######## grid_mem_arbiter_flat ########
### src/rtl/grid_mem_if.sv
// Bundles the VGA scan port, gameplay port and grid RAM port of one arbiter.
// The master modport is the requester/RAM side; the slave modport is the arbiter.
interface grid_mem_if;
    localparam int unsigned ADDR_W = 7;
    localparam int unsigned DATA_W = 2;

    logic              vga_req;
    logic [ADDR_W-1:0] vga_addr;
    logic [DATA_W-1:0] vga_data;
    logic              vga_valid;
    logic              vga_miss;

    logic              gp_req;
    logic              gp_we;
    logic [ADDR_W-1:0] gp_addr;
    logic [DATA_W-1:0] gp_wdata;
    logic              gp_ack;
    logic [DATA_W-1:0] gp_rdata;

    logic [ADDR_W-1:0] mem_addr;
    logic [DATA_W-1:0] mem_wdata;
    logic              mem_we;
    logic              mem_oe;
    logic [DATA_W-1:0] mem_rdata;

    modport master (
        output vga_req, vga_addr, gp_req, gp_we, gp_addr, gp_wdata, mem_rdata,
        input  vga_data, vga_valid, vga_miss, gp_ack, gp_rdata,
               mem_addr, mem_wdata, mem_we, mem_oe
    );

    modport slave (
        input  vga_req, vga_addr, gp_req, gp_we, gp_addr, gp_wdata, mem_rdata,
        output vga_data, vga_valid, vga_miss, gp_ack, gp_rdata,
               mem_addr, mem_wdata, mem_we, mem_oe
    );
endinterface

### src/rtl/grid_mem_arbiter.sv
// Single-port grid RAM arbiter: VGA scan reads have priority, gameplay
// requests are guaranteed a slot after WAIT_MAX denied cycles.
module grid_mem_arbiter #(
    parameter int unsigned WAIT_MAX = 15,
    parameter int unsigned CNT_W    = 4
) (
    input  logic       clk,
    input  logic       rst_n,
    grid_mem_if.slave  bus
);
    localparam int unsigned DATA_W = 2;

    localparam logic [1:0] ST_IDLE         = 2'b00;
    localparam logic [1:0] ST_VGA_RESP     = 2'b01;
    localparam logic [1:0] ST_GP_RESP      = 2'b10;
    localparam logic [1:0] ST_GP_RESP_MISS = 2'b11;

    logic [1:0]        state, state_nxt;
    logic [CNT_W-1:0]  wait_cnt, wait_cnt_nxt;
    logic              gp_rd, gp_rd_nxt;
    logic [DATA_W-1:0] vga_hold, gp_hold;
    logic              gp_inflight, gp_pend, gp_slot, vga_slot, at_limit;
    logic              vga_resp, gp_resp;

    // Both GP response states have the MSB set; that is the in-flight cycle.
    assign gp_inflight = state[1];
    assign gp_pend     = bus.gp_req & ~gp_inflight;
    assign at_limit    = (wait_cnt == CNT_W'(WAIT_MAX));
    assign vga_resp    = (state == ST_VGA_RESP);
    assign gp_resp     = state[1];

    // Slot decision, memory drive and next owner tag.
    always_comb begin
        gp_slot       = 1'b0;
        vga_slot      = 1'b0;
        state_nxt     = ST_IDLE;
        wait_cnt_nxt  = wait_cnt;
        gp_rd_nxt     = gp_rd;
        bus.mem_addr  = '0;
        bus.mem_wdata = '0;
        bus.mem_we    = 1'b0;
        bus.mem_oe    = 1'b0;

        // No slot is granted while reset holds the tag register.
        if (rst_n) begin
            if (gp_pend && (!bus.vga_req || at_limit)) begin
                gp_slot = 1'b1;
            end else if (bus.vga_req) begin
                vga_slot = 1'b1;
            end
        end

        if (gp_slot) begin
            bus.mem_addr  = bus.gp_addr;
            bus.mem_wdata = bus.gp_wdata;
            bus.mem_we    = bus.gp_we;
            bus.mem_oe    = ~bus.gp_we;
            gp_rd_nxt     = ~bus.gp_we;
            state_nxt     = bus.vga_req ? ST_GP_RESP_MISS : ST_GP_RESP;
        end else if (vga_slot) begin
            bus.mem_addr = bus.vga_addr;
            bus.mem_oe   = 1'b1;
            state_nxt    = ST_VGA_RESP;
        end

        if (!bus.gp_req || gp_slot) begin
            wait_cnt_nxt = '0;
        end else if (gp_pend && !at_limit) begin
            wait_cnt_nxt = wait_cnt + CNT_W'(1);
        end
    end

    always_ff @(posedge clk or negedge rst_n) begin
        if (!rst_n) begin
            state    <= ST_IDLE;
            wait_cnt <= '0;
            gp_rd    <= 1'b0;
            vga_hold <= '0;
            gp_hold  <= '0;
        end else begin
            state    <= state_nxt;
            wait_cnt <= wait_cnt_nxt;
            gp_rd    <= gp_rd_nxt;
            if (vga_resp) begin
                vga_hold <= bus.mem_rdata;
            end
            if (gp_resp && gp_rd) begin
                gp_hold <= bus.mem_rdata;
            end
        end
    end

    // RAM data is registered, so the response cycle forwards it directly.
    assign bus.vga_valid = vga_resp;
    assign bus.vga_miss  = (state == ST_GP_RESP_MISS);
    assign bus.gp_ack    = gp_resp;
    assign bus.vga_data  = vga_resp ? bus.mem_rdata : vga_hold;
    assign bus.gp_rdata  = (gp_resp && gp_rd) ? bus.mem_rdata : gp_hold;
endmodule
### src/flat_wrapper.sv
// flat-port wrapper written by rule: the top's interface ports become plain ports
module grid_mem_arbiter_flat 
#(
    parameter int unsigned WAIT_MAX = 15,
    parameter int unsigned CNT_W    = 4
)
  (clk, rst_n, bus_vga_req, bus_vga_addr, bus_gp_req, bus_gp_we, bus_gp_addr, bus_gp_wdata, bus_mem_rdata, bus_vga_data, bus_vga_valid, bus_vga_miss, bus_gp_ack, bus_gp_rdata, bus_mem_addr, bus_mem_wdata, bus_mem_we, bus_mem_oe);
  grid_mem_if bus_i ();
  input  logic clk;
  input  logic rst_n;
  input wire logic [$bits(bus_i.vga_req)-1:0] bus_vga_req;
  input wire logic [$bits(bus_i.vga_addr)-1:0] bus_vga_addr;
  input wire logic [$bits(bus_i.gp_req)-1:0] bus_gp_req;
  input wire logic [$bits(bus_i.gp_we)-1:0] bus_gp_we;
  input wire logic [$bits(bus_i.gp_addr)-1:0] bus_gp_addr;
  input wire logic [$bits(bus_i.gp_wdata)-1:0] bus_gp_wdata;
  input wire logic [$bits(bus_i.mem_rdata)-1:0] bus_mem_rdata;
  output wire logic [$bits(bus_i.vga_data)-1:0] bus_vga_data;
  output wire logic [$bits(bus_i.vga_valid)-1:0] bus_vga_valid;
  output wire logic [$bits(bus_i.vga_miss)-1:0] bus_vga_miss;
  output wire logic [$bits(bus_i.gp_ack)-1:0] bus_gp_ack;
  output wire logic [$bits(bus_i.gp_rdata)-1:0] bus_gp_rdata;
  output wire logic [$bits(bus_i.mem_addr)-1:0] bus_mem_addr;
  output wire logic [$bits(bus_i.mem_wdata)-1:0] bus_mem_wdata;
  output wire logic [$bits(bus_i.mem_we)-1:0] bus_mem_we;
  output wire logic [$bits(bus_i.mem_oe)-1:0] bus_mem_oe;
  assign bus_i.vga_req = bus_vga_req;
  assign bus_i.vga_addr = bus_vga_addr;
  assign bus_i.gp_req = bus_gp_req;
  assign bus_i.gp_we = bus_gp_we;
  assign bus_i.gp_addr = bus_gp_addr;
  assign bus_i.gp_wdata = bus_gp_wdata;
  assign bus_i.mem_rdata = bus_mem_rdata;
  assign bus_vga_data = bus_i.vga_data;
  assign bus_vga_valid = bus_i.vga_valid;
  assign bus_vga_miss = bus_i.vga_miss;
  assign bus_gp_ack = bus_i.gp_ack;
  assign bus_gp_rdata = bus_i.gp_rdata;
  assign bus_mem_addr = bus_i.mem_addr;
  assign bus_mem_wdata = bus_i.mem_wdata;
  assign bus_mem_we = bus_i.mem_we;
  assign bus_mem_oe = bus_i.mem_oe;
  grid_mem_arbiter #(.WAIT_MAX(WAIT_MAX), .CNT_W(CNT_W)) u_core (.clk(clk), .rst_n(rst_n), .bus(bus_i));
endmodule
### config.mk
export PLATFORM = sky130hd
export DESIGN_NAME = grid_mem_arbiter_flat
export DESIGN_NICKNAME = d
export VERILOG_FILES = /design/src/rtl/grid_mem_if.sv /design/src/rtl/grid_mem_arbiter.sv /design/src/flat_wrapper.sv
export SDC_FILE = /design/constraint.sdc
export NUM_CORES = 1
export LEC_CHECK = 0
export CORE_ASPECT_RATIO = 1.1
export CORE_MARGIN = 2
export CORE_UTILIZATION = 35
export CTS_CLUSTER_DIAMETER = 30
export DETAILED_ROUTE_END_ITERATION = 12
export PLACE_DENSITY = 0.79
export SLEW_MARGIN = 20
export SYNTH_ARGS = -nofsm -noshare
export SYNTH_HDL_FRONTEND = slang
export SYNTH_SLANG_ARGS = --single-unit
### constraint.sdc
create_clock -name clk -period 1.9 [get_ports clk]
set_input_delay 0.475 -clock clk [delete_from_list [all_inputs] [get_ports clk]]
set_output_delay 0.475 -clock clk [all_outputs]
set_load 0.01 [all_outputs]
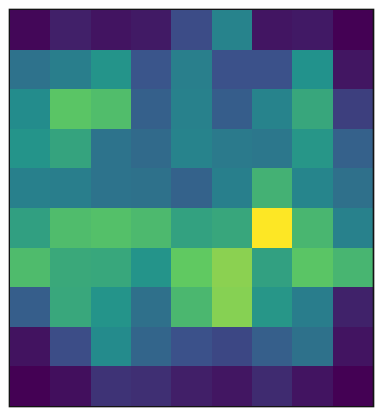
(grid_mem_arbiter_flat/wire_density.png)
Drawn at 8 px/um. The die is cut into 9 by 10 equal tiles; dark purple is low, yellow is high, scaled to the fullest tile. Values are wire area over tile area, all layers added.
mean over tiles: 0.15
tiles over half the peak: 34%
fullest tile: 0.37
nearly empty tiles: 4.4%
routed wire length: 2020 um
routed via count: 771
routed len/inst: 13.7 um

==> design notes <==
The run finished, with violations left. The checks that failed: design-rule violations, negative setup slack. For the floorplan-stage core utilization, the log shows 0.369. Sorting the synthesized cells by how often they occur yields nand2_1 (15), dfrtp_1 (11), o22ai_1 (7), and2_1 (5). TritonCTS built the clock tree.

Of all cell types, the one taking the most synthesized area is dfrtp_1. The share of total power consumed by net switching is 0.283. The run gives 0 for the max-slew violation total from the final report. The OpenROAD report gives the critical path a required time of 1.42 ns. Remaining routing DRC violations: 1. The non-clock buffer share of cell area is 0.373. The final-layout worst hold slack is 0.349 ns. Summed over all nets, the switching power comes to 0.000198 W.

The slack of the critical path was -0.0633 ns; the area of all placed cells without fillers was 1250 um^2. The share of the synthesized area in the top cell type was 0.418. The iteration count recorded for the first detailed-route pass is 8. Endpoints with negative setup slack in the final report add up to 12. The final period utilization was 1.03. Summed over all nets, wire length on met3 after detailed routing comes to 145 um. The number of buffers and inverters on the critical path is 3. The largest stage delay on the critical path works out to 0.41 ns. The run gives 0 as the number of buffers inserted for hold repair after clock tree synthesis. The number of unique standard cell types used by synthesis is 24, and the clock distribution area overhead in the final layout is 0.0209. The xor-xnor portion of the synthesized cell area came out at 0.0133. Ranked by flip-flop count, first place goes to u_core.wait_cnt.

The timing report shows the most common cell along the critical path to be buf_6. The met1 layer usage reported by global route is 0.208. The total number of cells along the worst setup path came out at 5. VDD sags by at most 0.254 mV. Largest family of logic cells by area: simple AND/OR/NAND/NOR gates.

The dominant power group in this design is sequential cells. The synthesized design contains 11 register bits. 53 cells are multi-input combinational gates.

The area growth from synthesis to layout is 90.7%. The dominant cell by count in the synthesized netlist was nand2_1. The floorplan report lists the tap cell count as 18. The flip-flop count of the largest register, all copies and words added works out to 4. The fraction of final layout cells sized beyond drive strength 1 works out to 0.426. Slowest cell on the critical path: dfrtp_1. Cell type taking the most area: buffers. The run gives 84 as the number of resized instances in the post-cts repair step.

In the per-layer breakdown of the detailed-route log, met1 shows 724 um.

######## ibm1620_timing_ring ########
**src/rtl/ibm1620_timing_pkg.sv**
```systemverilog
// Shared types and constants for the IBM 1620 two-phase clock consumer.
package ibm1620_timing_pkg;

    localparam int unsigned RING_LEN_DEFAULT = 10;
    localparam int unsigned POS_W            = 4;
    localparam int unsigned COUNT_W          = 16;
    localparam int unsigned FCODE_W          = 2;

    localparam logic [FCODE_W-1:0] FC_NONE    = 2'd0;
    localparam logic [FCODE_W-1:0] FC_GAP     = 2'd1;
    localparam logic [FCODE_W-1:0] FC_TIMEOUT = 2'd2;
    localparam logic [FCODE_W-1:0] FC_ORDER   = 2'd3;

    typedef enum logic [2:0] {
        ST_IDLE,
        ST_ARM,
        ST_RUN,
        ST_STOPPING,
        ST_FAULT
    } ring_state_t;

endpackage

```
**src/rtl/sms_sync_edge.sv**
```systemverilog
// Two-flop synchronizer for one clock phase line plus a rising-edge detector.
module sms_sync_edge (
    input  logic clk,
    input  logic rst,
    input  logic din,
    output logic level,
    output logic rise_c
);

    logic meta;
    logic prev;

    always_ff @(posedge clk) begin
        if (rst) begin
            meta  <= 1'b0;
            level <= 1'b0;
            prev  <= 1'b0;
        end else begin
            meta  <= din;
            level <= meta;
            prev  <= level;
        end
    end

    assign rise_c = level & ~prev;

endmodule

```
**src/rtl/ibm1620_timing_ring.sv**
```systemverilog
// One-hot memory-cycle timing ring driven by the clk_a/clk_b phase pair,
// with overlap/gap, lost-clock and phase-order fault detection.
module ibm1620_timing_ring
    import ibm1620_timing_pkg::*;
#(
    parameter int unsigned RING_LEN = RING_LEN_DEFAULT,
    parameter int unsigned GAP_MAX  = 4,
    parameter int unsigned TIMEOUT  = 64
) (
    input  logic                clk,
    input  logic                rst,
    input  logic                phase_a,
    input  logic                phase_b,
    input  logic                start,
    input  logic                stop,
    output logic                busy,
    output logic [RING_LEN-1:0] t_gate,
    output logic [POS_W-1:0]    t_pos,
    output logic                cycle_end,
    output logic [COUNT_W-1:0]  cycle_count,
    output logic                fault,
    output logic [FCODE_W-1:0]  fault_code
);

    localparam int unsigned GAP_W = $clog2(GAP_MAX + 1) + 1;
    localparam int unsigned WD_W  = $clog2(TIMEOUT + 1) + 1;

    logic a_lvl, a_rise, b_lvl, b_rise;

    sms_sync_edge u_sync_a (
        .clk    (clk),
        .rst    (rst),
        .din    (phase_a),
        .level  (a_lvl),
        .rise_c (a_rise)
    );

    sms_sync_edge u_sync_b (
        .clk    (clk),
        .rst    (rst),
        .din    (phase_b),
        .level  (b_lvl),
        .rise_c (b_rise)
    );

    ring_state_t          state, state_nxt;
    logic [GAP_W-1:0]     gap_cnt, gap_nxt;
    logic [WD_W-1:0]      wd_cnt, wd_nxt;
    logic                 need_b, need_b_nxt;
    logic [POS_W-1:0]     t_pos_nxt, adv_pos;
    logic [RING_LEN-1:0]  t_gate_nxt;
    logic [COUNT_W-1:0]   count_nxt;
    logic                 busy_nxt, end_nxt, fault_nxt;
    logic [FCODE_W-1:0]   code_nxt, flt;
    logic                 active, at_last;

    always_ff @(posedge clk) begin
        if (rst) begin
            state       <= ST_IDLE;
            gap_cnt     <= '0;
            wd_cnt      <= '0;
            need_b      <= 1'b0;
            busy        <= 1'b0;
            t_gate      <= '0;
            t_pos       <= '0;
            cycle_end   <= 1'b0;
            cycle_count <= '0;
            fault       <= 1'b0;
            fault_code  <= FC_NONE;
        end else begin
            state       <= state_nxt;
            gap_cnt     <= gap_nxt;
            wd_cnt      <= wd_nxt;
            need_b      <= need_b_nxt;
            busy        <= busy_nxt;
            t_gate      <= t_gate_nxt;
            t_pos       <= t_pos_nxt;
            cycle_end   <= end_nxt;
            cycle_count <= count_nxt;
            fault       <= fault_nxt;
            fault_code  <= code_nxt;
        end
    end

    always_comb begin
        state_nxt  = state;
        gap_nxt    = '0;
        wd_nxt     = '0;
        need_b_nxt = need_b;
        t_pos_nxt  = t_pos;
        count_nxt  = cycle_count;
        end_nxt    = 1'b0;
        fault_nxt  = fault;
        code_nxt   = fault_code;
        flt        = FC_NONE;
        active     = (state == ST_ARM) || (state == ST_RUN) || (state == ST_STOPPING);
        at_last    = (t_pos == POS_W'(RING_LEN - 1));
        adv_pos    = at_last ? '0 : t_pos + POS_W'(1);

        // Protocol watchdogs run only while the ring is armed or turning.
        if (active) begin
            gap_nxt = (a_lvl == b_lvl) ? gap_cnt + GAP_W'(1) : '0;
            wd_nxt  = (a_rise || b_rise) ? '0 : wd_cnt + WD_W'(1);
            if ((a_lvl == b_lvl) && (gap_cnt >= GAP_W'(GAP_MAX))) begin
                flt = FC_GAP;
            end else if (!(a_rise || b_rise) && (wd_cnt >= WD_W'(TIMEOUT))) begin
                flt = FC_TIMEOUT;
            end else if (a_rise && need_b && (state != ST_ARM)) begin
                flt = FC_ORDER;
            end
        end

        if (flt != FC_NONE) begin
            state_nxt = ST_FAULT;
            fault_nxt = 1'b1;
            code_nxt  = flt;
            t_pos_nxt = '0;
            gap_nxt   = '0;
            wd_nxt    = '0;
        end else begin
            case (state)
                ST_IDLE, ST_FAULT: begin
                    if (start) begin
                        state_nxt  = ST_ARM;
                        fault_nxt  = 1'b0;
                        code_nxt   = FC_NONE;
                        need_b_nxt = 1'b0;
                        t_pos_nxt  = '0;
                    end
                end
                ST_ARM: begin
                    if (stop) begin
                        state_nxt = ST_IDLE;
                    end else if (a_rise) begin
                        state_nxt  = ST_RUN;
                        t_pos_nxt  = '0;
                        need_b_nxt = 1'b1;
                    end
                end
                ST_RUN, ST_STOPPING: begin
                    if (b_rise) begin
                        need_b_nxt = 1'b0;
                    end
                    if (a_rise) begin
                        need_b_nxt = 1'b1;
                        t_pos_nxt  = adv_pos;
                        if (at_last) begin
                            end_nxt   = 1'b1;
                            count_nxt = cycle_count + COUNT_W'(1);
                            if (state == ST_STOPPING) begin
                                state_nxt = ST_IDLE;
                            end
                        end
                    end
                    if ((state == ST_RUN) && stop) begin
                        state_nxt = ST_STOPPING;
                    end
                end
                default: begin
                    state_nxt = ST_IDLE;
                    t_pos_nxt = '0;
                end
            endcase
        end

        busy_nxt   = (state_nxt == ST_ARM) || (state_nxt == ST_RUN) || (state_nxt == ST_STOPPING);
        t_gate_nxt = ((state_nxt == ST_RUN) || (state_nxt == ST_STOPPING))
                     ? (RING_LEN'(1) << t_pos_nxt) : '0;
    end

endmodule

```
**config.mk**
```make
export PLATFORM = sky130hd
export DESIGN_NAME = ibm1620_timing_ring
export DESIGN_NICKNAME = d
export VERILOG_FILES = /design/src/rtl/ibm1620_timing_pkg.sv /design/src/rtl/sms_sync_edge.sv /design/src/rtl/ibm1620_timing_ring.sv
export SDC_FILE = /design/constraint.sdc
export NUM_CORES = 1
export LEC_CHECK = 0
export CAP_MARGIN = 40
export CORE_ASPECT_RATIO = 1.25
export CORE_MARGIN = 4
export CORE_UTILIZATION = 52
export DETAILED_ROUTE_END_ITERATION = 10
export PLACE_DENSITY = 0.78
export SLEW_MARGIN = 25
export SYNTH_ARGS = -nofsm -noshare
export SYNTH_HDL_FRONTEND = slang
export SYNTH_SLANG_ARGS = --single-unit
export TNS_END_PERCENT = 5
```
**constraint.sdc**
```tcl
create_clock -name clk -period 2.9 [get_ports clk]
set_clock_uncertainty 0.15 [all_clocks]
set_input_delay 0.29 -clock clk [delete_from_list [all_inputs] [get_ports clk]]
set_output_delay 0.29 -clock clk [all_outputs]
set_load 0.05 [all_outputs]
```
==> design notes <==
Synthesis inferred 57 register bits. The tools report the number of standard cells in the final layout excluding fillers as 371. Each instance of the synthesized netlist takes up on average 9.48 um^2. The run finished with clean final reports. Simple logic cell fraction of the synthesized area: 0.291. Across all layers, the routed design uses 1992 vias.

Non-clock buffer share of cell area: 0.144. Largest area contributor in the netlist: dfxtp_1. Entering global routing, the biggest net connects 16 pins.

Per the layout report, the design carries 12 clock buffers. Warnings raised by the tools during the run amount to 27. Per the timing report, the most critical flop-to-flop path finishes at t_gate[7]$_SDFF_PP0_. The class of the tightest hold or removal check was reg2reg. The tools report the number of buffers on the longest clock path as 2. In this run the layout overhead on the synthesized area is reported as 27.8%.

Number of global-route vias before repair: 1966. Setup repair after global routing left no endpoint under its margin.
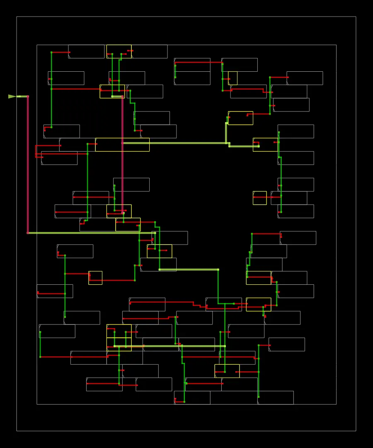
(ibm1620_timing_ring/final_clocks.png)
number of buffers created by CTS: 9
number of sequential storage elements: 57
clock sink count: 57
clock group power: 0.000770 W

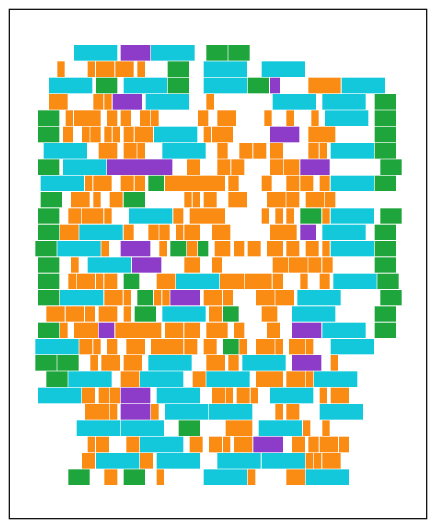
(ibm1620_timing_ring/cell_classes.png)
Drawn at 6 px/um.
| class | color | cells | share of their area |
|---|---|---|---|
| flops | cyan | 57 | 37% |
| all other logic | orange | 193 | 41% |
| other buffers and delay cells | green | 47 | 15% |
| clock drivers and dummy loads | purple | 16 | 7.0% |
Non-Filler Cell Area, Final: 3130 um^2
CORE AREA: 4490 um^2
Rows: 27


######## sldu_addrgen_operand_arbiter ########
### src/rtl/sldu_addrgen_operand_arbiter.sv
// Steers beats of the shared operand queue to exactly one of SLDU / ADDRGEN per routing command.
// Optional performance counters: define ARA_SLDU_ADDRGEN_ARB_PERF_EN.
module sldu_addrgen_operand_arbiter #(
  parameter int unsigned CmdDepth  = 2,
  parameter int unsigned CntWidth  = 16,
  parameter int unsigned DataWidth = 64
) (
  input  logic                 clk_i,
  input  logic                 rst_i,
  input  logic                 cmd_target_i,
  input  logic [CntWidth-1:0]  cmd_len_i,
  input  logic                 cmd_valid_i,
  output logic                 cmd_ready_o,
  input  logic [DataWidth-1:0] operand_i,
  input  logic                 operand_valid_i,
  output logic                 operand_ready_o,
  output logic [DataWidth-1:0] sldu_operand_o,
  output logic                 sldu_operand_valid_o,
  input  logic                 sldu_operand_ready_i,
  output logic [DataWidth-1:0] addrgen_operand_o,
  output logic                 addrgen_operand_valid_o,
  input  logic                 addrgen_operand_ready_i,
  output logic                 busy_o
`ifdef ARA_SLDU_ADDRGEN_ARB_PERF_EN
  ,
  output logic [31:0]          perf_sldu_beats_o,
  output logic [31:0]          perf_addrgen_beats_o,
  output logic [31:0]          perf_stall_o
`endif
);

  localparam int unsigned PtrWidth = (CmdDepth > 1) ? $clog2(CmdDepth) : 1;
  localparam int unsigned LvlWidth = $clog2(CmdDepth + 1);
  localparam logic [PtrWidth-1:0] LastPtr = PtrWidth'(CmdDepth - 1);

  typedef struct packed {
    logic                target;
    logic [CntWidth-1:0] len;
  } cmd_t;

  typedef enum logic {IDLE, ACTIVE} state_t;

  cmd_t                mem [CmdDepth];
  logic [PtrWidth-1:0] wr_ptr, rd_ptr;
  logic [LvlWidth-1:0] level;
  logic                full, empty, push, pop;
  cmd_t                head;

  state_t              state_q, state_d;
  logic [CntWidth-1:0] cnt_q, cnt_d;
  logic                target_q, target_d;
  logic                active, sel_ready, xfer;

  assign full        = (level == LvlWidth'(CmdDepth));
  assign empty       = (level == '0);
  assign cmd_ready_o = !full;
  assign push        = cmd_valid_i && !full;
  assign head        = mem[rd_ptr];

  always_ff @(posedge clk_i) begin
    if (rst_i) begin
      wr_ptr <= '0;
      rd_ptr <= '0;
      level  <= '0;
    end else begin
      if (push) begin
        mem[wr_ptr] <= '{target: cmd_target_i, len: cmd_len_i};
        wr_ptr      <= (wr_ptr == LastPtr) ? '0 : wr_ptr + PtrWidth'(1);
      end
      if (pop) rd_ptr <= (rd_ptr == LastPtr) ? '0 : rd_ptr + PtrWidth'(1);
      case ({push, pop})
        2'b10:   level <= level + LvlWidth'(1);
        2'b01:   level <= level - LvlWidth'(1);
        default: level <= level;
      endcase
    end
  end

  assign active    = (state_q == ACTIVE);
  assign sel_ready = target_q ? addrgen_operand_ready_i : sldu_operand_ready_i;
  assign xfer      = active && operand_valid_i && sel_ready;

  always_ff @(posedge clk_i) begin
    if (rst_i) begin
      state_q  <= IDLE;
      cnt_q    <= '0;
      target_q <= 1'b0;
    end else begin
      state_q  <= state_d;
      cnt_q    <= cnt_d;
      target_q <= target_d;
    end
  end

  // The last beat of a command pops the next head in the same cycle, so
  // consecutive commands stream without a bubble.
  always_comb begin
    state_d  = state_q;
    cnt_d    = cnt_q;
    target_d = target_q;
    pop      = 1'b0;
    unique case (state_q)
      IDLE: begin
        if (!empty) begin
          pop      = 1'b1;
          target_d = head.target;
          cnt_d    = head.len;
          if (head.len != '0) state_d = ACTIVE;
        end
      end
      ACTIVE: begin
        if (xfer) begin
          if (cnt_q == CntWidth'(1)) begin
            if (!empty) begin
              pop      = 1'b1;
              target_d = head.target;
              cnt_d    = head.len;
              state_d  = (head.len == '0) ? IDLE : ACTIVE;
            end else begin
              cnt_d   = '0;
              state_d = IDLE;
            end
          end else begin
            cnt_d = cnt_q - CntWidth'(1);
          end
        end
      end
      default: state_d = IDLE;
    endcase
  end

  assign sldu_operand_o          = operand_i;
  assign addrgen_operand_o       = operand_i;
  assign sldu_operand_valid_o    = active && !target_q && operand_valid_i;
  assign addrgen_operand_valid_o = active && target_q && operand_valid_i;
  assign operand_ready_o         = active && sel_ready;
  assign busy_o                  = active || !empty;

`ifdef ARA_SLDU_ADDRGEN_ARB_PERF_EN
  always_ff @(posedge clk_i) begin
    if (rst_i) begin
      perf_sldu_beats_o    <= '0;
      perf_addrgen_beats_o <= '0;
      perf_stall_o         <= '0;
    end else begin
      if (xfer && !target_q) perf_sldu_beats_o <= perf_sldu_beats_o + 32'd1;
      if (xfer && target_q) perf_addrgen_beats_o <= perf_addrgen_beats_o + 32'd1;
      if (active && operand_valid_i && !sel_ready) perf_stall_o <= perf_stall_o + 32'd1;
    end
  end
`endif

endmodule

### config.mk
export PLATFORM = sky130hd
export DESIGN_NAME = sldu_addrgen_operand_arbiter
export DESIGN_NICKNAME = d
export VERILOG_FILES = /design/src/rtl/sldu_addrgen_operand_arbiter.sv
export SDC_FILE = /design/constraint.sdc
export NUM_CORES = 1
export LEC_CHECK = 0
export CORE_MARGIN = 4
export CORE_UTILIZATION = 42
export CTS_BUF_LIST = sky130_fd_sc_hd__clkbuf_8
export CTS_CLUSTER_DIAMETER = 200
export DETAILED_ROUTE_END_ITERATION = 10
export PLACE_DENSITY = 0.94
export SLEW_MARGIN = 20
export SYNTH_ARGS = -nofsm -noshare
export SYNTH_HDL_FRONTEND = slang
export SYNTH_SLANG_ARGS = --single-unit
### constraint.sdc
create_clock -name clk_i -period 4.2 [get_ports clk_i]
set_input_delay 0.63 -clock clk_i [delete_from_list [all_inputs] [get_ports clk_i]]
set_output_delay 0.63 -clock clk_i [all_outputs]
set_load 0.02 [all_outputs]
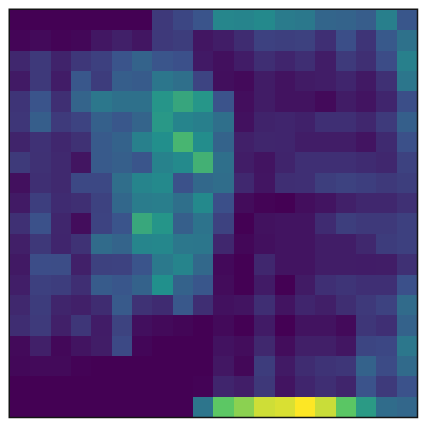
(sldu_addrgen_operand_arbiter/wire_density.png)
Drawn at 4 px/um. The die is cut into 20 by 20 equal tiles; dark purple is low, yellow is high, scaled to the fullest tile. Values are wire area over tile area, all layers added.
mean over tiles: 0.19
emptiest ninth of the die: south-west
tiles over half the peak: 4.0%
nearly empty tiles: 13%
fullest tile: 1.0
routed len/inst: 26.3 um
routed wire length: 10100 um
GR Util All Layers: 0.188
routed via count: 2359

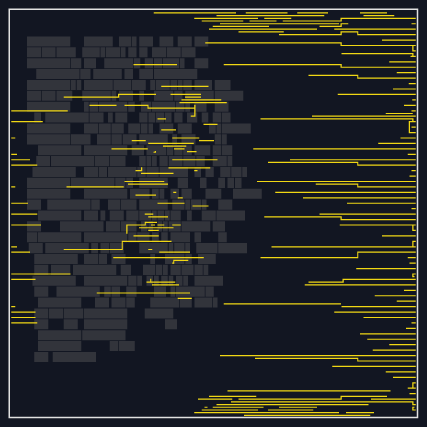
(sldu_addrgen_operand_arbiter/met3.png)
Drawn at 4 px/um. Cells faint in the background.
wire length on this layer: 2140 um
main direction: horizontal
share of all routed wire: 21%
nets with wire on the layer: 114
met3 Resource Use GR: 0.164

==> design notes <==
The run finished with clean final reports. The worst hold path belongs to the class reg2reg. STA classifies the critical path startpoint as an input port. Setup repair after global routing left no endpoint under its margin. The floorplan-stage core utilization was 0.440. After synthesis the netlist holds a flip-flop and latch count of 57.

The logs give 0.212 for the fraction of power consumed by the clock network and 0 for the number of failing setup endpoints in the final timing report. Endpoints failing hold in the final report were tallied at 0. Critical path data arrival time: 2.09 ns. Layout inverter count without the clock tree: 8. Summing all non-filler instances in the final layout gives an area of 3320 um^2. The largest family of logic cells by area is buffers and inverters.

The depth of the worst register-to-register path was 9. The post-route report lists met1 wire length as 2820 um. The tools report the pin count of the biggest net entering global routing as 25. The initialized floorplan defines 33 standard-cell rows.

The largest stage delay on the critical path was 0.53 ns; the share of the final layout cell area in sequential cells was 0.447. The area of combinational cells with multiple inputs came out at 1180 um^2. Of all power groups, the one with the highest power is combinational cells. With the simple logic cell fraction of the synthesized area at 0.125, the number of enable flip-flop cells is 34. The run gives 2331 as the number of global-route vias before repair.

The worst setup path is captured at a primary output. The sequential power share is 0.375. Endpoint of the worst-slack reg-to-reg timing path: level[1]$_SDFFE_PP0P_.

The run gives 0.00143 W as the total internal power. The clock network power reported by the tool is 0.000508 W. For the met1 layer usage reported by global route, the log shows 0.163. Synthesized area divided by synthesized cell count: 9.91 um^2. The most frequent logic cell in the layout is edfxtp_1. The final power report lists total power as 0.00240 W. The vertical die dimension reported for this design is 102 um. The share of total power consumed by net switching was 0.405; the flop-to-flop setup slack was 1.66 ns.

The combinational share of cell area was 0.357. The cell sequence reported for the critical path is clkdlybuf4s50_1 -> mux2_2 -> and2_1 -> clkdlybuf4s50_1. Synthesis produced a netlist with a net count of 462. The run gives 0.375 for the worst-case headroom to the max-slew limit.

The horizontal die dimension reported for this design is 102 um. The capture point of the critical path was operand_ready_o.

######## v10_pulse_generator ########
==> v10_pulse_generator/final_clocks.png <==
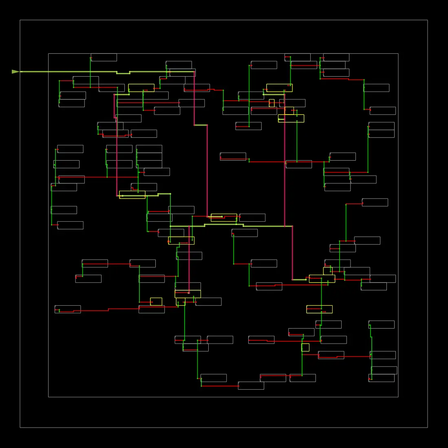
==> v10_pulse_generator/met3.png <==
Drawn at 2 px/um. Cells faint in the background.
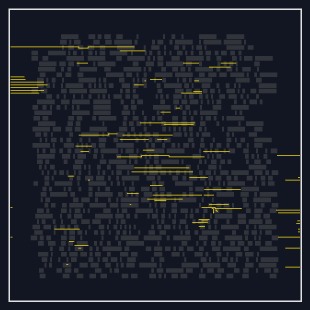
==> v10_pulse_generator/wire_density.png <==
Drawn at 2 px/um. The die is cut into 29 by 29 equal tiles; dark purple is low, yellow is high, scaled to the fullest tile. Values are wire area over tile area, all layers added.
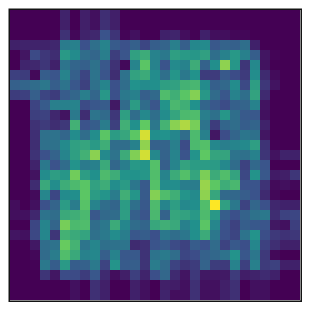
==> config.mk <==
export PLATFORM = sky130hd
export DESIGN_NAME = v10_pulse_generator
export DESIGN_NICKNAME = d
export VERILOG_FILES = /design/src/rtl/v10_pulse_generator.sv
export SDC_FILE = /design/constraint.sdc
export NUM_CORES = 1
export LEC_CHECK = 0
export ABC_AREA = 0
export CELL_PAD_IN_SITES_DETAIL_PLACEMENT = 1
export CELL_PAD_IN_SITES_GLOBAL_PLACEMENT = 1
export CORE_MARGIN = 10
export CORE_UTILIZATION = 46
export DETAILED_ROUTE_END_ITERATION = 8
export PLACE_DENSITY_LB_ADDON = 0.1
export SYNTH_ARGS = -nofsm -noshare
export SYNTH_HDL_FRONTEND = slang
export SYNTH_SLANG_ARGS = --single-unit
export TNS_END_PERCENT = 5
==> constraint.sdc <==
create_clock -name clk -period 6.46 [get_ports clk]
set_clock_uncertainty 0.05 [all_clocks]
set_input_delay 1.292 -clock clk [delete_from_list [all_inputs] [get_ports clk]]
set_output_delay 1.292 -clock clk [all_outputs]
set_load 0.01 [all_outputs]
==> src/rtl/v10_pulse_generator.sv <==
// Detector-like pulse synthesiser: linear rise over 2^RISE_SHIFT cycles, exponential tail with tau = 2^DECAY_SHIFT.
// Optional V10_PULSE_NOISE_EN adds a small LFSR dither (-4..+3 counts) to every output sample.
module v10_pulse_generator #(
  parameter int SIZE_ADC_DATA = 12,
  parameter int DECAY_SHIFT   = 4,
  parameter int RISE_SHIFT    = 2,
  parameter int FRAC_BITS     = 8
) (
  input  logic                     clk,
  input  logic                     reset,
  input  logic                     trig_valid,
  output logic                     trig_ready,
  input  logic [SIZE_ADC_DATA-1:0] trig_amplitude,
  input  logic [SIZE_ADC_DATA-1:0] baseline,
  output logic [SIZE_ADC_DATA-1:0] adc_data,
  output logic                     busy,
  output logic [15:0]              pulse_count
);
  localparam int PW  = SIZE_ADC_DATA + FRAC_BITS;
  localparam int SW  = SIZE_ADC_DATA + 2;
  localparam int RCW = (RISE_SHIFT > 0) ? RISE_SHIFT : 1;
  localparam logic [PW-1:0]  PMAX      = {PW{1'b1}} << FRAC_BITS;
  localparam logic [RCW-1:0] RISE_LAST = RCW'((1 << RISE_SHIFT) - 1);
  localparam logic [SW-1:0]  OUT_MAX   = SW'((1 << SIZE_ADC_DATA) - 1);

  typedef enum logic [1:0] {IDLE, RISE, DECAY} state_t;

  state_t                   state_q, state_d;
  logic [PW-1:0]            p_q, p_d;
  logic [PW-1:0]            target_q, target_d;
  logic [PW-1:0]            step_q, step_d;
  logic [RCW-1:0]           rise_cnt_q, rise_cnt_d;
  logic [SIZE_ADC_DATA-1:0] adc_q, adc_d;
  logic [15:0]              count_q, count_d;

  logic                     accept;
  logic [PW-1:0]            amp_fx, tgt, decay_amt, p_int;
  logic [PW:0]              sum_full;
  logic [SW-1:0]            base_sum, with_pos, out_sum;
  logic [2:0]               noise_pos, noise_neg;

  assign trig_ready  = reset & (state_q != RISE);
  assign busy        = (state_q != IDLE);
  assign adc_data    = adc_q;
  assign pulse_count = count_q;
  assign accept      = trig_valid & trig_ready;

`ifdef V10_PULSE_NOISE_EN
  logic [15:0] lfsr_q, lfsr_d;

  // lfsr[2:0] >= 4 maps to +0..+3, below 4 maps to -4..-1
  always_comb begin
    lfsr_d    = {lfsr_q[14:0], lfsr_q[15] ^ lfsr_q[13] ^ lfsr_q[12] ^ lfsr_q[10]};
    noise_pos = lfsr_q[2] ? {1'b0, lfsr_q[1:0]} : 3'd0;
    noise_neg = lfsr_q[2] ? 3'd0 : 3'd4 - lfsr_q[2:0];
  end

  always_ff @(posedge clk or negedge reset) begin
    if (!reset) lfsr_q <= 16'hACE1;
    else        lfsr_q <= lfsr_d;
  end
`else
  assign noise_pos = '0;
  assign noise_neg = '0;
`endif

  always_comb begin
    amp_fx    = PW'(trig_amplitude) << FRAC_BITS;
    sum_full  = {1'b0, p_q} + {1'b0, amp_fx};
    tgt       = (sum_full > {1'b0, PMAX}) ? PMAX : sum_full[PW-1:0];
    decay_amt = p_q >> DECAY_SHIFT;
    // Tail must reach zero: the last few LSBs decay one per cycle
    if (decay_amt == '0 && p_q != '0) decay_amt = PW'(1);

    state_d    = state_q;
    p_d        = p_q;
    target_d   = target_q;
    step_d     = step_q;
    rise_cnt_d = rise_cnt_q;
    count_d    = count_q;

    case (state_q)
      RISE: begin
        if (rise_cnt_q == RISE_LAST) begin
          p_d     = target_q;
          state_d = DECAY;
        end else begin
          p_d        = p_q + step_q;
          rise_cnt_d = rise_cnt_q + RCW'(1);
        end
      end
      DECAY: begin
        if (!accept) begin
          if (p_q == '0) state_d = IDLE;
          else           p_d     = p_q - decay_amt;
        end
      end
      default: p_d = '0;
    endcase

    // Accept starts a rise from the current P (pile-up); P holds this edge
    if (accept) begin
      state_d    = RISE;
      p_d        = p_q;
      target_d   = tgt;
      step_d     = (tgt - p_q) >> RISE_SHIFT;
      rise_cnt_d = '0;
      count_d    = count_q + 16'd1;
    end

    p_int    = p_q >> FRAC_BITS;
    base_sum = SW'(baseline) + SW'(p_int);
    with_pos = base_sum + SW'(noise_pos);
    out_sum  = (with_pos < SW'(noise_neg)) ? '0 : with_pos - SW'(noise_neg);
    adc_d    = (out_sum > OUT_MAX) ? '1 : out_sum[SIZE_ADC_DATA-1:0];
  end

  always_ff @(posedge clk or negedge reset) begin
    if (!reset) begin
      state_q    <= IDLE;
      p_q        <= '0;
      target_q   <= '0;
      step_q     <= '0;
      rise_cnt_q <= '0;
      adc_q      <= '0;
      count_q    <= '0;
    end else begin
      state_q    <= state_d;
      p_q        <= p_d;
      target_q   <= target_d;
      step_q     <= step_d;
      rise_cnt_q <= rise_cnt_d;
      adc_q      <= adc_d;
      count_q    <= count_d;
    end
  end
endmodule
==> design notes <==
For the number of global-route vias before repair, the log shows 7043. Per the detailed placement report, the placed cell area equals 7990 um^2. The combinational share of cell area is 0.562.

With the standby leakage power at 3.79 nW, the number of tapcells is 211. Subtracting the final worst setup slack from the clock period gives 5.95 ns. With the proportion of synthesized flip-flops having asynchronous set or reset at 1.00, the depth of the worst register-to-register path is 19.

The slew at the pin closest to its max-slew limit came out at 1.03 ns. Setup repair after global routing left no endpoint under its margin. The xor-xnor portion of the synthesized cell area came out at 0.0775. In the hold report, the worst path ends at pulse_count[15]$_DFFE_PN0P_. The final power report lists total power as 0.00370 W. The final period utilization was 0.921; the areal power density over the cells was 448 nW/um^2. In the post-synthesis netlist, the biggest area contributors are dfrtp_1 (31%), ha_1 (13%), xnor2_1 (5.9%). The synthesized design contains 0 enable-type register cells. In this run the most critical hold path is launched from pulse_count[15]$_DFFE_PN0P_. The layout inverter count without the clock tree is 55, and the slack of the critical path is 0.508 ns.

The run gives 7210 um^2 as the netlist area before placement. Summing all multi-input logic gate instances after layout gives 4650 um^2. The number of antenna violations at the first check in global routing was 0; the number of synthesis warnings was 0. The run finished with clean final reports.

The CTS log lists the clock sinks for this run as 90. The first global-routing pass estimated 36900 um of wire. The vertical die dimension came out at 145 um. Internal power comes to 0.00197 W.

The OpenROAD report gives the critical path a required time of 6.65 ns. The run gives 0.00225 W as the power attributed to combinational cells. The number of warnings the tools reported works out to 28. Routing layer with the top usage in global route: met2. After floorplanning, the die was sized to cover 21100 um^2. The total number of cells along the worst setup path is 21. The highest clock frequency the design can meet was 0.168 GHz. The largest registers in the layout are p_q x20, target_q x20, step_q x18.
## Picture notes: v10_pulse_generator/final_clocks.png
number of buffers created by CTS: 9
insertion delay of the later-clocked pin in the worst-skew pair: 0.36 ns
final-layout clock buffer total: 9

## Picture notes: v10_pulse_generator/met3.png
longest straight run: 34.0 um
nets with wire on the layer: 56
share of all routed wire: 3.2%
routed wire length: 22300 um
met3 Resource Use GR: 0.0255

## Picture notes: v10_pulse_generator/wire_density.png
fullest tile: 0.58
emptiest ninth of the die: north-east
nearly empty tiles: 20%
mean over tiles: 0.16
routed len/inst: 20.2 um
routed via count: 6514


######## tick_stopwatch ########
==> tick_stopwatch/wire_density.png <==
Drawn at 8 px/um. The die is cut into 10 by 10 equal tiles; dark purple is low, yellow is high, scaled to the fullest tile. Values are wire area over tile area, all layers added.
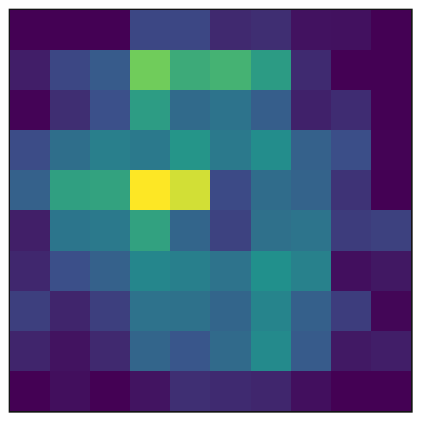
==> tick_stopwatch/drive_strength.png <==
Drawn at 6 px/um.
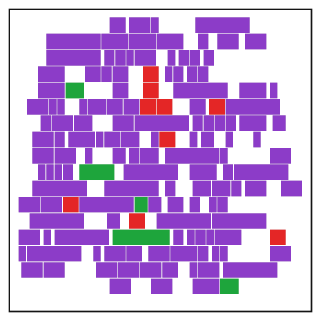
==> tick_stopwatch/cell_classes.png <==
Drawn at 10 px/um.
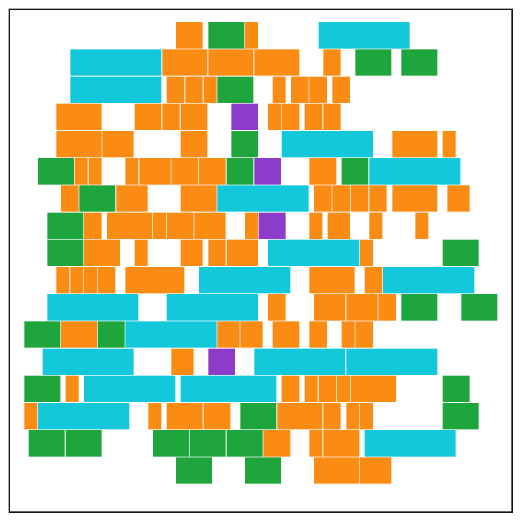
<file path="config.mk">
export PLATFORM = sky130hd
export DESIGN_NAME = tick_stopwatch
export DESIGN_NICKNAME = d
export VERILOG_FILES = /design/src/rtl/tick_stopwatch_pkg.sv /design/src/rtl/tick_stopwatch_bcd_digit.sv /design/src/rtl/tick_stopwatch.sv
export SDC_FILE = /design/constraint.sdc
export NUM_CORES = 1
export LEC_CHECK = 0
export CAP_MARGIN = 20
export CORE_UTILIZATION = 50
export DETAILED_ROUTE_END_ITERATION = 8
export PLACE_DENSITY_LB_ADDON = 0.3
export SYNTH_ARGS = -nofsm -noshare
export SYNTH_HDL_FRONTEND = slang
export SYNTH_SLANG_ARGS = --single-unit
</file>
<file path="constraint.sdc">
create_clock -name CLK_in -period 2.1 [get_ports CLK_in]
set_input_delay 0.315 -clock CLK_in [delete_from_list [all_inputs] [get_ports CLK_in]]
set_output_delay 0.315 -clock CLK_in [all_outputs]
set_load 0.02 [all_outputs]
</file>
<file path="src/rtl/tick_stopwatch_pkg.sv">
// Shared definitions for the tick stopwatch: state encoding, BCD digit limits
// and digit ordering.
package tick_stopwatch_pkg;

   localparam logic ST_IDLE = 1'b0;
   localparam logic ST_RUN  = 1'b1;

   localparam logic [3:0] BCD_MAX_ONES = 4'd9;
   localparam logic [3:0] BCD_MAX_TENS = 4'd5;

   localparam int N_DIGITS     = 4;
   localparam int DIG_SEC_TENS = 1;

   typedef struct packed {
      logic [3:0] min_tens;
      logic [3:0] min_ones;
      logic [3:0] sec_tens;
      logic [3:0] sec_ones;
   } bcd_time_t;

   // Only the seconds-tens digit rolls over at 5; every other digit is decimal.
   function automatic logic [3:0] digit_limit(input int idx);
      return (idx == DIG_SEC_TENS) ? BCD_MAX_TENS : BCD_MAX_ONES;
   endfunction

endpackage

</file>
<file path="src/rtl/tick_stopwatch_bcd_digit.sv">
// One BCD counter digit: clear has priority, increments roll over to zero at
// the supplied maximum and raise a carry into the next digit.
module bcd_digit #(
   parameter int W = 4
) (
   input  logic         i_clk,
   input  logic         i_rst_n,
   input  logic         i_inc,
   input  logic         i_clr,
   input  logic [W-1:0] i_max,
   output logic [W-1:0] o_value,
   output logic         o_carry
);

   logic [W-1:0] r_value;
   logic         w_at_max;

   // Treat anything at or above the limit as the rollover point so the digit
   // can never step into a non-BCD code.
   assign w_at_max = (r_value >= i_max);
   assign o_carry  = i_inc & w_at_max;
   assign o_value  = r_value;

   always_ff @(posedge i_clk or negedge i_rst_n) begin
      if (!i_rst_n) begin
         r_value <= '0;
      end else if (i_clr) begin
         r_value <= '0;
      end else if (i_inc) begin
         r_value <= w_at_max ? '0 : r_value + 1'b1;
      end
   end

endmodule

</file>
<file path="src/rtl/tick_stopwatch.sv">
// MM:SS stopwatch advanced by rising edges of a 1 Hz tick, with start/stop/clear
// controls and a one-cycle pulse when the count wraps back to 00:00.
module tick_stopwatch
   import tick_stopwatch_pkg::*;
#(
   parameter int MAX_MIN = 99
) (
   input  logic       CLK_in,
   input  logic       RST_n,
   input  logic       TICK_in,
   input  logic       START,
   input  logic       STOP,
   input  logic       CLEAR,
   output logic [3:0] SEC_ONES,
   output logic [2:0] SEC_TENS,
   output logic [3:0] MIN_ONES,
   output logic [3:0] MIN_TENS,
   output logic       RUNNING,
   output logic       WRAP
);

   localparam logic [3:0] MAX_MIN_TENS = 4'(MAX_MIN / 10);
   localparam logic [3:0] MAX_MIN_ONES = 4'(MAX_MIN % 10);

   logic              r_tick_d;
   logic              r_state;
   logic              r_wrap;

   logic              w_tick_ev;
   logic              w_count;
   logic              w_min_at_max;
   logic              w_wrap_ev;
   logic              w_clr;
   logic [N_DIGITS:0] w_inc;
   logic [3:0]        w_val [N_DIGITS];
   bcd_time_t         w_time;
   logic              w_unused;

   assign w_tick_ev = TICK_in & ~r_tick_d;
   // A tick is judged against the state before this edge, so a tick coinciding
   // with START is dropped and one coinciding with STOP still counts.
   assign w_count   = (r_state == ST_RUN) & w_tick_ev;
   assign w_inc[0]  = w_count;

   generate
      for (genvar gi = 0; gi < N_DIGITS; gi++) begin : g_digit
         bcd_digit #(
            .W(4)
         ) u_digit (
            .i_clk   (CLK_in),
            .i_rst_n (RST_n),
            .i_inc   (w_inc[gi]),
            .i_clr   (w_clr),
            .i_max   (digit_limit(gi)),
            .o_value (w_val[gi]),
            .o_carry (w_inc[gi+1])
         );
      end
   endgenerate

   assign w_time = {w_val[3], w_val[2], w_val[1], w_val[0]};

   assign w_min_at_max = (w_time.min_tens == MAX_MIN_TENS) &&
                         (w_time.min_ones == MAX_MIN_ONES);
   // w_inc[2] is the seconds carry (xx:59 plus a counted tick); an overflow
   // out of the minutes-tens digit is also folded into the wrap.
   assign w_wrap_ev = (w_inc[2] & w_min_at_max) | w_inc[N_DIGITS];
   assign w_clr     = CLEAR | w_wrap_ev;

   always_ff @(posedge CLK_in or negedge RST_n) begin
      if (!RST_n) begin
         r_tick_d <= 1'b1;
         r_state  <= ST_IDLE;
         r_wrap   <= 1'b0;
      end else begin
         r_tick_d <= TICK_in;
         if (STOP) begin
            r_state <= ST_IDLE;
         end else if (START) begin
            r_state <= ST_RUN;
         end
         r_wrap <= w_wrap_ev & ~CLEAR;
      end
   end

   assign SEC_ONES = w_time.sec_ones;
   assign SEC_TENS = w_time.sec_tens[2:0];
   assign MIN_ONES = w_time.min_ones;
   assign MIN_TENS = w_time.min_tens;
   assign RUNNING  = (r_state == ST_RUN);
   assign WRAP     = r_wrap;

   // Seconds-tens never exceeds 5, so its top bit carries no information.
   assign w_unused = w_time.sec_tens[3];

endmodule

</file>
==> design notes <==
The run finished with clean final reports. The most frequent logic cell in the layout was clkdlybuf4s50_1. Of the combinational cells, the family taking the most area is simple AND/OR/NAND/NOR gates. Following the worst setup path forward leads to its endpoint at g_digit[3].u_digit.o_value[0]$_DFFE_PN0P_.

In the detailed route, the total length drawn on met2 is 1270 um. Standby leakage power: 0.639 nW. Across all hold checks on the routed design, the worst slack comes to 0.324 ns. Post-CTS repair ended up resizing 0 cells. The combinational share of cell area was 0.415; the count of buffers from port buffering was 22.

After routing, the total negative slack on setup checks comes to 0 ns. STA lists the maximum fanout along the critical path as 9. The highest supply drop recorded on VDD is 0.433 mV. STA classifies the critical path endpoint as a register.

The synthesized instance count is 123. The most common cell in the synthesized netlist is dfrtp_1. The warning tally printed by Yosys for this design is 0.

The multiplexer share of the synthesized area was 0.0346. Setup repair after global routing left no endpoint under its margin. The power attributed to combinational cells is 0.0000494 W. The number of primary I/O pins came out at 23. By instance count after routing, the leading logic cell types are clkdlybuf4s50_1 (22), dfrtp_1 (18), ha_1 (12). The highest layer touched by signal routing is met4. The run gives 0.529 for the floorplan-stage core utilization. The number of cells on the worst reg-to-reg path is 6. The number of levels the H-tree was split into is 1, and the areal power density over the cells is 430 nW/um^2. The final layout report lists a clock buffer count of 3. In this run the tools logged warnings totalling 34. The category of the worst setup path launch point was a register.

TritonCTS built the clock tree. The run gives 165 for the net count reported at finish. Counting I/O delays and the setup requirement, the final critical path takes 1.96 ns.

Non-clock buffer share of cell area: 0.179. Of all cell types, the one taking the most synthesized area is dfrtp_1. The met3 layer usage reported by global route is 0.0394, and the width of the die is 50.1 um.

Looking at the max-slew report, the worst-margin pin has a slew of 0.583 ns. The worst register-to-register path begins at g_digit[0].u_digit.o_value[1]$_DFFE_PN0P_. Power attributed to the clock group is 0.000195 W.

In the CTS report, the clock slew at the register clock pins of the worst setup and hold paths is listed as 0.12 ns. The number of failing setup endpoints in the final timing report was 0. In this run the register-to-register setup slack is 0.14 ns.
## Picture notes: tick_stopwatch/wire_density.png
tiles over half the peak: 11%
emptiest ninth of the die: north-east
fullest tile: 0.63
mean over tiles: 0.16
densest ninth of the die: center
GR Util All Layers: 0.223
routed len/inst: 14.5 um

## Picture notes: tick_stopwatch/drive_strength.png
| size | color | cells | share | most used |
|---|---|---|---|---|
| drive 1 or less | purple | 132 | 90% | clkdlybuf4s50_1 |
| drive 2 | green | 5 | 3.4% | or3b_2 |
| drive 3 to 4 | red | 9 | 6.2% | buf_4 |
Area Overhead vs Synth: 24.1%
count of non-CTS buffers in the layout: 27
final critical-path setup slack: 0.137 ns
Non-Filler Cell Area, Final: 1440 um^2

## Picture notes: tick_stopwatch/cell_classes.png
| class | color | cells | share of their area |
|---|---|---|---|
| flops | cyan | 19 | 34% |
| other buffers and delay cells | green | 27 | 18% |
| all other logic | orange | 96 | 45% |
| clock drivers and dummy loads | purple | 4 | 2.1% |
post-layout util: 0.656
register fraction of the total cell area: 0.332


######## multicycle_control_flat ########
==> multicycle_control_flat/drive_strength.png <==
Drawn at 4 px/um.
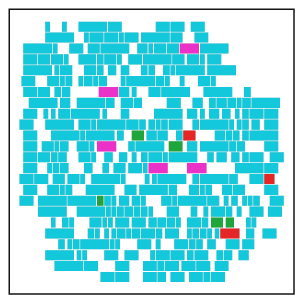
==> multicycle_control_flat/final_clocks.png <==
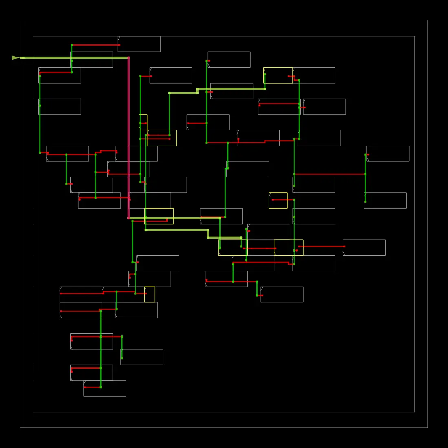
--- config.mk ---
export PLATFORM = sky130hd
export DESIGN_NAME = multicycle_control_flat
export DESIGN_NICKNAME = d
export VERILOG_FILES = /design/src/rtl/multicycle_control_if.sv /design/src/rtl/multicycle_control.sv /design/src/flat_wrapper.sv
export SDC_FILE = /design/constraint.sdc
export NUM_CORES = 1
export LEC_CHECK = 0
export CORE_MARGIN = 2
export CORE_UTILIZATION = 50
export CTS_CLUSTER_SIZE = 10
export DETAILED_ROUTE_END_ITERATION = 12
export PLACE_DENSITY = 0.85
export SYNTH_ARGS = -nofsm -noshare
export SYNTH_HDL_FRONTEND = slang
export SYNTH_SLANG_ARGS = --single-unit
--- constraint.sdc ---
create_clock -name Clk -period 6.5 [get_ports Clk]
set_clock_uncertainty 0.05 [all_clocks]
set_input_delay 0.975 -clock Clk [delete_from_list [all_inputs] [get_ports Clk]]
set_output_delay 0.975 -clock Clk [all_outputs]
set_load 0.02 [all_outputs]
--- src/rtl/multicycle_control_if.sv ---
// Bundle between the multicycle MIPS controller and its datapath.
//   Op, Zero, MemReady    : datapath -> controller
//   PCWrite .. IllegalOp  : controller -> datapath (mux selects, enables, ALU op)
//   RetireCount           : retired-instruction counter, CNT_W bits
//   DbgState              : current controller state code, for observation only
// Handshake: a memory state (FETCH, MEMRD, MEMWR) asserts its request
// (MemRead or MemWrite) and holds it every cycle until the memory answers
// with MemReady=1 in the same cycle; the transfer completes on that edge.
// The controller never withdraws a request before MemReady.
interface multicycle_control_if #(
  parameter int CNT_W = 32
);
  logic [5:0]       Op;
  logic             Zero;
  logic             MemReady;
  logic             PCWrite;
  logic             PCWriteCond;
  logic             IorD;
  logic             MemRead;
  logic             MemWrite;
  logic             IRWrite;
  logic             MemtoReg;
  logic             RegDst;
  logic             RegWrite;
  logic             ALUSrcA;
  logic [1:0]       ALUSrcB;
  logic [1:0]       PCSource;
  logic [3:0]       ALUOp;
  logic             IllegalOp;
  logic [CNT_W-1:0] RetireCount;
  logic [3:0]       DbgState;

  modport master (
    input  Op, Zero, MemReady,
    output PCWrite, PCWriteCond, IorD, MemRead, MemWrite, IRWrite,
           MemtoReg, RegDst, RegWrite, ALUSrcA, ALUSrcB, PCSource,
           ALUOp, IllegalOp, RetireCount, DbgState
  );

  modport slave (
    output Op, Zero, MemReady,
    input  PCWrite, PCWriteCond, IorD, MemRead, MemWrite, IRWrite,
           MemtoReg, RegDst, RegWrite, ALUSrcA, ALUSrcB, PCSource,
           ALUOp, IllegalOp, RetireCount, DbgState
  );
endinterface

--- src/rtl/multicycle_control.sv ---
// Moore controller for a shared-ALU / shared-memory multicycle MIPS datapath.
// Sequences R-type, LW, SW, BEQ, ADDI and ADDIU one step per clock, counts
// retired instructions and flags unsupported opcodes in DECODE.
// Ports:
//   Clk    : clock, rising edge
//   Reset  : synchronous, active-high
//   bus    : multicycle_control_if.master (opcode, Zero, MemReady in;
//            all datapath controls, RetireCount and DbgState out)
// Parameters:
//   CNT_W   : RetireCount width (must match the interface's CNT_W)
//   WAIT_EN : 1 = memory states wait for MemReady, 0 = MemReady treated as 1
module multicycle_control #(
  parameter int CNT_W   = 32,
  parameter bit WAIT_EN = 1'b1
) (
  input  logic             Clk,
  input  logic             Reset,
  multicycle_control_if.master bus
);

  typedef enum logic [3:0] {
    S_FETCH  = 4'd0,
    S_DECODE = 4'd1,
    S_MEMADR = 4'd2,
    S_MEMRD  = 4'd3,
    S_MEMWB  = 4'd4,
    S_MEMWR  = 4'd5,
    S_REXEC  = 4'd6,
    S_RWB    = 4'd7,
    S_BEQ    = 4'd8,
    S_IEXEC  = 4'd9,
    S_IWB    = 4'd10
  } state_t;

  localparam logic [5:0] OP_RTYPE = 6'b000000;
  localparam logic [5:0] OP_LW    = 6'b100011;
  localparam logic [5:0] OP_SW    = 6'b101011;
  localparam logic [5:0] OP_BEQ   = 6'b000100;
  localparam logic [5:0] OP_ADDI  = 6'b001000;
  localparam logic [5:0] OP_ADDIU = 6'b001001;

  localparam logic [CNT_W-1:0] CNT_ONE = {{(CNT_W-1){1'b0}}, 1'b1};

  state_t           state;
  state_t           state_nxt;
  logic [5:0]       op_q;
  logic [CNT_W-1:0] retire_cnt;
  logic             mem_rdy;
  logic             retire;

  logic             pc_write;
  logic             pc_write_cond;
  logic             iord;
  logic             mem_read;
  logic             mem_write;
  logic             ir_write;
  logic             mem_to_reg;
  logic             reg_dst;
  logic             reg_write;
  logic             alu_src_a;
  logic [1:0]       alu_src_b;
  logic [1:0]       pc_source;
  logic [3:0]       alu_op;
  logic             illegal_op;

  assign mem_rdy = WAIT_EN ? bus.MemReady : 1'b1;

  always_ff @(posedge Clk) begin
    if (Reset) begin
      state      <= S_FETCH;
      op_q       <= 6'b000000;
      retire_cnt <= '0;
    end else begin
      state <= state_nxt;
      // IEXEC picks ADDI vs ADDIU from this copy, so Op may move on after DECODE.
      if (state == S_DECODE) op_q <= bus.Op;
      // Natural binary wrap from all ones back to zero.
      if (retire) retire_cnt <= retire_cnt + CNT_ONE;
    end
  end

  always_comb begin
    state_nxt     = S_FETCH;
    pc_write      = 1'b0;
    pc_write_cond = 1'b0;
    iord          = 1'b0;
    mem_read      = 1'b0;
    mem_write     = 1'b0;
    ir_write      = 1'b0;
    mem_to_reg    = 1'b0;
    reg_dst       = 1'b0;
    reg_write     = 1'b0;
    alu_src_a     = 1'b0;
    alu_src_b     = 2'b00;
    pc_source     = 2'b00;
    alu_op        = 4'b0000;
    illegal_op    = 1'b0;
    retire        = 1'b0;

    case (state)
      S_FETCH: begin
        mem_read  = 1'b1;
        alu_src_b = 2'b01;
        // IR and PC+4 are committed only on the edge the fetch completes.
        ir_write  = mem_rdy;
        pc_write  = mem_rdy;
        state_nxt = mem_rdy ? S_DECODE : S_FETCH;
      end
      S_DECODE: begin
        // ALU precomputes the branch target while the opcode is decoded.
        alu_src_b = 2'b11;
        case (bus.Op)
          OP_LW, OP_SW:      state_nxt = S_MEMADR;
          OP_RTYPE:          state_nxt = S_REXEC;
          OP_BEQ:            state_nxt = S_BEQ;
          OP_ADDI, OP_ADDIU: state_nxt = S_IEXEC;
          default: begin
            // Also catches X/Z opcodes in simulation.
            state_nxt  = S_FETCH;
            illegal_op = 1'b1;
          end
        endcase
      end
      S_MEMADR: begin
        alu_src_a = 1'b1;
        alu_src_b = 2'b10;
        if (bus.Op == OP_LW)      state_nxt = S_MEMRD;
        else if (bus.Op == OP_SW) state_nxt = S_MEMWR;
        else                      state_nxt = S_FETCH;
      end
      S_MEMRD: begin
        mem_read  = 1'b1;
        iord      = 1'b1;
        state_nxt = mem_rdy ? S_MEMWB : S_MEMRD;
      end
      S_MEMWB: begin
        reg_write  = 1'b1;
        mem_to_reg = 1'b1;
        retire     = 1'b1;
        state_nxt  = S_FETCH;
      end
      S_MEMWR: begin
        mem_write = 1'b1;
        iord      = 1'b1;
        retire    = mem_rdy;
        state_nxt = mem_rdy ? S_FETCH : S_MEMWR;
      end
      S_REXEC: begin
        alu_src_a = 1'b1;
        alu_op    = 4'b0010;
        state_nxt = S_RWB;
      end
      S_RWB: begin
        reg_write = 1'b1;
        reg_dst   = 1'b1;
        retire    = 1'b1;
        state_nxt = S_FETCH;
      end
      S_BEQ: begin
        alu_src_a     = 1'b1;
        alu_op        = 4'b0001;
        pc_write_cond = 1'b1;
        pc_source     = 2'b01;
        retire        = 1'b1;
        state_nxt     = S_FETCH;
      end
      S_IEXEC: begin
        alu_src_a = 1'b1;
        alu_src_b = 2'b10;
        alu_op    = (op_q == OP_ADDIU) ? 4'b0101 : 4'b0100;
        state_nxt = S_IWB;
      end
      S_IWB: begin
        reg_write = 1'b1;
        retire    = 1'b1;
        state_nxt = S_FETCH;
      end
      default: state_nxt = S_FETCH;
    endcase
  end

  // Write enables and memory requests are squashed during reset so the
  // datapath sees no side effects from whatever state is being abandoned.
  assign bus.PCWrite     = pc_write      & ~Reset;
  assign bus.PCWriteCond = pc_write_cond & ~Reset;
  assign bus.MemRead     = mem_read      & ~Reset;
  assign bus.MemWrite    = mem_write     & ~Reset;
  assign bus.IRWrite     = ir_write      & ~Reset;
  assign bus.RegWrite    = reg_write     & ~Reset;
  assign bus.IorD        = iord;
  assign bus.MemtoReg    = mem_to_reg;
  assign bus.RegDst      = reg_dst;
  assign bus.ALUSrcA     = alu_src_a;
  assign bus.ALUSrcB     = alu_src_b;
  assign bus.PCSource    = pc_source;
  assign bus.ALUOp       = alu_op;
  assign bus.IllegalOp   = illegal_op;
  assign bus.RetireCount = retire_cnt;
  assign bus.DbgState    = state;

endmodule

--- src/flat_wrapper.sv ---
// flat-port wrapper written by rule: the top's interface ports become plain ports
module multicycle_control_flat 
#(
  parameter int CNT_W   = 32,
  parameter bit WAIT_EN = 1'b1
)
  (Clk, Reset, bus_Op, bus_Zero, bus_MemReady, bus_PCWrite, bus_PCWriteCond, bus_IorD, bus_MemRead, bus_MemWrite, bus_IRWrite, bus_MemtoReg, bus_RegDst, bus_RegWrite, bus_ALUSrcA, bus_ALUSrcB, bus_PCSource, bus_ALUOp, bus_IllegalOp, bus_RetireCount, bus_DbgState);
  multicycle_control_if #(.CNT_W(CNT_W)) bus_i ();
  input  logic Clk;
  input  logic Reset;
  input wire logic [$bits(bus_i.Op)-1:0] bus_Op;
  input wire logic [$bits(bus_i.Zero)-1:0] bus_Zero;
  input wire logic [$bits(bus_i.MemReady)-1:0] bus_MemReady;
  output wire logic [$bits(bus_i.PCWrite)-1:0] bus_PCWrite;
  output wire logic [$bits(bus_i.PCWriteCond)-1:0] bus_PCWriteCond;
  output wire logic [$bits(bus_i.IorD)-1:0] bus_IorD;
  output wire logic [$bits(bus_i.MemRead)-1:0] bus_MemRead;
  output wire logic [$bits(bus_i.MemWrite)-1:0] bus_MemWrite;
  output wire logic [$bits(bus_i.IRWrite)-1:0] bus_IRWrite;
  output wire logic [$bits(bus_i.MemtoReg)-1:0] bus_MemtoReg;
  output wire logic [$bits(bus_i.RegDst)-1:0] bus_RegDst;
  output wire logic [$bits(bus_i.RegWrite)-1:0] bus_RegWrite;
  output wire logic [$bits(bus_i.ALUSrcA)-1:0] bus_ALUSrcA;
  output wire logic [$bits(bus_i.ALUSrcB)-1:0] bus_ALUSrcB;
  output wire logic [$bits(bus_i.PCSource)-1:0] bus_PCSource;
  output wire logic [$bits(bus_i.ALUOp)-1:0] bus_ALUOp;
  output wire logic [$bits(bus_i.IllegalOp)-1:0] bus_IllegalOp;
  output wire logic [$bits(bus_i.RetireCount)-1:0] bus_RetireCount;
  output wire logic [$bits(bus_i.DbgState)-1:0] bus_DbgState;
  assign bus_i.Op = bus_Op;
  assign bus_i.Zero = bus_Zero;
  assign bus_i.MemReady = bus_MemReady;
  assign bus_PCWrite = bus_i.PCWrite;
  assign bus_PCWriteCond = bus_i.PCWriteCond;
  assign bus_IorD = bus_i.IorD;
  assign bus_MemRead = bus_i.MemRead;
  assign bus_MemWrite = bus_i.MemWrite;
  assign bus_IRWrite = bus_i.IRWrite;
  assign bus_MemtoReg = bus_i.MemtoReg;
  assign bus_RegDst = bus_i.RegDst;
  assign bus_RegWrite = bus_i.RegWrite;
  assign bus_ALUSrcA = bus_i.ALUSrcA;
  assign bus_ALUSrcB = bus_i.ALUSrcB;
  assign bus_PCSource = bus_i.PCSource;
  assign bus_ALUOp = bus_i.ALUOp;
  assign bus_IllegalOp = bus_i.IllegalOp;
  assign bus_RetireCount = bus_i.RetireCount;
  assign bus_DbgState = bus_i.DbgState;
  multicycle_control #(.CNT_W(CNT_W), .WAIT_EN(WAIT_EN)) u_core (.Clk(Clk), .Reset(Reset), .bus(bus_i));
endmodule
==> design notes <==
Number of global-route vias before repair: 1862. The number of enable flip-flop cells is 0. Average wire per standard cell: 13.3 um. The number of unique standard cell types used by synthesis was 47. The layer flagged by global routing as most heavily used is met2. The area of combinational cells with multiple inputs came out at 1280 um^2. With the number of buffers inserted for hold repair after clock tree synthesis at 0, the number of antenna violations at the first check in global routing is 0. Looking at the clock tree report, the maximum root-to-sink buffer count equals 2. After detailed routing, the met2 layer carries 2410 um of wire. Total power normalized to cell area comes to 161 nW/um^2. Walking the critical path from launch to capture passes 5 cell instances. The tools report the number of vias after detailed routing as 2156. TritonCTS built the clock tree. The tool warning count for the run is 27. Category of the worst setup path launch point: an input port.

The power report puts the net switching power at 0.000116 W. The residual antenna-violating net count after detailed routing is 0, and the total length of routed wires is 5160 um. The number of levels the H-tree was split into is 2. Ranked by power, first place goes to sequential cells.

The flow ran to the end, and the final reports show no timing, DRC or antenna violations. The timing report attributes the biggest portion of critical-path delay to buffers and inverters. The die is 70.8 um tall. The combinational share of cell area came out at 0.441. The run gives 0.323 as the routing usage on met2. The met1 layer usage reported by global route is 0.288, and the power attributed to combinational cells is 0.0000414 W.

The count of mapped cells out of synthesis came out at 285. The cell type taking the most area was logic gates. From left edge to right edge, the die measures 70.8 um.

The area fraction in full adders, half adders and majority gates is 0.00561, and the non-clock buffer share of cell area is 0.212. The first global-routing pass estimated 8580 um of wire.
## Picture notes: multicycle_control_flat/drive_strength.png
| size | color | cells | share |
|---|---|---|---|
| drive 6 and up | magenta | 5 | 1.5% |
| drive 2 | green | 5 | 1.5% |
| drive 1 or less | cyan | 323 | 96% |
| drive 3 to 4 | red | 3 | 0.89% |
count of non-CTS buffers in the layout: 62
Non-Filler Cell Area, Final: 2910 um^2
final critical-path setup slack: 2.80 ns
Area Overhead vs Synth: 30.5%

## Picture notes: multicycle_control_flat/final_clocks.png
clock sink count: 42
number of sequential storage elements: 42
number of buffers created by CTS: 5
final-layout clock buffer total: 6
clock group power: 0.000165 W


######## fetch_flat ########
==> fetch_flat/met3.png <==
Drawn at 3 px/um. Cells faint in the background.
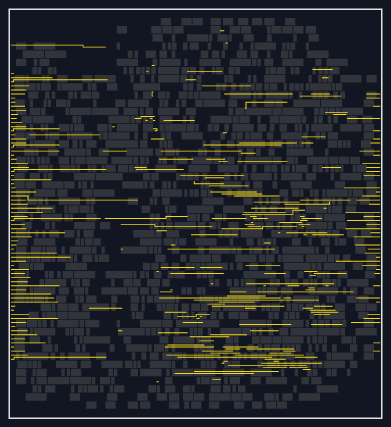
==> fetch_flat/final_clocks.png <==
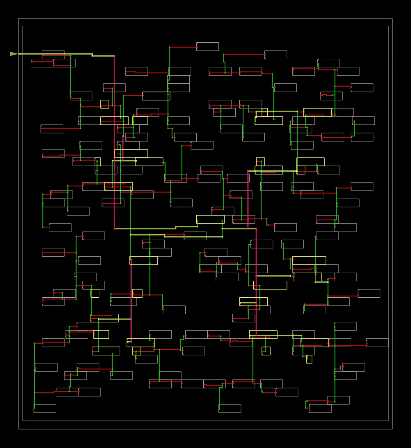
[config.mk]
export PLATFORM = sky130hd
export DESIGN_NAME = fetch_flat
export DESIGN_NICKNAME = d
export VERILOG_FILES = /design/src/rtl/common.sv /design/src/rtl/pipes.sv /design/src/rtl/fetch_if.sv /design/src/rtl/fetch_pc_reg.sv /design/src/rtl/fetch.sv /design/src/flat_wrapper.sv
export SDC_FILE = /design/constraint.sdc
export NUM_CORES = 1
export LEC_CHECK = 0
export ABC_CLOCK_PERIOD_IN_PS = 5300
export CORE_ASPECT_RATIO = 1.1
export CORE_UTILIZATION = 45
export DETAILED_ROUTE_END_ITERATION = 7
export PLACE_DENSITY = 0.73
export SLEW_MARGIN = 5
export SYNTH_ARGS = -nofsm -noshare
export SYNTH_HDL_FRONTEND = slang
export SYNTH_SLANG_ARGS = --single-unit
[constraint.sdc]
create_clock -name clk -period 5.3 [get_ports clk]
set_input_delay 1.06 -clock clk [delete_from_list [all_inputs] [get_ports clk]]
set_output_delay 1.06 -clock clk [all_outputs]
set_load 0.02 [all_outputs]
[src/rtl/common.sv]
// rtl/common.sv - constants shared across the pipeline
package common;

    localparam logic [31:0] PC_RESET = 32'hBFC0_0000;

endpackage

[src/rtl/pipes.sv]
// rtl/pipes.sv - pipeline register and fetch FSM types
package pipes;

    typedef struct packed {
        logic [31:0] instruction;
        logic [31:0] pc_plus_4;
        logic        valid;
    } f_d_reg_t;

    typedef enum logic [1:0] {
        REQ,
        HOLD,
        FLUSH
    } fetch_state_t;

    typedef enum logic [1:0] {
        PC_KEEP,
        PC_REDIRECT,
        PC_ADV
    } pc_sel_t;

    typedef enum logic [1:0] {
        RA_KEEP,
        RA_REDIRECT,
        RA_ADV,
        RA_PC
    } ra_sel_t;

endpackage

[src/rtl/fetch_if.sv]
// rtl/fetch_if.sv - instruction bus, redirect and fetch-to-decode signals
interface fetch_if;
    import pipes::*;

    logic        ireq_valid;
    logic [31:0] ireq_addr;
    logic        iresp_data_ok;
    logic [31:0] iresp_data;
    logic        stallF;
    logic        redirect_valid;
    logic [31:0] redirect_pc;
    f_d_reg_t    f_d_reg;

    modport master (
        output ireq_valid, ireq_addr, f_d_reg,
        input  iresp_data_ok, iresp_data, stallF, redirect_valid, redirect_pc
    );

    modport slave (
        input  ireq_valid, ireq_addr, f_d_reg,
        output iresp_data_ok, iresp_data, stallF, redirect_valid, redirect_pc
    );

endinterface

[src/rtl/fetch_pc_reg.sv]
// rtl/fetch_pc_reg.sv - next fetch pc and outstanding request address
module fetch_pc_reg
    import pipes::*;
    import common::*;
(
    input  logic        clk,
    input  logic        resetn,
    input  pc_sel_t     pc_sel,
    input  ra_sel_t     ra_sel,
    input  logic [31:0] redirect_pc,
    input  logic [31:0] adv_addr,
    output logic [31:0] req_addr
);

    logic [31:0] pc;

    always_ff @(posedge clk) begin
        if (!resetn) begin
            pc       <= PC_RESET;
            req_addr <= PC_RESET;
        end else begin
            case (pc_sel)
                PC_REDIRECT: pc <= redirect_pc;
                PC_ADV:      pc <= adv_addr;
                default:     pc <= pc;
            endcase
            // RA_PC reissues at the pc parked during a flush
            case (ra_sel)
                RA_REDIRECT: req_addr <= redirect_pc;
                RA_ADV:      req_addr <= adv_addr;
                RA_PC:       req_addr <= pc;
                default:     req_addr <= req_addr;
            endcase
        end
    end

endmodule

[src/rtl/fetch.sv]
// rtl/fetch.sv - instruction fetch stage: bus requests, stall buffering, redirects
module fetch
    import pipes::*;
(
    input  logic    clk,
    input  logic    resetn,
    fetch_if.master bus
);

    fetch_state_t state;
    logic [31:0]  hold_inst;
    logic [31:0]  hold_pc4;
    logic [31:0]  req_addr;
    logic [31:0]  seq_addr;
    logic [31:0]  adv_addr;
    pc_sel_t      pc_sel;
    ra_sel_t      ra_sel;
    f_d_reg_t     fd;

    assign seq_addr       = req_addr + 32'd4;
    assign bus.ireq_addr  = req_addr;
    assign bus.ireq_valid = resetn && (state != HOLD);
    assign bus.f_d_reg    = fd;

    always_comb begin
        pc_sel   = PC_KEEP;
        ra_sel   = RA_KEEP;
        adv_addr = seq_addr;
        fd       = '0;
        case (state)
            REQ: begin
                fd.instruction = bus.iresp_data;
                fd.pc_plus_4   = seq_addr;
                fd.valid       = bus.iresp_data_ok && !bus.stallF && !bus.redirect_valid;
                if (bus.redirect_valid) begin
                    pc_sel = PC_REDIRECT;
                    ra_sel = bus.iresp_data_ok ? RA_REDIRECT : RA_KEEP;
                end else if (bus.iresp_data_ok && !bus.stallF) begin
                    pc_sel = PC_ADV;
                    ra_sel = RA_ADV;
                end
            end
            HOLD: begin
                fd.instruction = hold_inst;
                fd.pc_plus_4   = hold_pc4;
                fd.valid       = !bus.redirect_valid;
                adv_addr       = hold_pc4;
                if (bus.redirect_valid) begin
                    pc_sel = PC_REDIRECT;
                    ra_sel = RA_REDIRECT;
                end else if (!bus.stallF) begin
                    pc_sel = PC_ADV;
                    ra_sel = RA_ADV;
                end
            end
            FLUSH: begin
                if (bus.redirect_valid) begin
                    pc_sel = PC_REDIRECT;
                end else if (bus.iresp_data_ok) begin
                    ra_sel = RA_PC;
                end
            end
            default: begin
                pc_sel = PC_KEEP;
            end
        endcase
        if (!resetn) begin
            fd = '0;
        end
    end

    always_ff @(posedge clk) begin
        if (!resetn) begin
            state     <= REQ;
            hold_inst <= '0;
            hold_pc4  <= '0;
        end else begin
            case (state)
                REQ: begin
                    if (bus.redirect_valid) begin
                        state <= bus.iresp_data_ok ? REQ : FLUSH;
                    end else if (bus.iresp_data_ok && bus.stallF) begin
                        state     <= HOLD;
                        hold_inst <= bus.iresp_data;
                        hold_pc4  <= seq_addr;
                    end
                end
                HOLD: begin
                    if (bus.redirect_valid || !bus.stallF) begin
                        state <= REQ;
                    end
                end
                FLUSH: begin
                    // a redirect here only retargets pc; the in-flight word still has to drain
                    if (!bus.redirect_valid && bus.iresp_data_ok) begin
                        state <= REQ;
                    end
                end
                default: state <= REQ;
            endcase
        end
    end

    fetch_pc_reg pc_reg (
        .clk         (clk),
        .resetn      (resetn),
        .pc_sel      (pc_sel),
        .ra_sel      (ra_sel),
        .redirect_pc (bus.redirect_pc),
        .adv_addr    (adv_addr),
        .req_addr    (req_addr)
    );

endmodule

[src/flat_wrapper.sv]
// flat-port wrapper written by rule: the top's interface ports become plain ports
module fetch_flat import pipes::*;
  (clk, resetn, bus_ireq_valid, bus_ireq_addr, bus_f_d_reg, bus_iresp_data_ok, bus_iresp_data, bus_stallF, bus_redirect_valid, bus_redirect_pc);
  fetch_if bus_i ();
  input  logic clk;
  input  logic resetn;
  output wire logic [$bits(bus_i.ireq_valid)-1:0] bus_ireq_valid;
  output wire logic [$bits(bus_i.ireq_addr)-1:0] bus_ireq_addr;
  output wire logic [$bits(bus_i.f_d_reg)-1:0] bus_f_d_reg;
  input wire logic [$bits(bus_i.iresp_data_ok)-1:0] bus_iresp_data_ok;
  input wire logic [$bits(bus_i.iresp_data)-1:0] bus_iresp_data;
  input wire logic [$bits(bus_i.stallF)-1:0] bus_stallF;
  input wire logic [$bits(bus_i.redirect_valid)-1:0] bus_redirect_valid;
  input wire logic [$bits(bus_i.redirect_pc)-1:0] bus_redirect_pc;
  assign bus_ireq_valid = bus_i.ireq_valid;
  assign bus_ireq_addr = bus_i.ireq_addr;
  assign bus_f_d_reg = bus_i.f_d_reg;
  assign bus_i.iresp_data_ok = bus_iresp_data_ok;
  assign bus_i.iresp_data = bus_iresp_data;
  assign bus_i.stallF = bus_stallF;
  assign bus_i.redirect_valid = bus_redirect_valid;
  assign bus_i.redirect_pc = bus_redirect_pc;
  fetch u_core (.clk(clk), .resetn(resetn), .bus(bus_i));
endmodule
==> design notes <==
The flow ran to the end, and the final reports show no timing, DRC or antenna violations. The combinational share of cell area works out to 0.447. The maximum fanout count along the critical path is 8, and the multiplexer share of the synthesized area is 0.0712. The number of antenna violations at the first check in global routing was 0. The worst flop-to-flop path startpoint is u_core.state[0]$_SDFFE_PN0P_.

The largest area contributor in the netlist was dfxtp_1. The flip-flop cell with the highest count after synthesis was dfxtp_1. The number of cells after detailed placement came out at 1298. The biggest slice of the total power is consumed by clock. Per STA, the worst path is made up of ha_1 -> and4_1 -> nand4_1 -> nor3_1 -> xnor2_1 -> a211oi_1 -> clkdlybuf4s50_1. Type of the worst setup path: reg2out. The number of standard cells in the final layout excluding fillers was 1330; the first-pass GRT wire length was 37700 um. The run gives 15800 um^2 as the core outline area. In the log, the iteration count for the first detailed-route pass is 6. With the xor-xnor portion of the synthesized cell area at 0.0323, the total power is 0.00295 W. The layout has 19 clock buffers. Per the post-route antenna check, the number of violating nets is 0.

The final layout contains 1188 nets. The share of the yosys chip area belonging to registers was 0.355; the routed via count divided by cell count was 5.87. For the aggregate global-route resource usage, the log shows 0.292.

Data arrives at the worst endpoint at 3.37 ns. For the netlist area before placement, the log shows 7320 um^2. Setup repair after global routing left no endpoint under its margin. The number of global-route vias before repair was 7139; the area of combinational cells with multiple inputs was 4310 um^2.

The overall die size recorded for this design is 16800 um^2. The capture point of the critical path was reported as bus_f_d_reg[23]. The slew at the pin closest to its max-slew limit was 1.11 ns. After synthesis, the mean cell area works out to 7.37 um^2.

The fraction of final layout cells sized beyond drive strength 1 came out at 0.0673. The simple logic cell fraction of the synthesized area works out to 0.233. After synthesis the netlist holds a flip-flop and latch count of 130. Depth of the worst register-to-register path: 8. Leaving out fill and tap cells, the most frequent cells in the layout are nor2_1 (170), clkdlybuf4s50_1 (166), dfxtp_1 (129). The timing report gives the biggest stage delay along the critical path as 0.66 ns.

The vertical die dimension was 136 um. The highest clock frequency the design can meet is 0.226 GHz. The tools report the global placement routability congestion as 0.869.
## Picture notes: fetch_flat/met3.png
nets with wire on the layer: 188
wire length on this layer: 2290 um
main direction: horizontal
routed via count: 7813
met3 Resource Use GR: 0.0686
routed wire length: 24000 um

## Picture notes: fetch_flat/final_clocks.png
number of buffers created by CTS: 17
number of sequential storage elements: 130
clock group power: 0.00122 W
insertion delay of the later-clocked pin in the worst-skew pair: 0.41 ns
clock sink count: 130


######## lfsr_word_arbiter ########
==> lfsr_word_arbiter/final_clocks.png <==
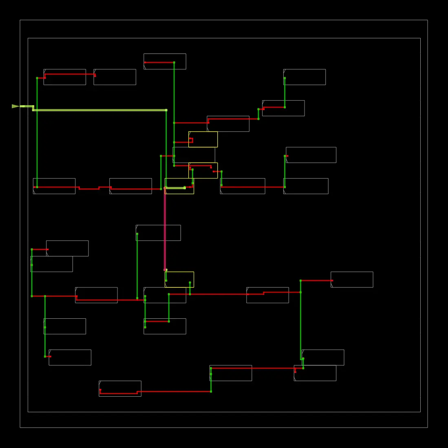
==> lfsr_word_arbiter/drive_strength.png <==
Drawn at 4 px/um.
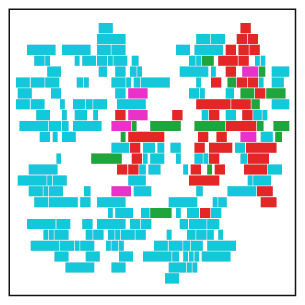
==> lfsr_word_arbiter/met3.png <==
Drawn at 6 px/um. Cells faint in the background.
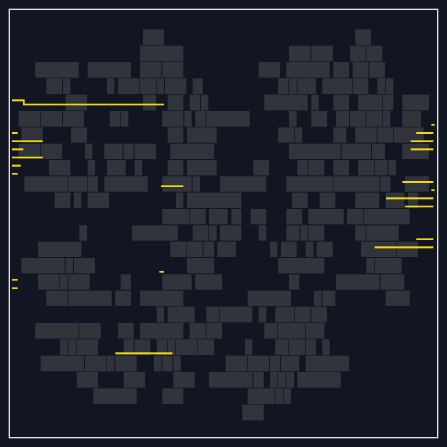
$ cat src/rtl/lfsr_pkg.sv
// Shared types and helpers for the LFSR word arbiter slice.
// Holds the arbiter FSM encoding and the zero-seed substitute.
package lfsr_pkg;

   typedef enum logic [1:0] {
      ST_IDLE,
      ST_SEED,
      ST_SHIFT,
      ST_RESP
   } lfsr_arb_state_t;

   localparam int MaxDepth = 64;

   // An all-zero state would lock the generator, so map it to 1.
   function automatic logic [MaxDepth-1:0] nonzero_seed(
      input logic [MaxDepth-1:0] s
   );
      return (s == '0) ? MaxDepth'(1) : s;
   endfunction

endpackage

$ cat src/rtl/lfsr.sv
// Shared Galois/Fibonacci LFSR with synchronous load.
// Output bit is state[0]; reset state is 1.
module lfsr #(
   parameter int               Depth  = 8,
   parameter logic [Depth-1:0] Coeffs = 8'hB8,
   parameter bit               Galois = 1'b1
) (
   input  logic             clk,
   input  logic             reset,
   input  logic             enable,
   input  logic             set_state,
   input  logic [Depth-1:0] seed,
   output logic             out
);

   logic [Depth-1:0] state;
   logic [Depth-1:0] nxt;

   always_comb begin
      nxt = state >> 1;
      if (Galois) begin
         if (state[0]) nxt = nxt ^ Coeffs;
      end else begin
         nxt[Depth-1] = ^(state & Coeffs);
      end
   end

   always_ff @(posedge clk) begin
      if (reset) begin
         state <= Depth'(1);
      end else if (set_state) begin
         state <= seed;
      end else if (enable) begin
         state <= nxt;
      end
   end

   assign out = state[0];

endmodule

$ cat src/rtl/lfsr_word_arbiter.sv
// Round-robin arbiter sharing one LFSR among requesters of
// WordWidth-bit random words; also sequences reseeding.
module lfsr_word_arbiter
   import lfsr_pkg::*;
#(
   parameter int               NumReq    = 4,
   parameter int               WordWidth = 8,
   parameter int               Depth     = 8,
   parameter logic [Depth-1:0] Coeffs    = 8'hB8,
   parameter bit               Galois    = 1'b1,
   localparam int              IdWidth   = $clog2(NumReq)
) (
   input  logic                 clk,
   input  logic                 reset,
   input  logic [NumReq-1:0]    req_valid,
   output logic [NumReq-1:0]    req_ready,
   output logic                 rsp_valid,
   input  logic                 rsp_ready,
   output logic [IdWidth-1:0]   rsp_id,
   output logic [WordWidth-1:0] rsp_data,
   input  logic                 seed_valid,
   input  logic [Depth-1:0]     seed_data,
   output logic                 seed_ready,
   output logic                 busy
);

   localparam int CntWidth = $clog2(WordWidth + 1);
   localparam logic [CntWidth-1:0] LastBit = CntWidth'(WordWidth - 1);

   lfsr_arb_state_t     state;
   logic [IdWidth-1:0]  last_grant;
   logic [IdWidth-1:0]  grant;
   logic [CntWidth-1:0] cnt;
   logic                take_req;
   logic                lfsr_out;
   logic [Depth-1:0]    seed_fix;

   function automatic logic [IdWidth-1:0] rr_pick(
      input logic [NumReq-1:0]  v,
      input logic [IdWidth-1:0] last
   );
      logic [IdWidth-1:0] pick;
      logic               found;
      int                 idx;
      pick  = last;
      found = 1'b0;
      for (int i = 1; i <= NumReq; i++) begin
         idx = (int'(last) + i) % NumReq;
         if (!found && v[idx]) begin
            pick  = IdWidth'(idx);
            found = 1'b1;
         end
      end
      return pick;
   endfunction

   always_comb begin
      grant     = rr_pick(req_valid, last_grant);
      take_req  = (state == ST_IDLE) && !seed_valid && (|req_valid);
      req_ready = '0;
      if (take_req) req_ready[grant] = 1'b1;
   end

   assign seed_ready = (state == ST_SEED);
   assign rsp_valid  = (state == ST_RESP);
   assign busy       = (state != ST_IDLE);
   assign seed_fix   = Depth'(nonzero_seed(MaxDepth'(seed_data)));

   lfsr #(
      .Depth (Depth),
      .Coeffs(Coeffs),
      .Galois(Galois)
   ) u_lfsr (
      .clk      (clk),
      .reset    (reset),
      .enable   (state == ST_SHIFT),
      .set_state(state == ST_SEED),
      .seed     (seed_fix),
      .out      (lfsr_out)
   );

   always_ff @(posedge clk) begin
      if (reset) begin
         state      <= ST_IDLE;
         last_grant <= IdWidth'(NumReq - 1);
         rsp_id     <= '0;
         rsp_data   <= '0;
         cnt        <= '0;
      end else begin
         unique case (state)
            ST_IDLE: begin
               if (seed_valid) begin
                  state <= ST_SEED;
               end else if (take_req) begin
                  last_grant <= grant;
                  rsp_id     <= grant;
                  cnt        <= '0;
                  state      <= ST_SHIFT;
               end
            end
            ST_SEED: state <= ST_IDLE;
            // Bit k is sampled before this cycle's advance.
            ST_SHIFT: begin
               rsp_data[cnt] <= lfsr_out;
               cnt           <= cnt + CntWidth'(1);
               if (cnt == LastBit) state <= ST_RESP;
            end
            ST_RESP: begin
               if (rsp_ready) state <= ST_IDLE;
            end
            default: state <= ST_IDLE;
         endcase
      end
   end

endmodule

$ cat config.mk
export PLATFORM = sky130hd
export DESIGN_NAME = lfsr_word_arbiter
export DESIGN_NICKNAME = d
export VERILOG_FILES = /design/src/rtl/lfsr_pkg.sv /design/src/rtl/lfsr.sv /design/src/rtl/lfsr_word_arbiter.sv
export SDC_FILE = /design/constraint.sdc
export NUM_CORES = 1
export LEC_CHECK = 0
export CORE_UTILIZATION = 30
export CTS_CLUSTER_DIAMETER = 50
export DETAILED_ROUTE_END_ITERATION = 12
export PLACE_DENSITY = 0.51
export SYNTH_ARGS = -nofsm -noshare
export SYNTH_HDL_FRONTEND = slang
export SYNTH_SLANG_ARGS = --single-unit
$ cat constraint.sdc
create_clock -name clk -period 2.1 [get_ports clk]
set_input_delay 0.42 -clock clk [delete_from_list [all_inputs] [get_ports clk]]
set_output_delay 0.42 -clock clk [all_outputs]
set_load 0.005 [all_outputs]
==> design notes <==
The run gives 0.105 for the multiplexer share of the synthesized area. The logs give 0 for the final hold violation count and 52 for the number of tapcells. Summing all placed instances gives a cell area of 1910 um^2. TritonCTS built the clock tree. Non-clock buffers in the final layout number 61. The run gives 2 for the combined buffer and inverter count along the critical path. The routing layer with the top usage in global route was met2. Share of total power consumed by net switching: 0.351.

Type of element capturing the critical path: a primary output. From bottom edge to top edge, the die measures 71.2 um. Detailed routing inserted a total of 1369 vias. In this run, the number of DRC markers left after iteration 0 of detailed routing was 52. For reference, the critical path is launched at req_valid[3].

The routed wire length on met2 was 1780 um; the number of warnings the tools reported was 31. At the pin with the least slew margin, the transition time is 0.541 ns. The run gives 0.484 for the final design utilization. In this run the critical register-to-register path is launched from state[0]$_SDFFE_PP0P_. The number of multi-input combinational cells came out at 128. Looking at the clock tree report, the root buffer type is clkbuf_8. After synthesis the netlist holds a flip-flop and latch count of 26. For the first-pass GRT wire length, the log shows 5790 um.

For reference, the clock transition at the flip-flops on the worst setup and hold paths is 0.09 ns. Leaving out fill and tap cells, the most frequent cell in the layout is buf_4. The run gives 0.480 GHz as the highest clock frequency the design can meet. For the worst-case setup slack after placement, the log shows -0.500 ns. Setup total negative slack on the finished layout was measured at 0 ns. For the number of primary I/O pins, the log shows 33. Largest power group: combinational cells. The run finished with clean final reports. The logs give 0.639 for the worst-case headroom to the max-slew limit and 1.66 ns for the critical path data arrival time. The largest family of logic cells by area is simple AND/OR/NAND/NOR gates.

The run gives 278 as the number of standard cells in the final layout excluding fillers. Hold repair after CTS inserted 0 buffers. By count the netlist is led by dfxtp_1 (26), nor2_1 (24), nand2_1 (16), mux2i_1 (15), a21oi_1 (8). Per the gpl log, the routability congestion estimate is 0.811.

Dividing the detail-routed wire length by the instance count gives 12.9 um. The number of instances on the worst hold path is 2, and the data required time at the worst endpoint is 1.68 ns. The count of nets left with antenna violations once routing finished came out at 0.
## Picture notes: lfsr_word_arbiter/final_clocks.png
setup clock skew after layout: 0.00490 ns
insertion delay of the later-clocked pin in the worst-skew pair: 0.27 ns
clock sink count: 26
final-layout clock buffer total: 4

## Picture notes: lfsr_word_arbiter/drive_strength.png
| size | color | cells | share |
|---|---|---|---|
| drive 6 and up | magenta | 6 | 2.7% |
| drive 3 to 4 | red | 39 | 17% |
| drive 2 | green | 16 | 7.1% |
| drive 1 or less | cyan | 165 | 73% |
Area Overhead vs Synth: 50.9%
Non-Filler Cell Area, Final: 2170 um^2

## Picture notes: lfsr_word_arbiter/met3.png
main direction: horizontal
share of all routed wire: 2.6%
met3 Resource Use GR: 0.0199
routed wire length: 3580 um


######## rle_stream_encoder ########
## config.mk

```make
export PLATFORM = sky130hd
export DESIGN_NAME = rle_stream_encoder
export DESIGN_NICKNAME = d
export VERILOG_FILES = /design/src/rtl/rle_stream_encoder.sv
export SDC_FILE = /design/constraint.sdc
export NUM_CORES = 1
export LEC_CHECK = 0
export CORE_MARGIN = 5
export CORE_UTILIZATION = 30
export CTS_CLUSTER_SIZE = 25
export DETAILED_ROUTE_END_ITERATION = 8
export PLACE_DENSITY = 0.42
export SYNTH_ARGS = -nofsm -noshare
export SYNTH_HDL_FRONTEND = slang
export SYNTH_SLANG_ARGS = --single-unit
```

## constraint.sdc

```tcl
create_clock -name clk -period 3.3 [get_ports clk]
set_clock_uncertainty 0.1 [all_clocks]
set_input_delay 0.825 -clock clk [delete_from_list [all_inputs] [get_ports clk]]
set_output_delay 0.825 -clock clk [all_outputs]
set_load 0.005 [all_outputs]
```

## src/rtl/rle_stream_encoder.sv

```systemverilog
// Streaming run-length encoder: symbols in over valid/ready, {value,count} tokens
// out through a small token FIFO; in_last closes the open run and ends the packet.
module rle_stream_encoder #(
  parameter int DATA_W     = 8,
  parameter int CNT_W      = 8,
  parameter int FIFO_DEPTH = 4
) (
  input  logic                    clk,
  input  logic                    rst_n,
  input  logic [DATA_W-1:0]       in_data,
  input  logic                    in_valid,
  input  logic                    in_last,
  output logic                    in_ready,
  output logic [DATA_W+CNT_W-1:0] out_data,
  output logic                    out_last,
  output logic                    out_valid,
  input  logic                    out_ready
);
  localparam int AW = $clog2(FIFO_DEPTH);
  localparam logic [CNT_W-1:0] MAXC    = '1;
  localparam logic [AW:0]      OCC_LIM = (AW+1)'(FIFO_DEPTH - 2);

  typedef struct packed {
    logic [DATA_W-1:0] val;
    logic [CNT_W-1:0]  cnt;
    logic              last;
  } tok_t;

  typedef enum logic {IDLE, RUN} state_t;

  state_t            r_state, w_nstate;
  logic [DATA_W-1:0] r_val, w_nval;
  logic [CNT_W-1:0]  r_cnt, w_ncnt;
  logic              w_push0, w_push1, w_accept, w_pop;
  tok_t              w_tok0, w_tok1;

  tok_t              r_mem [FIFO_DEPTH];
  logic [AW-1:0]     r_wp, r_rp, w_wp1;
  logic [AW:0]       r_occ;

  // Two free slots are always needed since one beat may close a run and emit a
  // last token together; a pop in the same cycle is deliberately ignored.
  assign in_ready  = (r_occ <= OCC_LIM);
  assign w_accept  = in_valid & in_ready;
  assign out_valid = (r_occ != '0);
  assign w_pop     = out_valid & out_ready;
  assign out_data  = {r_mem[r_rp].val, r_mem[r_rp].cnt};
  assign out_last  = r_mem[r_rp].last;
  assign w_wp1     = r_wp + AW'(1);

  always_ff @(posedge clk or negedge rst_n) begin
    if (!rst_n) begin
      r_state <= IDLE;
      r_val   <= '0;
      r_cnt   <= '0;
    end else begin
      r_state <= w_nstate;
      r_val   <= w_nval;
      r_cnt   <= w_ncnt;
    end
  end

  always_comb begin
    w_nstate = r_state;
    w_nval   = r_val;
    w_ncnt   = r_cnt;
    w_push0  = 1'b0;
    w_push1  = 1'b0;
    w_tok0   = '0;
    w_tok1   = '0;
    if (w_accept) begin
      case (r_state)
        IDLE: begin
          if (in_last) begin
            w_push0 = 1'b1;
            w_tok0  = '{val: in_data, cnt: CNT_W'(1), last: 1'b1};
          end else begin
            w_nstate = RUN;
            w_nval   = in_data;
            w_ncnt   = CNT_W'(1);
          end
        end
        RUN: begin
          if (in_data == r_val && r_cnt != MAXC) begin
            if (in_last) begin
              w_push0  = 1'b1;
              w_tok0   = '{val: r_val, cnt: r_cnt + CNT_W'(1), last: 1'b1};
              w_nstate = IDLE;
            end else begin
              w_ncnt = r_cnt + CNT_W'(1);
            end
          end else begin
            // Saturated run and value change are the same case: close the
            // current run and restart with the incoming symbol at count 1.
            w_push0 = 1'b1;
            w_tok0  = '{val: r_val, cnt: r_cnt, last: 1'b0};
            w_nval  = in_data;
            w_ncnt  = CNT_W'(1);
            if (in_last) begin
              w_push1  = 1'b1;
              w_tok1   = '{val: in_data, cnt: CNT_W'(1), last: 1'b1};
              w_nstate = IDLE;
            end
          end
        end
        default: w_nstate = IDLE;
      endcase
    end
  end

  // Token FIFO; the closing token goes to the lower slot so it drains first.
  always_ff @(posedge clk or negedge rst_n) begin
    if (!rst_n) begin
      for (int i = 0; i < FIFO_DEPTH; i++) r_mem[i] <= '0;
      r_wp  <= '0;
      r_rp  <= '0;
      r_occ <= '0;
    end else begin
      if (w_push0) r_mem[r_wp]  <= w_tok0;
      if (w_push1) r_mem[w_wp1] <= w_tok1;
      r_wp  <= r_wp + AW'(w_push0) + AW'(w_push1);
      if (w_pop) r_rp <= r_rp + AW'(1);
      r_occ <= r_occ + (AW+1)'(w_push0) + (AW+1)'(w_push1) - (AW+1)'(w_pop);
    end
  end
endmodule

```

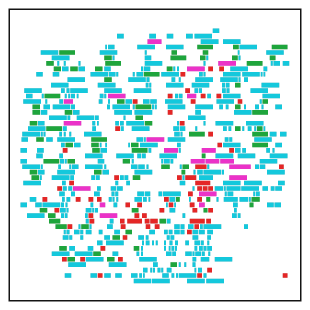
(rle_stream_encoder/drive_strength.png)
Drawn at 2 px/um.
| size | color | cells | share | most used |
|---|---|---|---|---|
| drive 1 or less | cyan | 431 | 72% | dfrtp_1 |
| drive 2 | green | 77 | 13% | mux2_2 |
| drive 6 and up | magenta | 20 | 3.4% | clkbuf_16 |
| drive 3 to 4 | red | 68 | 11% | buf_4 |
Area Overhead vs Synth: 23.9%
Non-Filler Cell Area, Final: 6780 um^2
final critical-path setup slack: 0.158 ns

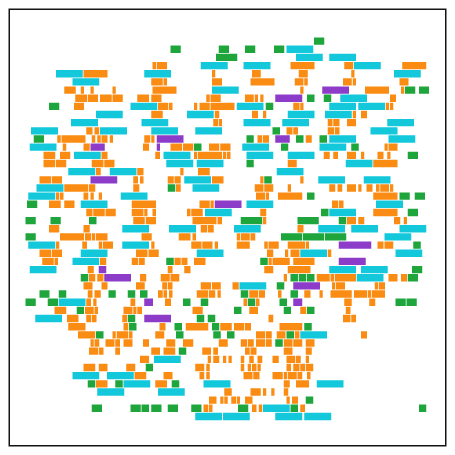
(rle_stream_encoder/cell_classes.png)
Drawn at 3 px/um.
| class | color | cells | share of their area |
|---|---|---|---|
| flops | cyan | 92 | 35% |
| all other logic | orange | 391 | 46% |
| other buffers and delay cells | green | 97 | 14% |
| clock drivers and dummy loads | purple | 16 | 4.8% |
Rows: 49
post-layout util: 0.377

==> design notes <==
The final period utilization came out at 0.952. The endpoint of the worst-slack reg-to-reg timing path was r_occ[2]$_DFF_PN0_. Measured in cells, the most critical reg-to-reg path has a length of 11.

The met3 layer usage reported by global route is 0.0309, and the count of buffers from port buffering is 31. For the sequential power share, the log shows 0.330. Yosys attributes the largest share of cell area to dfrtp_1 (42%), mux4_2 (7.0%), mux2_2 (6.6%).

Per the post-route antenna check, the number of violating nets is 0. Post-CTS repair ended up resizing 0 cells. The run gives 0.0178 for the area fraction in full adders, half adders and majority gates.

Leaving out fill and tap cells, the most frequent cells in the layout are dfrtp_1 (92), buf_4 (61), nand2_1 (38). For the total length of routed wires, the log shows 16600 um. The number of sinks handled by clock tree synthesis was 92. Across all register-to-register paths, the minimum setup slack is 0.26 ns. The run gives 0.126 as the worst-case headroom to the max-slew limit.

The final layout report lists a non-clock inverter count of 37. The non-clock buffer share of cell area was 0.130. The max-slew violation total from the final report is 0. Aggregate global-route resource usage: 0.164.

The sequential-cell power consumption is 0.00168 W. The most common cell in the synthesized netlist is dfrtp_1. The share of the yosys chip area belonging to registers is 0.421, and the number of unique standard cell types used by synthesis is 64. The biggest slice of the area belongs to logic gates. In this run the standard cell core region covers 18000 um^2. Area of combinational cells with multiple inputs: 2860 um^2.

According to the cell report, the number of logic gates is 354. The multiplexer share of the synthesized area was 0.187. The finished layout holds 825 standard cells, fillers aside. The final layout reports a setup TNS of 0 ns.

The run finished with clean final reports. The antenna diode count came out at 0. With the total number of cells along the worst setup path at 11, the standby leakage power is 3.02 nW. The part of the power in combinational logic is 0.451. After detailed routing, the met2 layer carries 8130 um of wire.

Clock buffers in the final layout number 12. Of all power groups, the one with the highest power is combinational cells. The met3 wire length is 465 um, and the vertical die dimension is 145 um. The most critical setup path has its endpoint at r_occ[2]$_DFF_PN0_.

The number of cells after detailed placement is 808.


==> layout pictures side by side <==
Wire density map.
picture 1
Drawn at 6 px/um. The die is cut into 14 by 14 equal tiles; dark purple is low, yellow is high, scaled to the fullest tile. Values are wire area over tile area, all layers added.
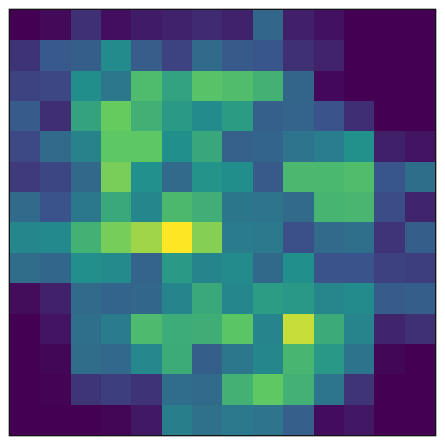
picture 2
Drawn at 2 px/um. The die is cut into 29 by 29 equal tiles; dark purple is low, yellow is high, scaled to the fullest tile. Values are wire area over tile area, all layers added.
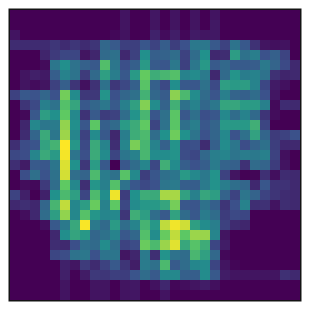
picture 3
Drawn at 3 px/um. The die is cut into 25 by 27 equal tiles; dark purple is low, yellow is high, scaled to the fullest tile. Values are wire area over tile area, all layers added.
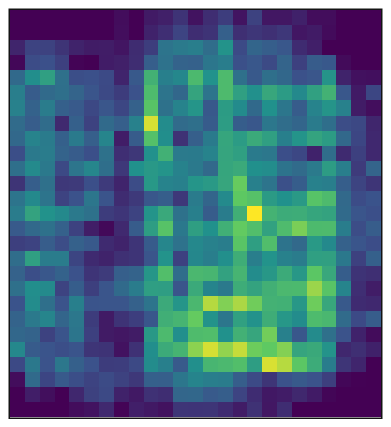
picture 4
Drawn at 4 px/um. The die is cut into 14 by 17 equal tiles; dark purple is low, yellow is high, scaled to the fullest tile. Values are wire area over tile area, all layers added.
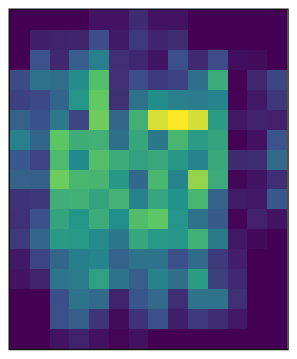
picture 5
Drawn at 6 px/um. The die is cut into 14 by 14 equal tiles; dark purple is low, yellow is high, scaled to the fullest tile. Values are wire area over tile area, all layers added.
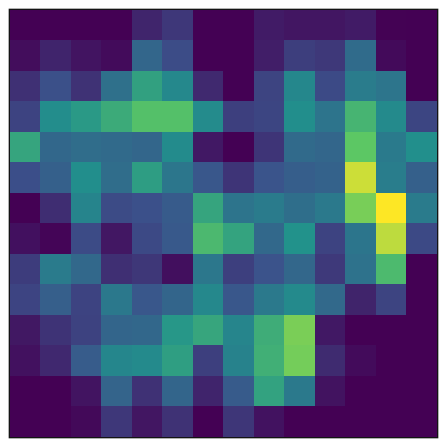
picture 5 -> lfsr_word_arbiter
picture 2 -> rle_stream_encoder
picture 4 -> ibm1620_timing_ring
picture 1 -> multicycle_control_flat
picture 3 -> fetch_flat
The one with the largest die is picture 2.


==> layout pictures side by side <==
Cell sizes after repair.
(a)
Drawn at 3 px/um.
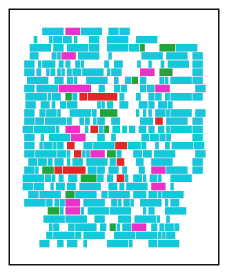
(b)
Drawn at 2 px/um.
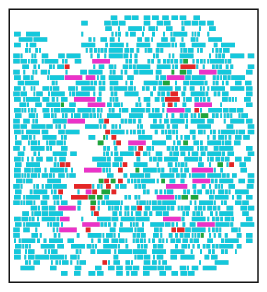
(c)
Drawn at 6 px/um.
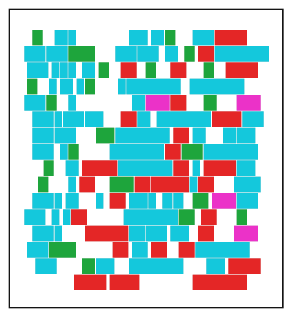
(d)
Drawn at 3 px/um.
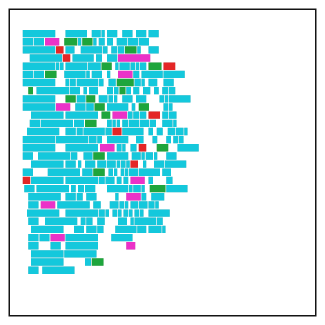
(e)
Drawn at 2 px/um.
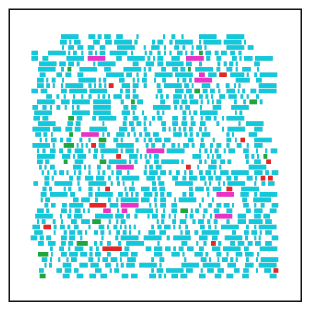
Of these, smallest die: (c)
Of these, largest die: (e)
(a) comes from ibm1620_timing_ring.
(c) comes from grid_mem_arbiter_flat.
(e) comes from v10_pulse_generator.
(b) comes from fetch_flat.
(d) comes from sldu_addrgen_operand_arbiter.

Power figures rest on the tool's default switching activity, not on a simulated workload.
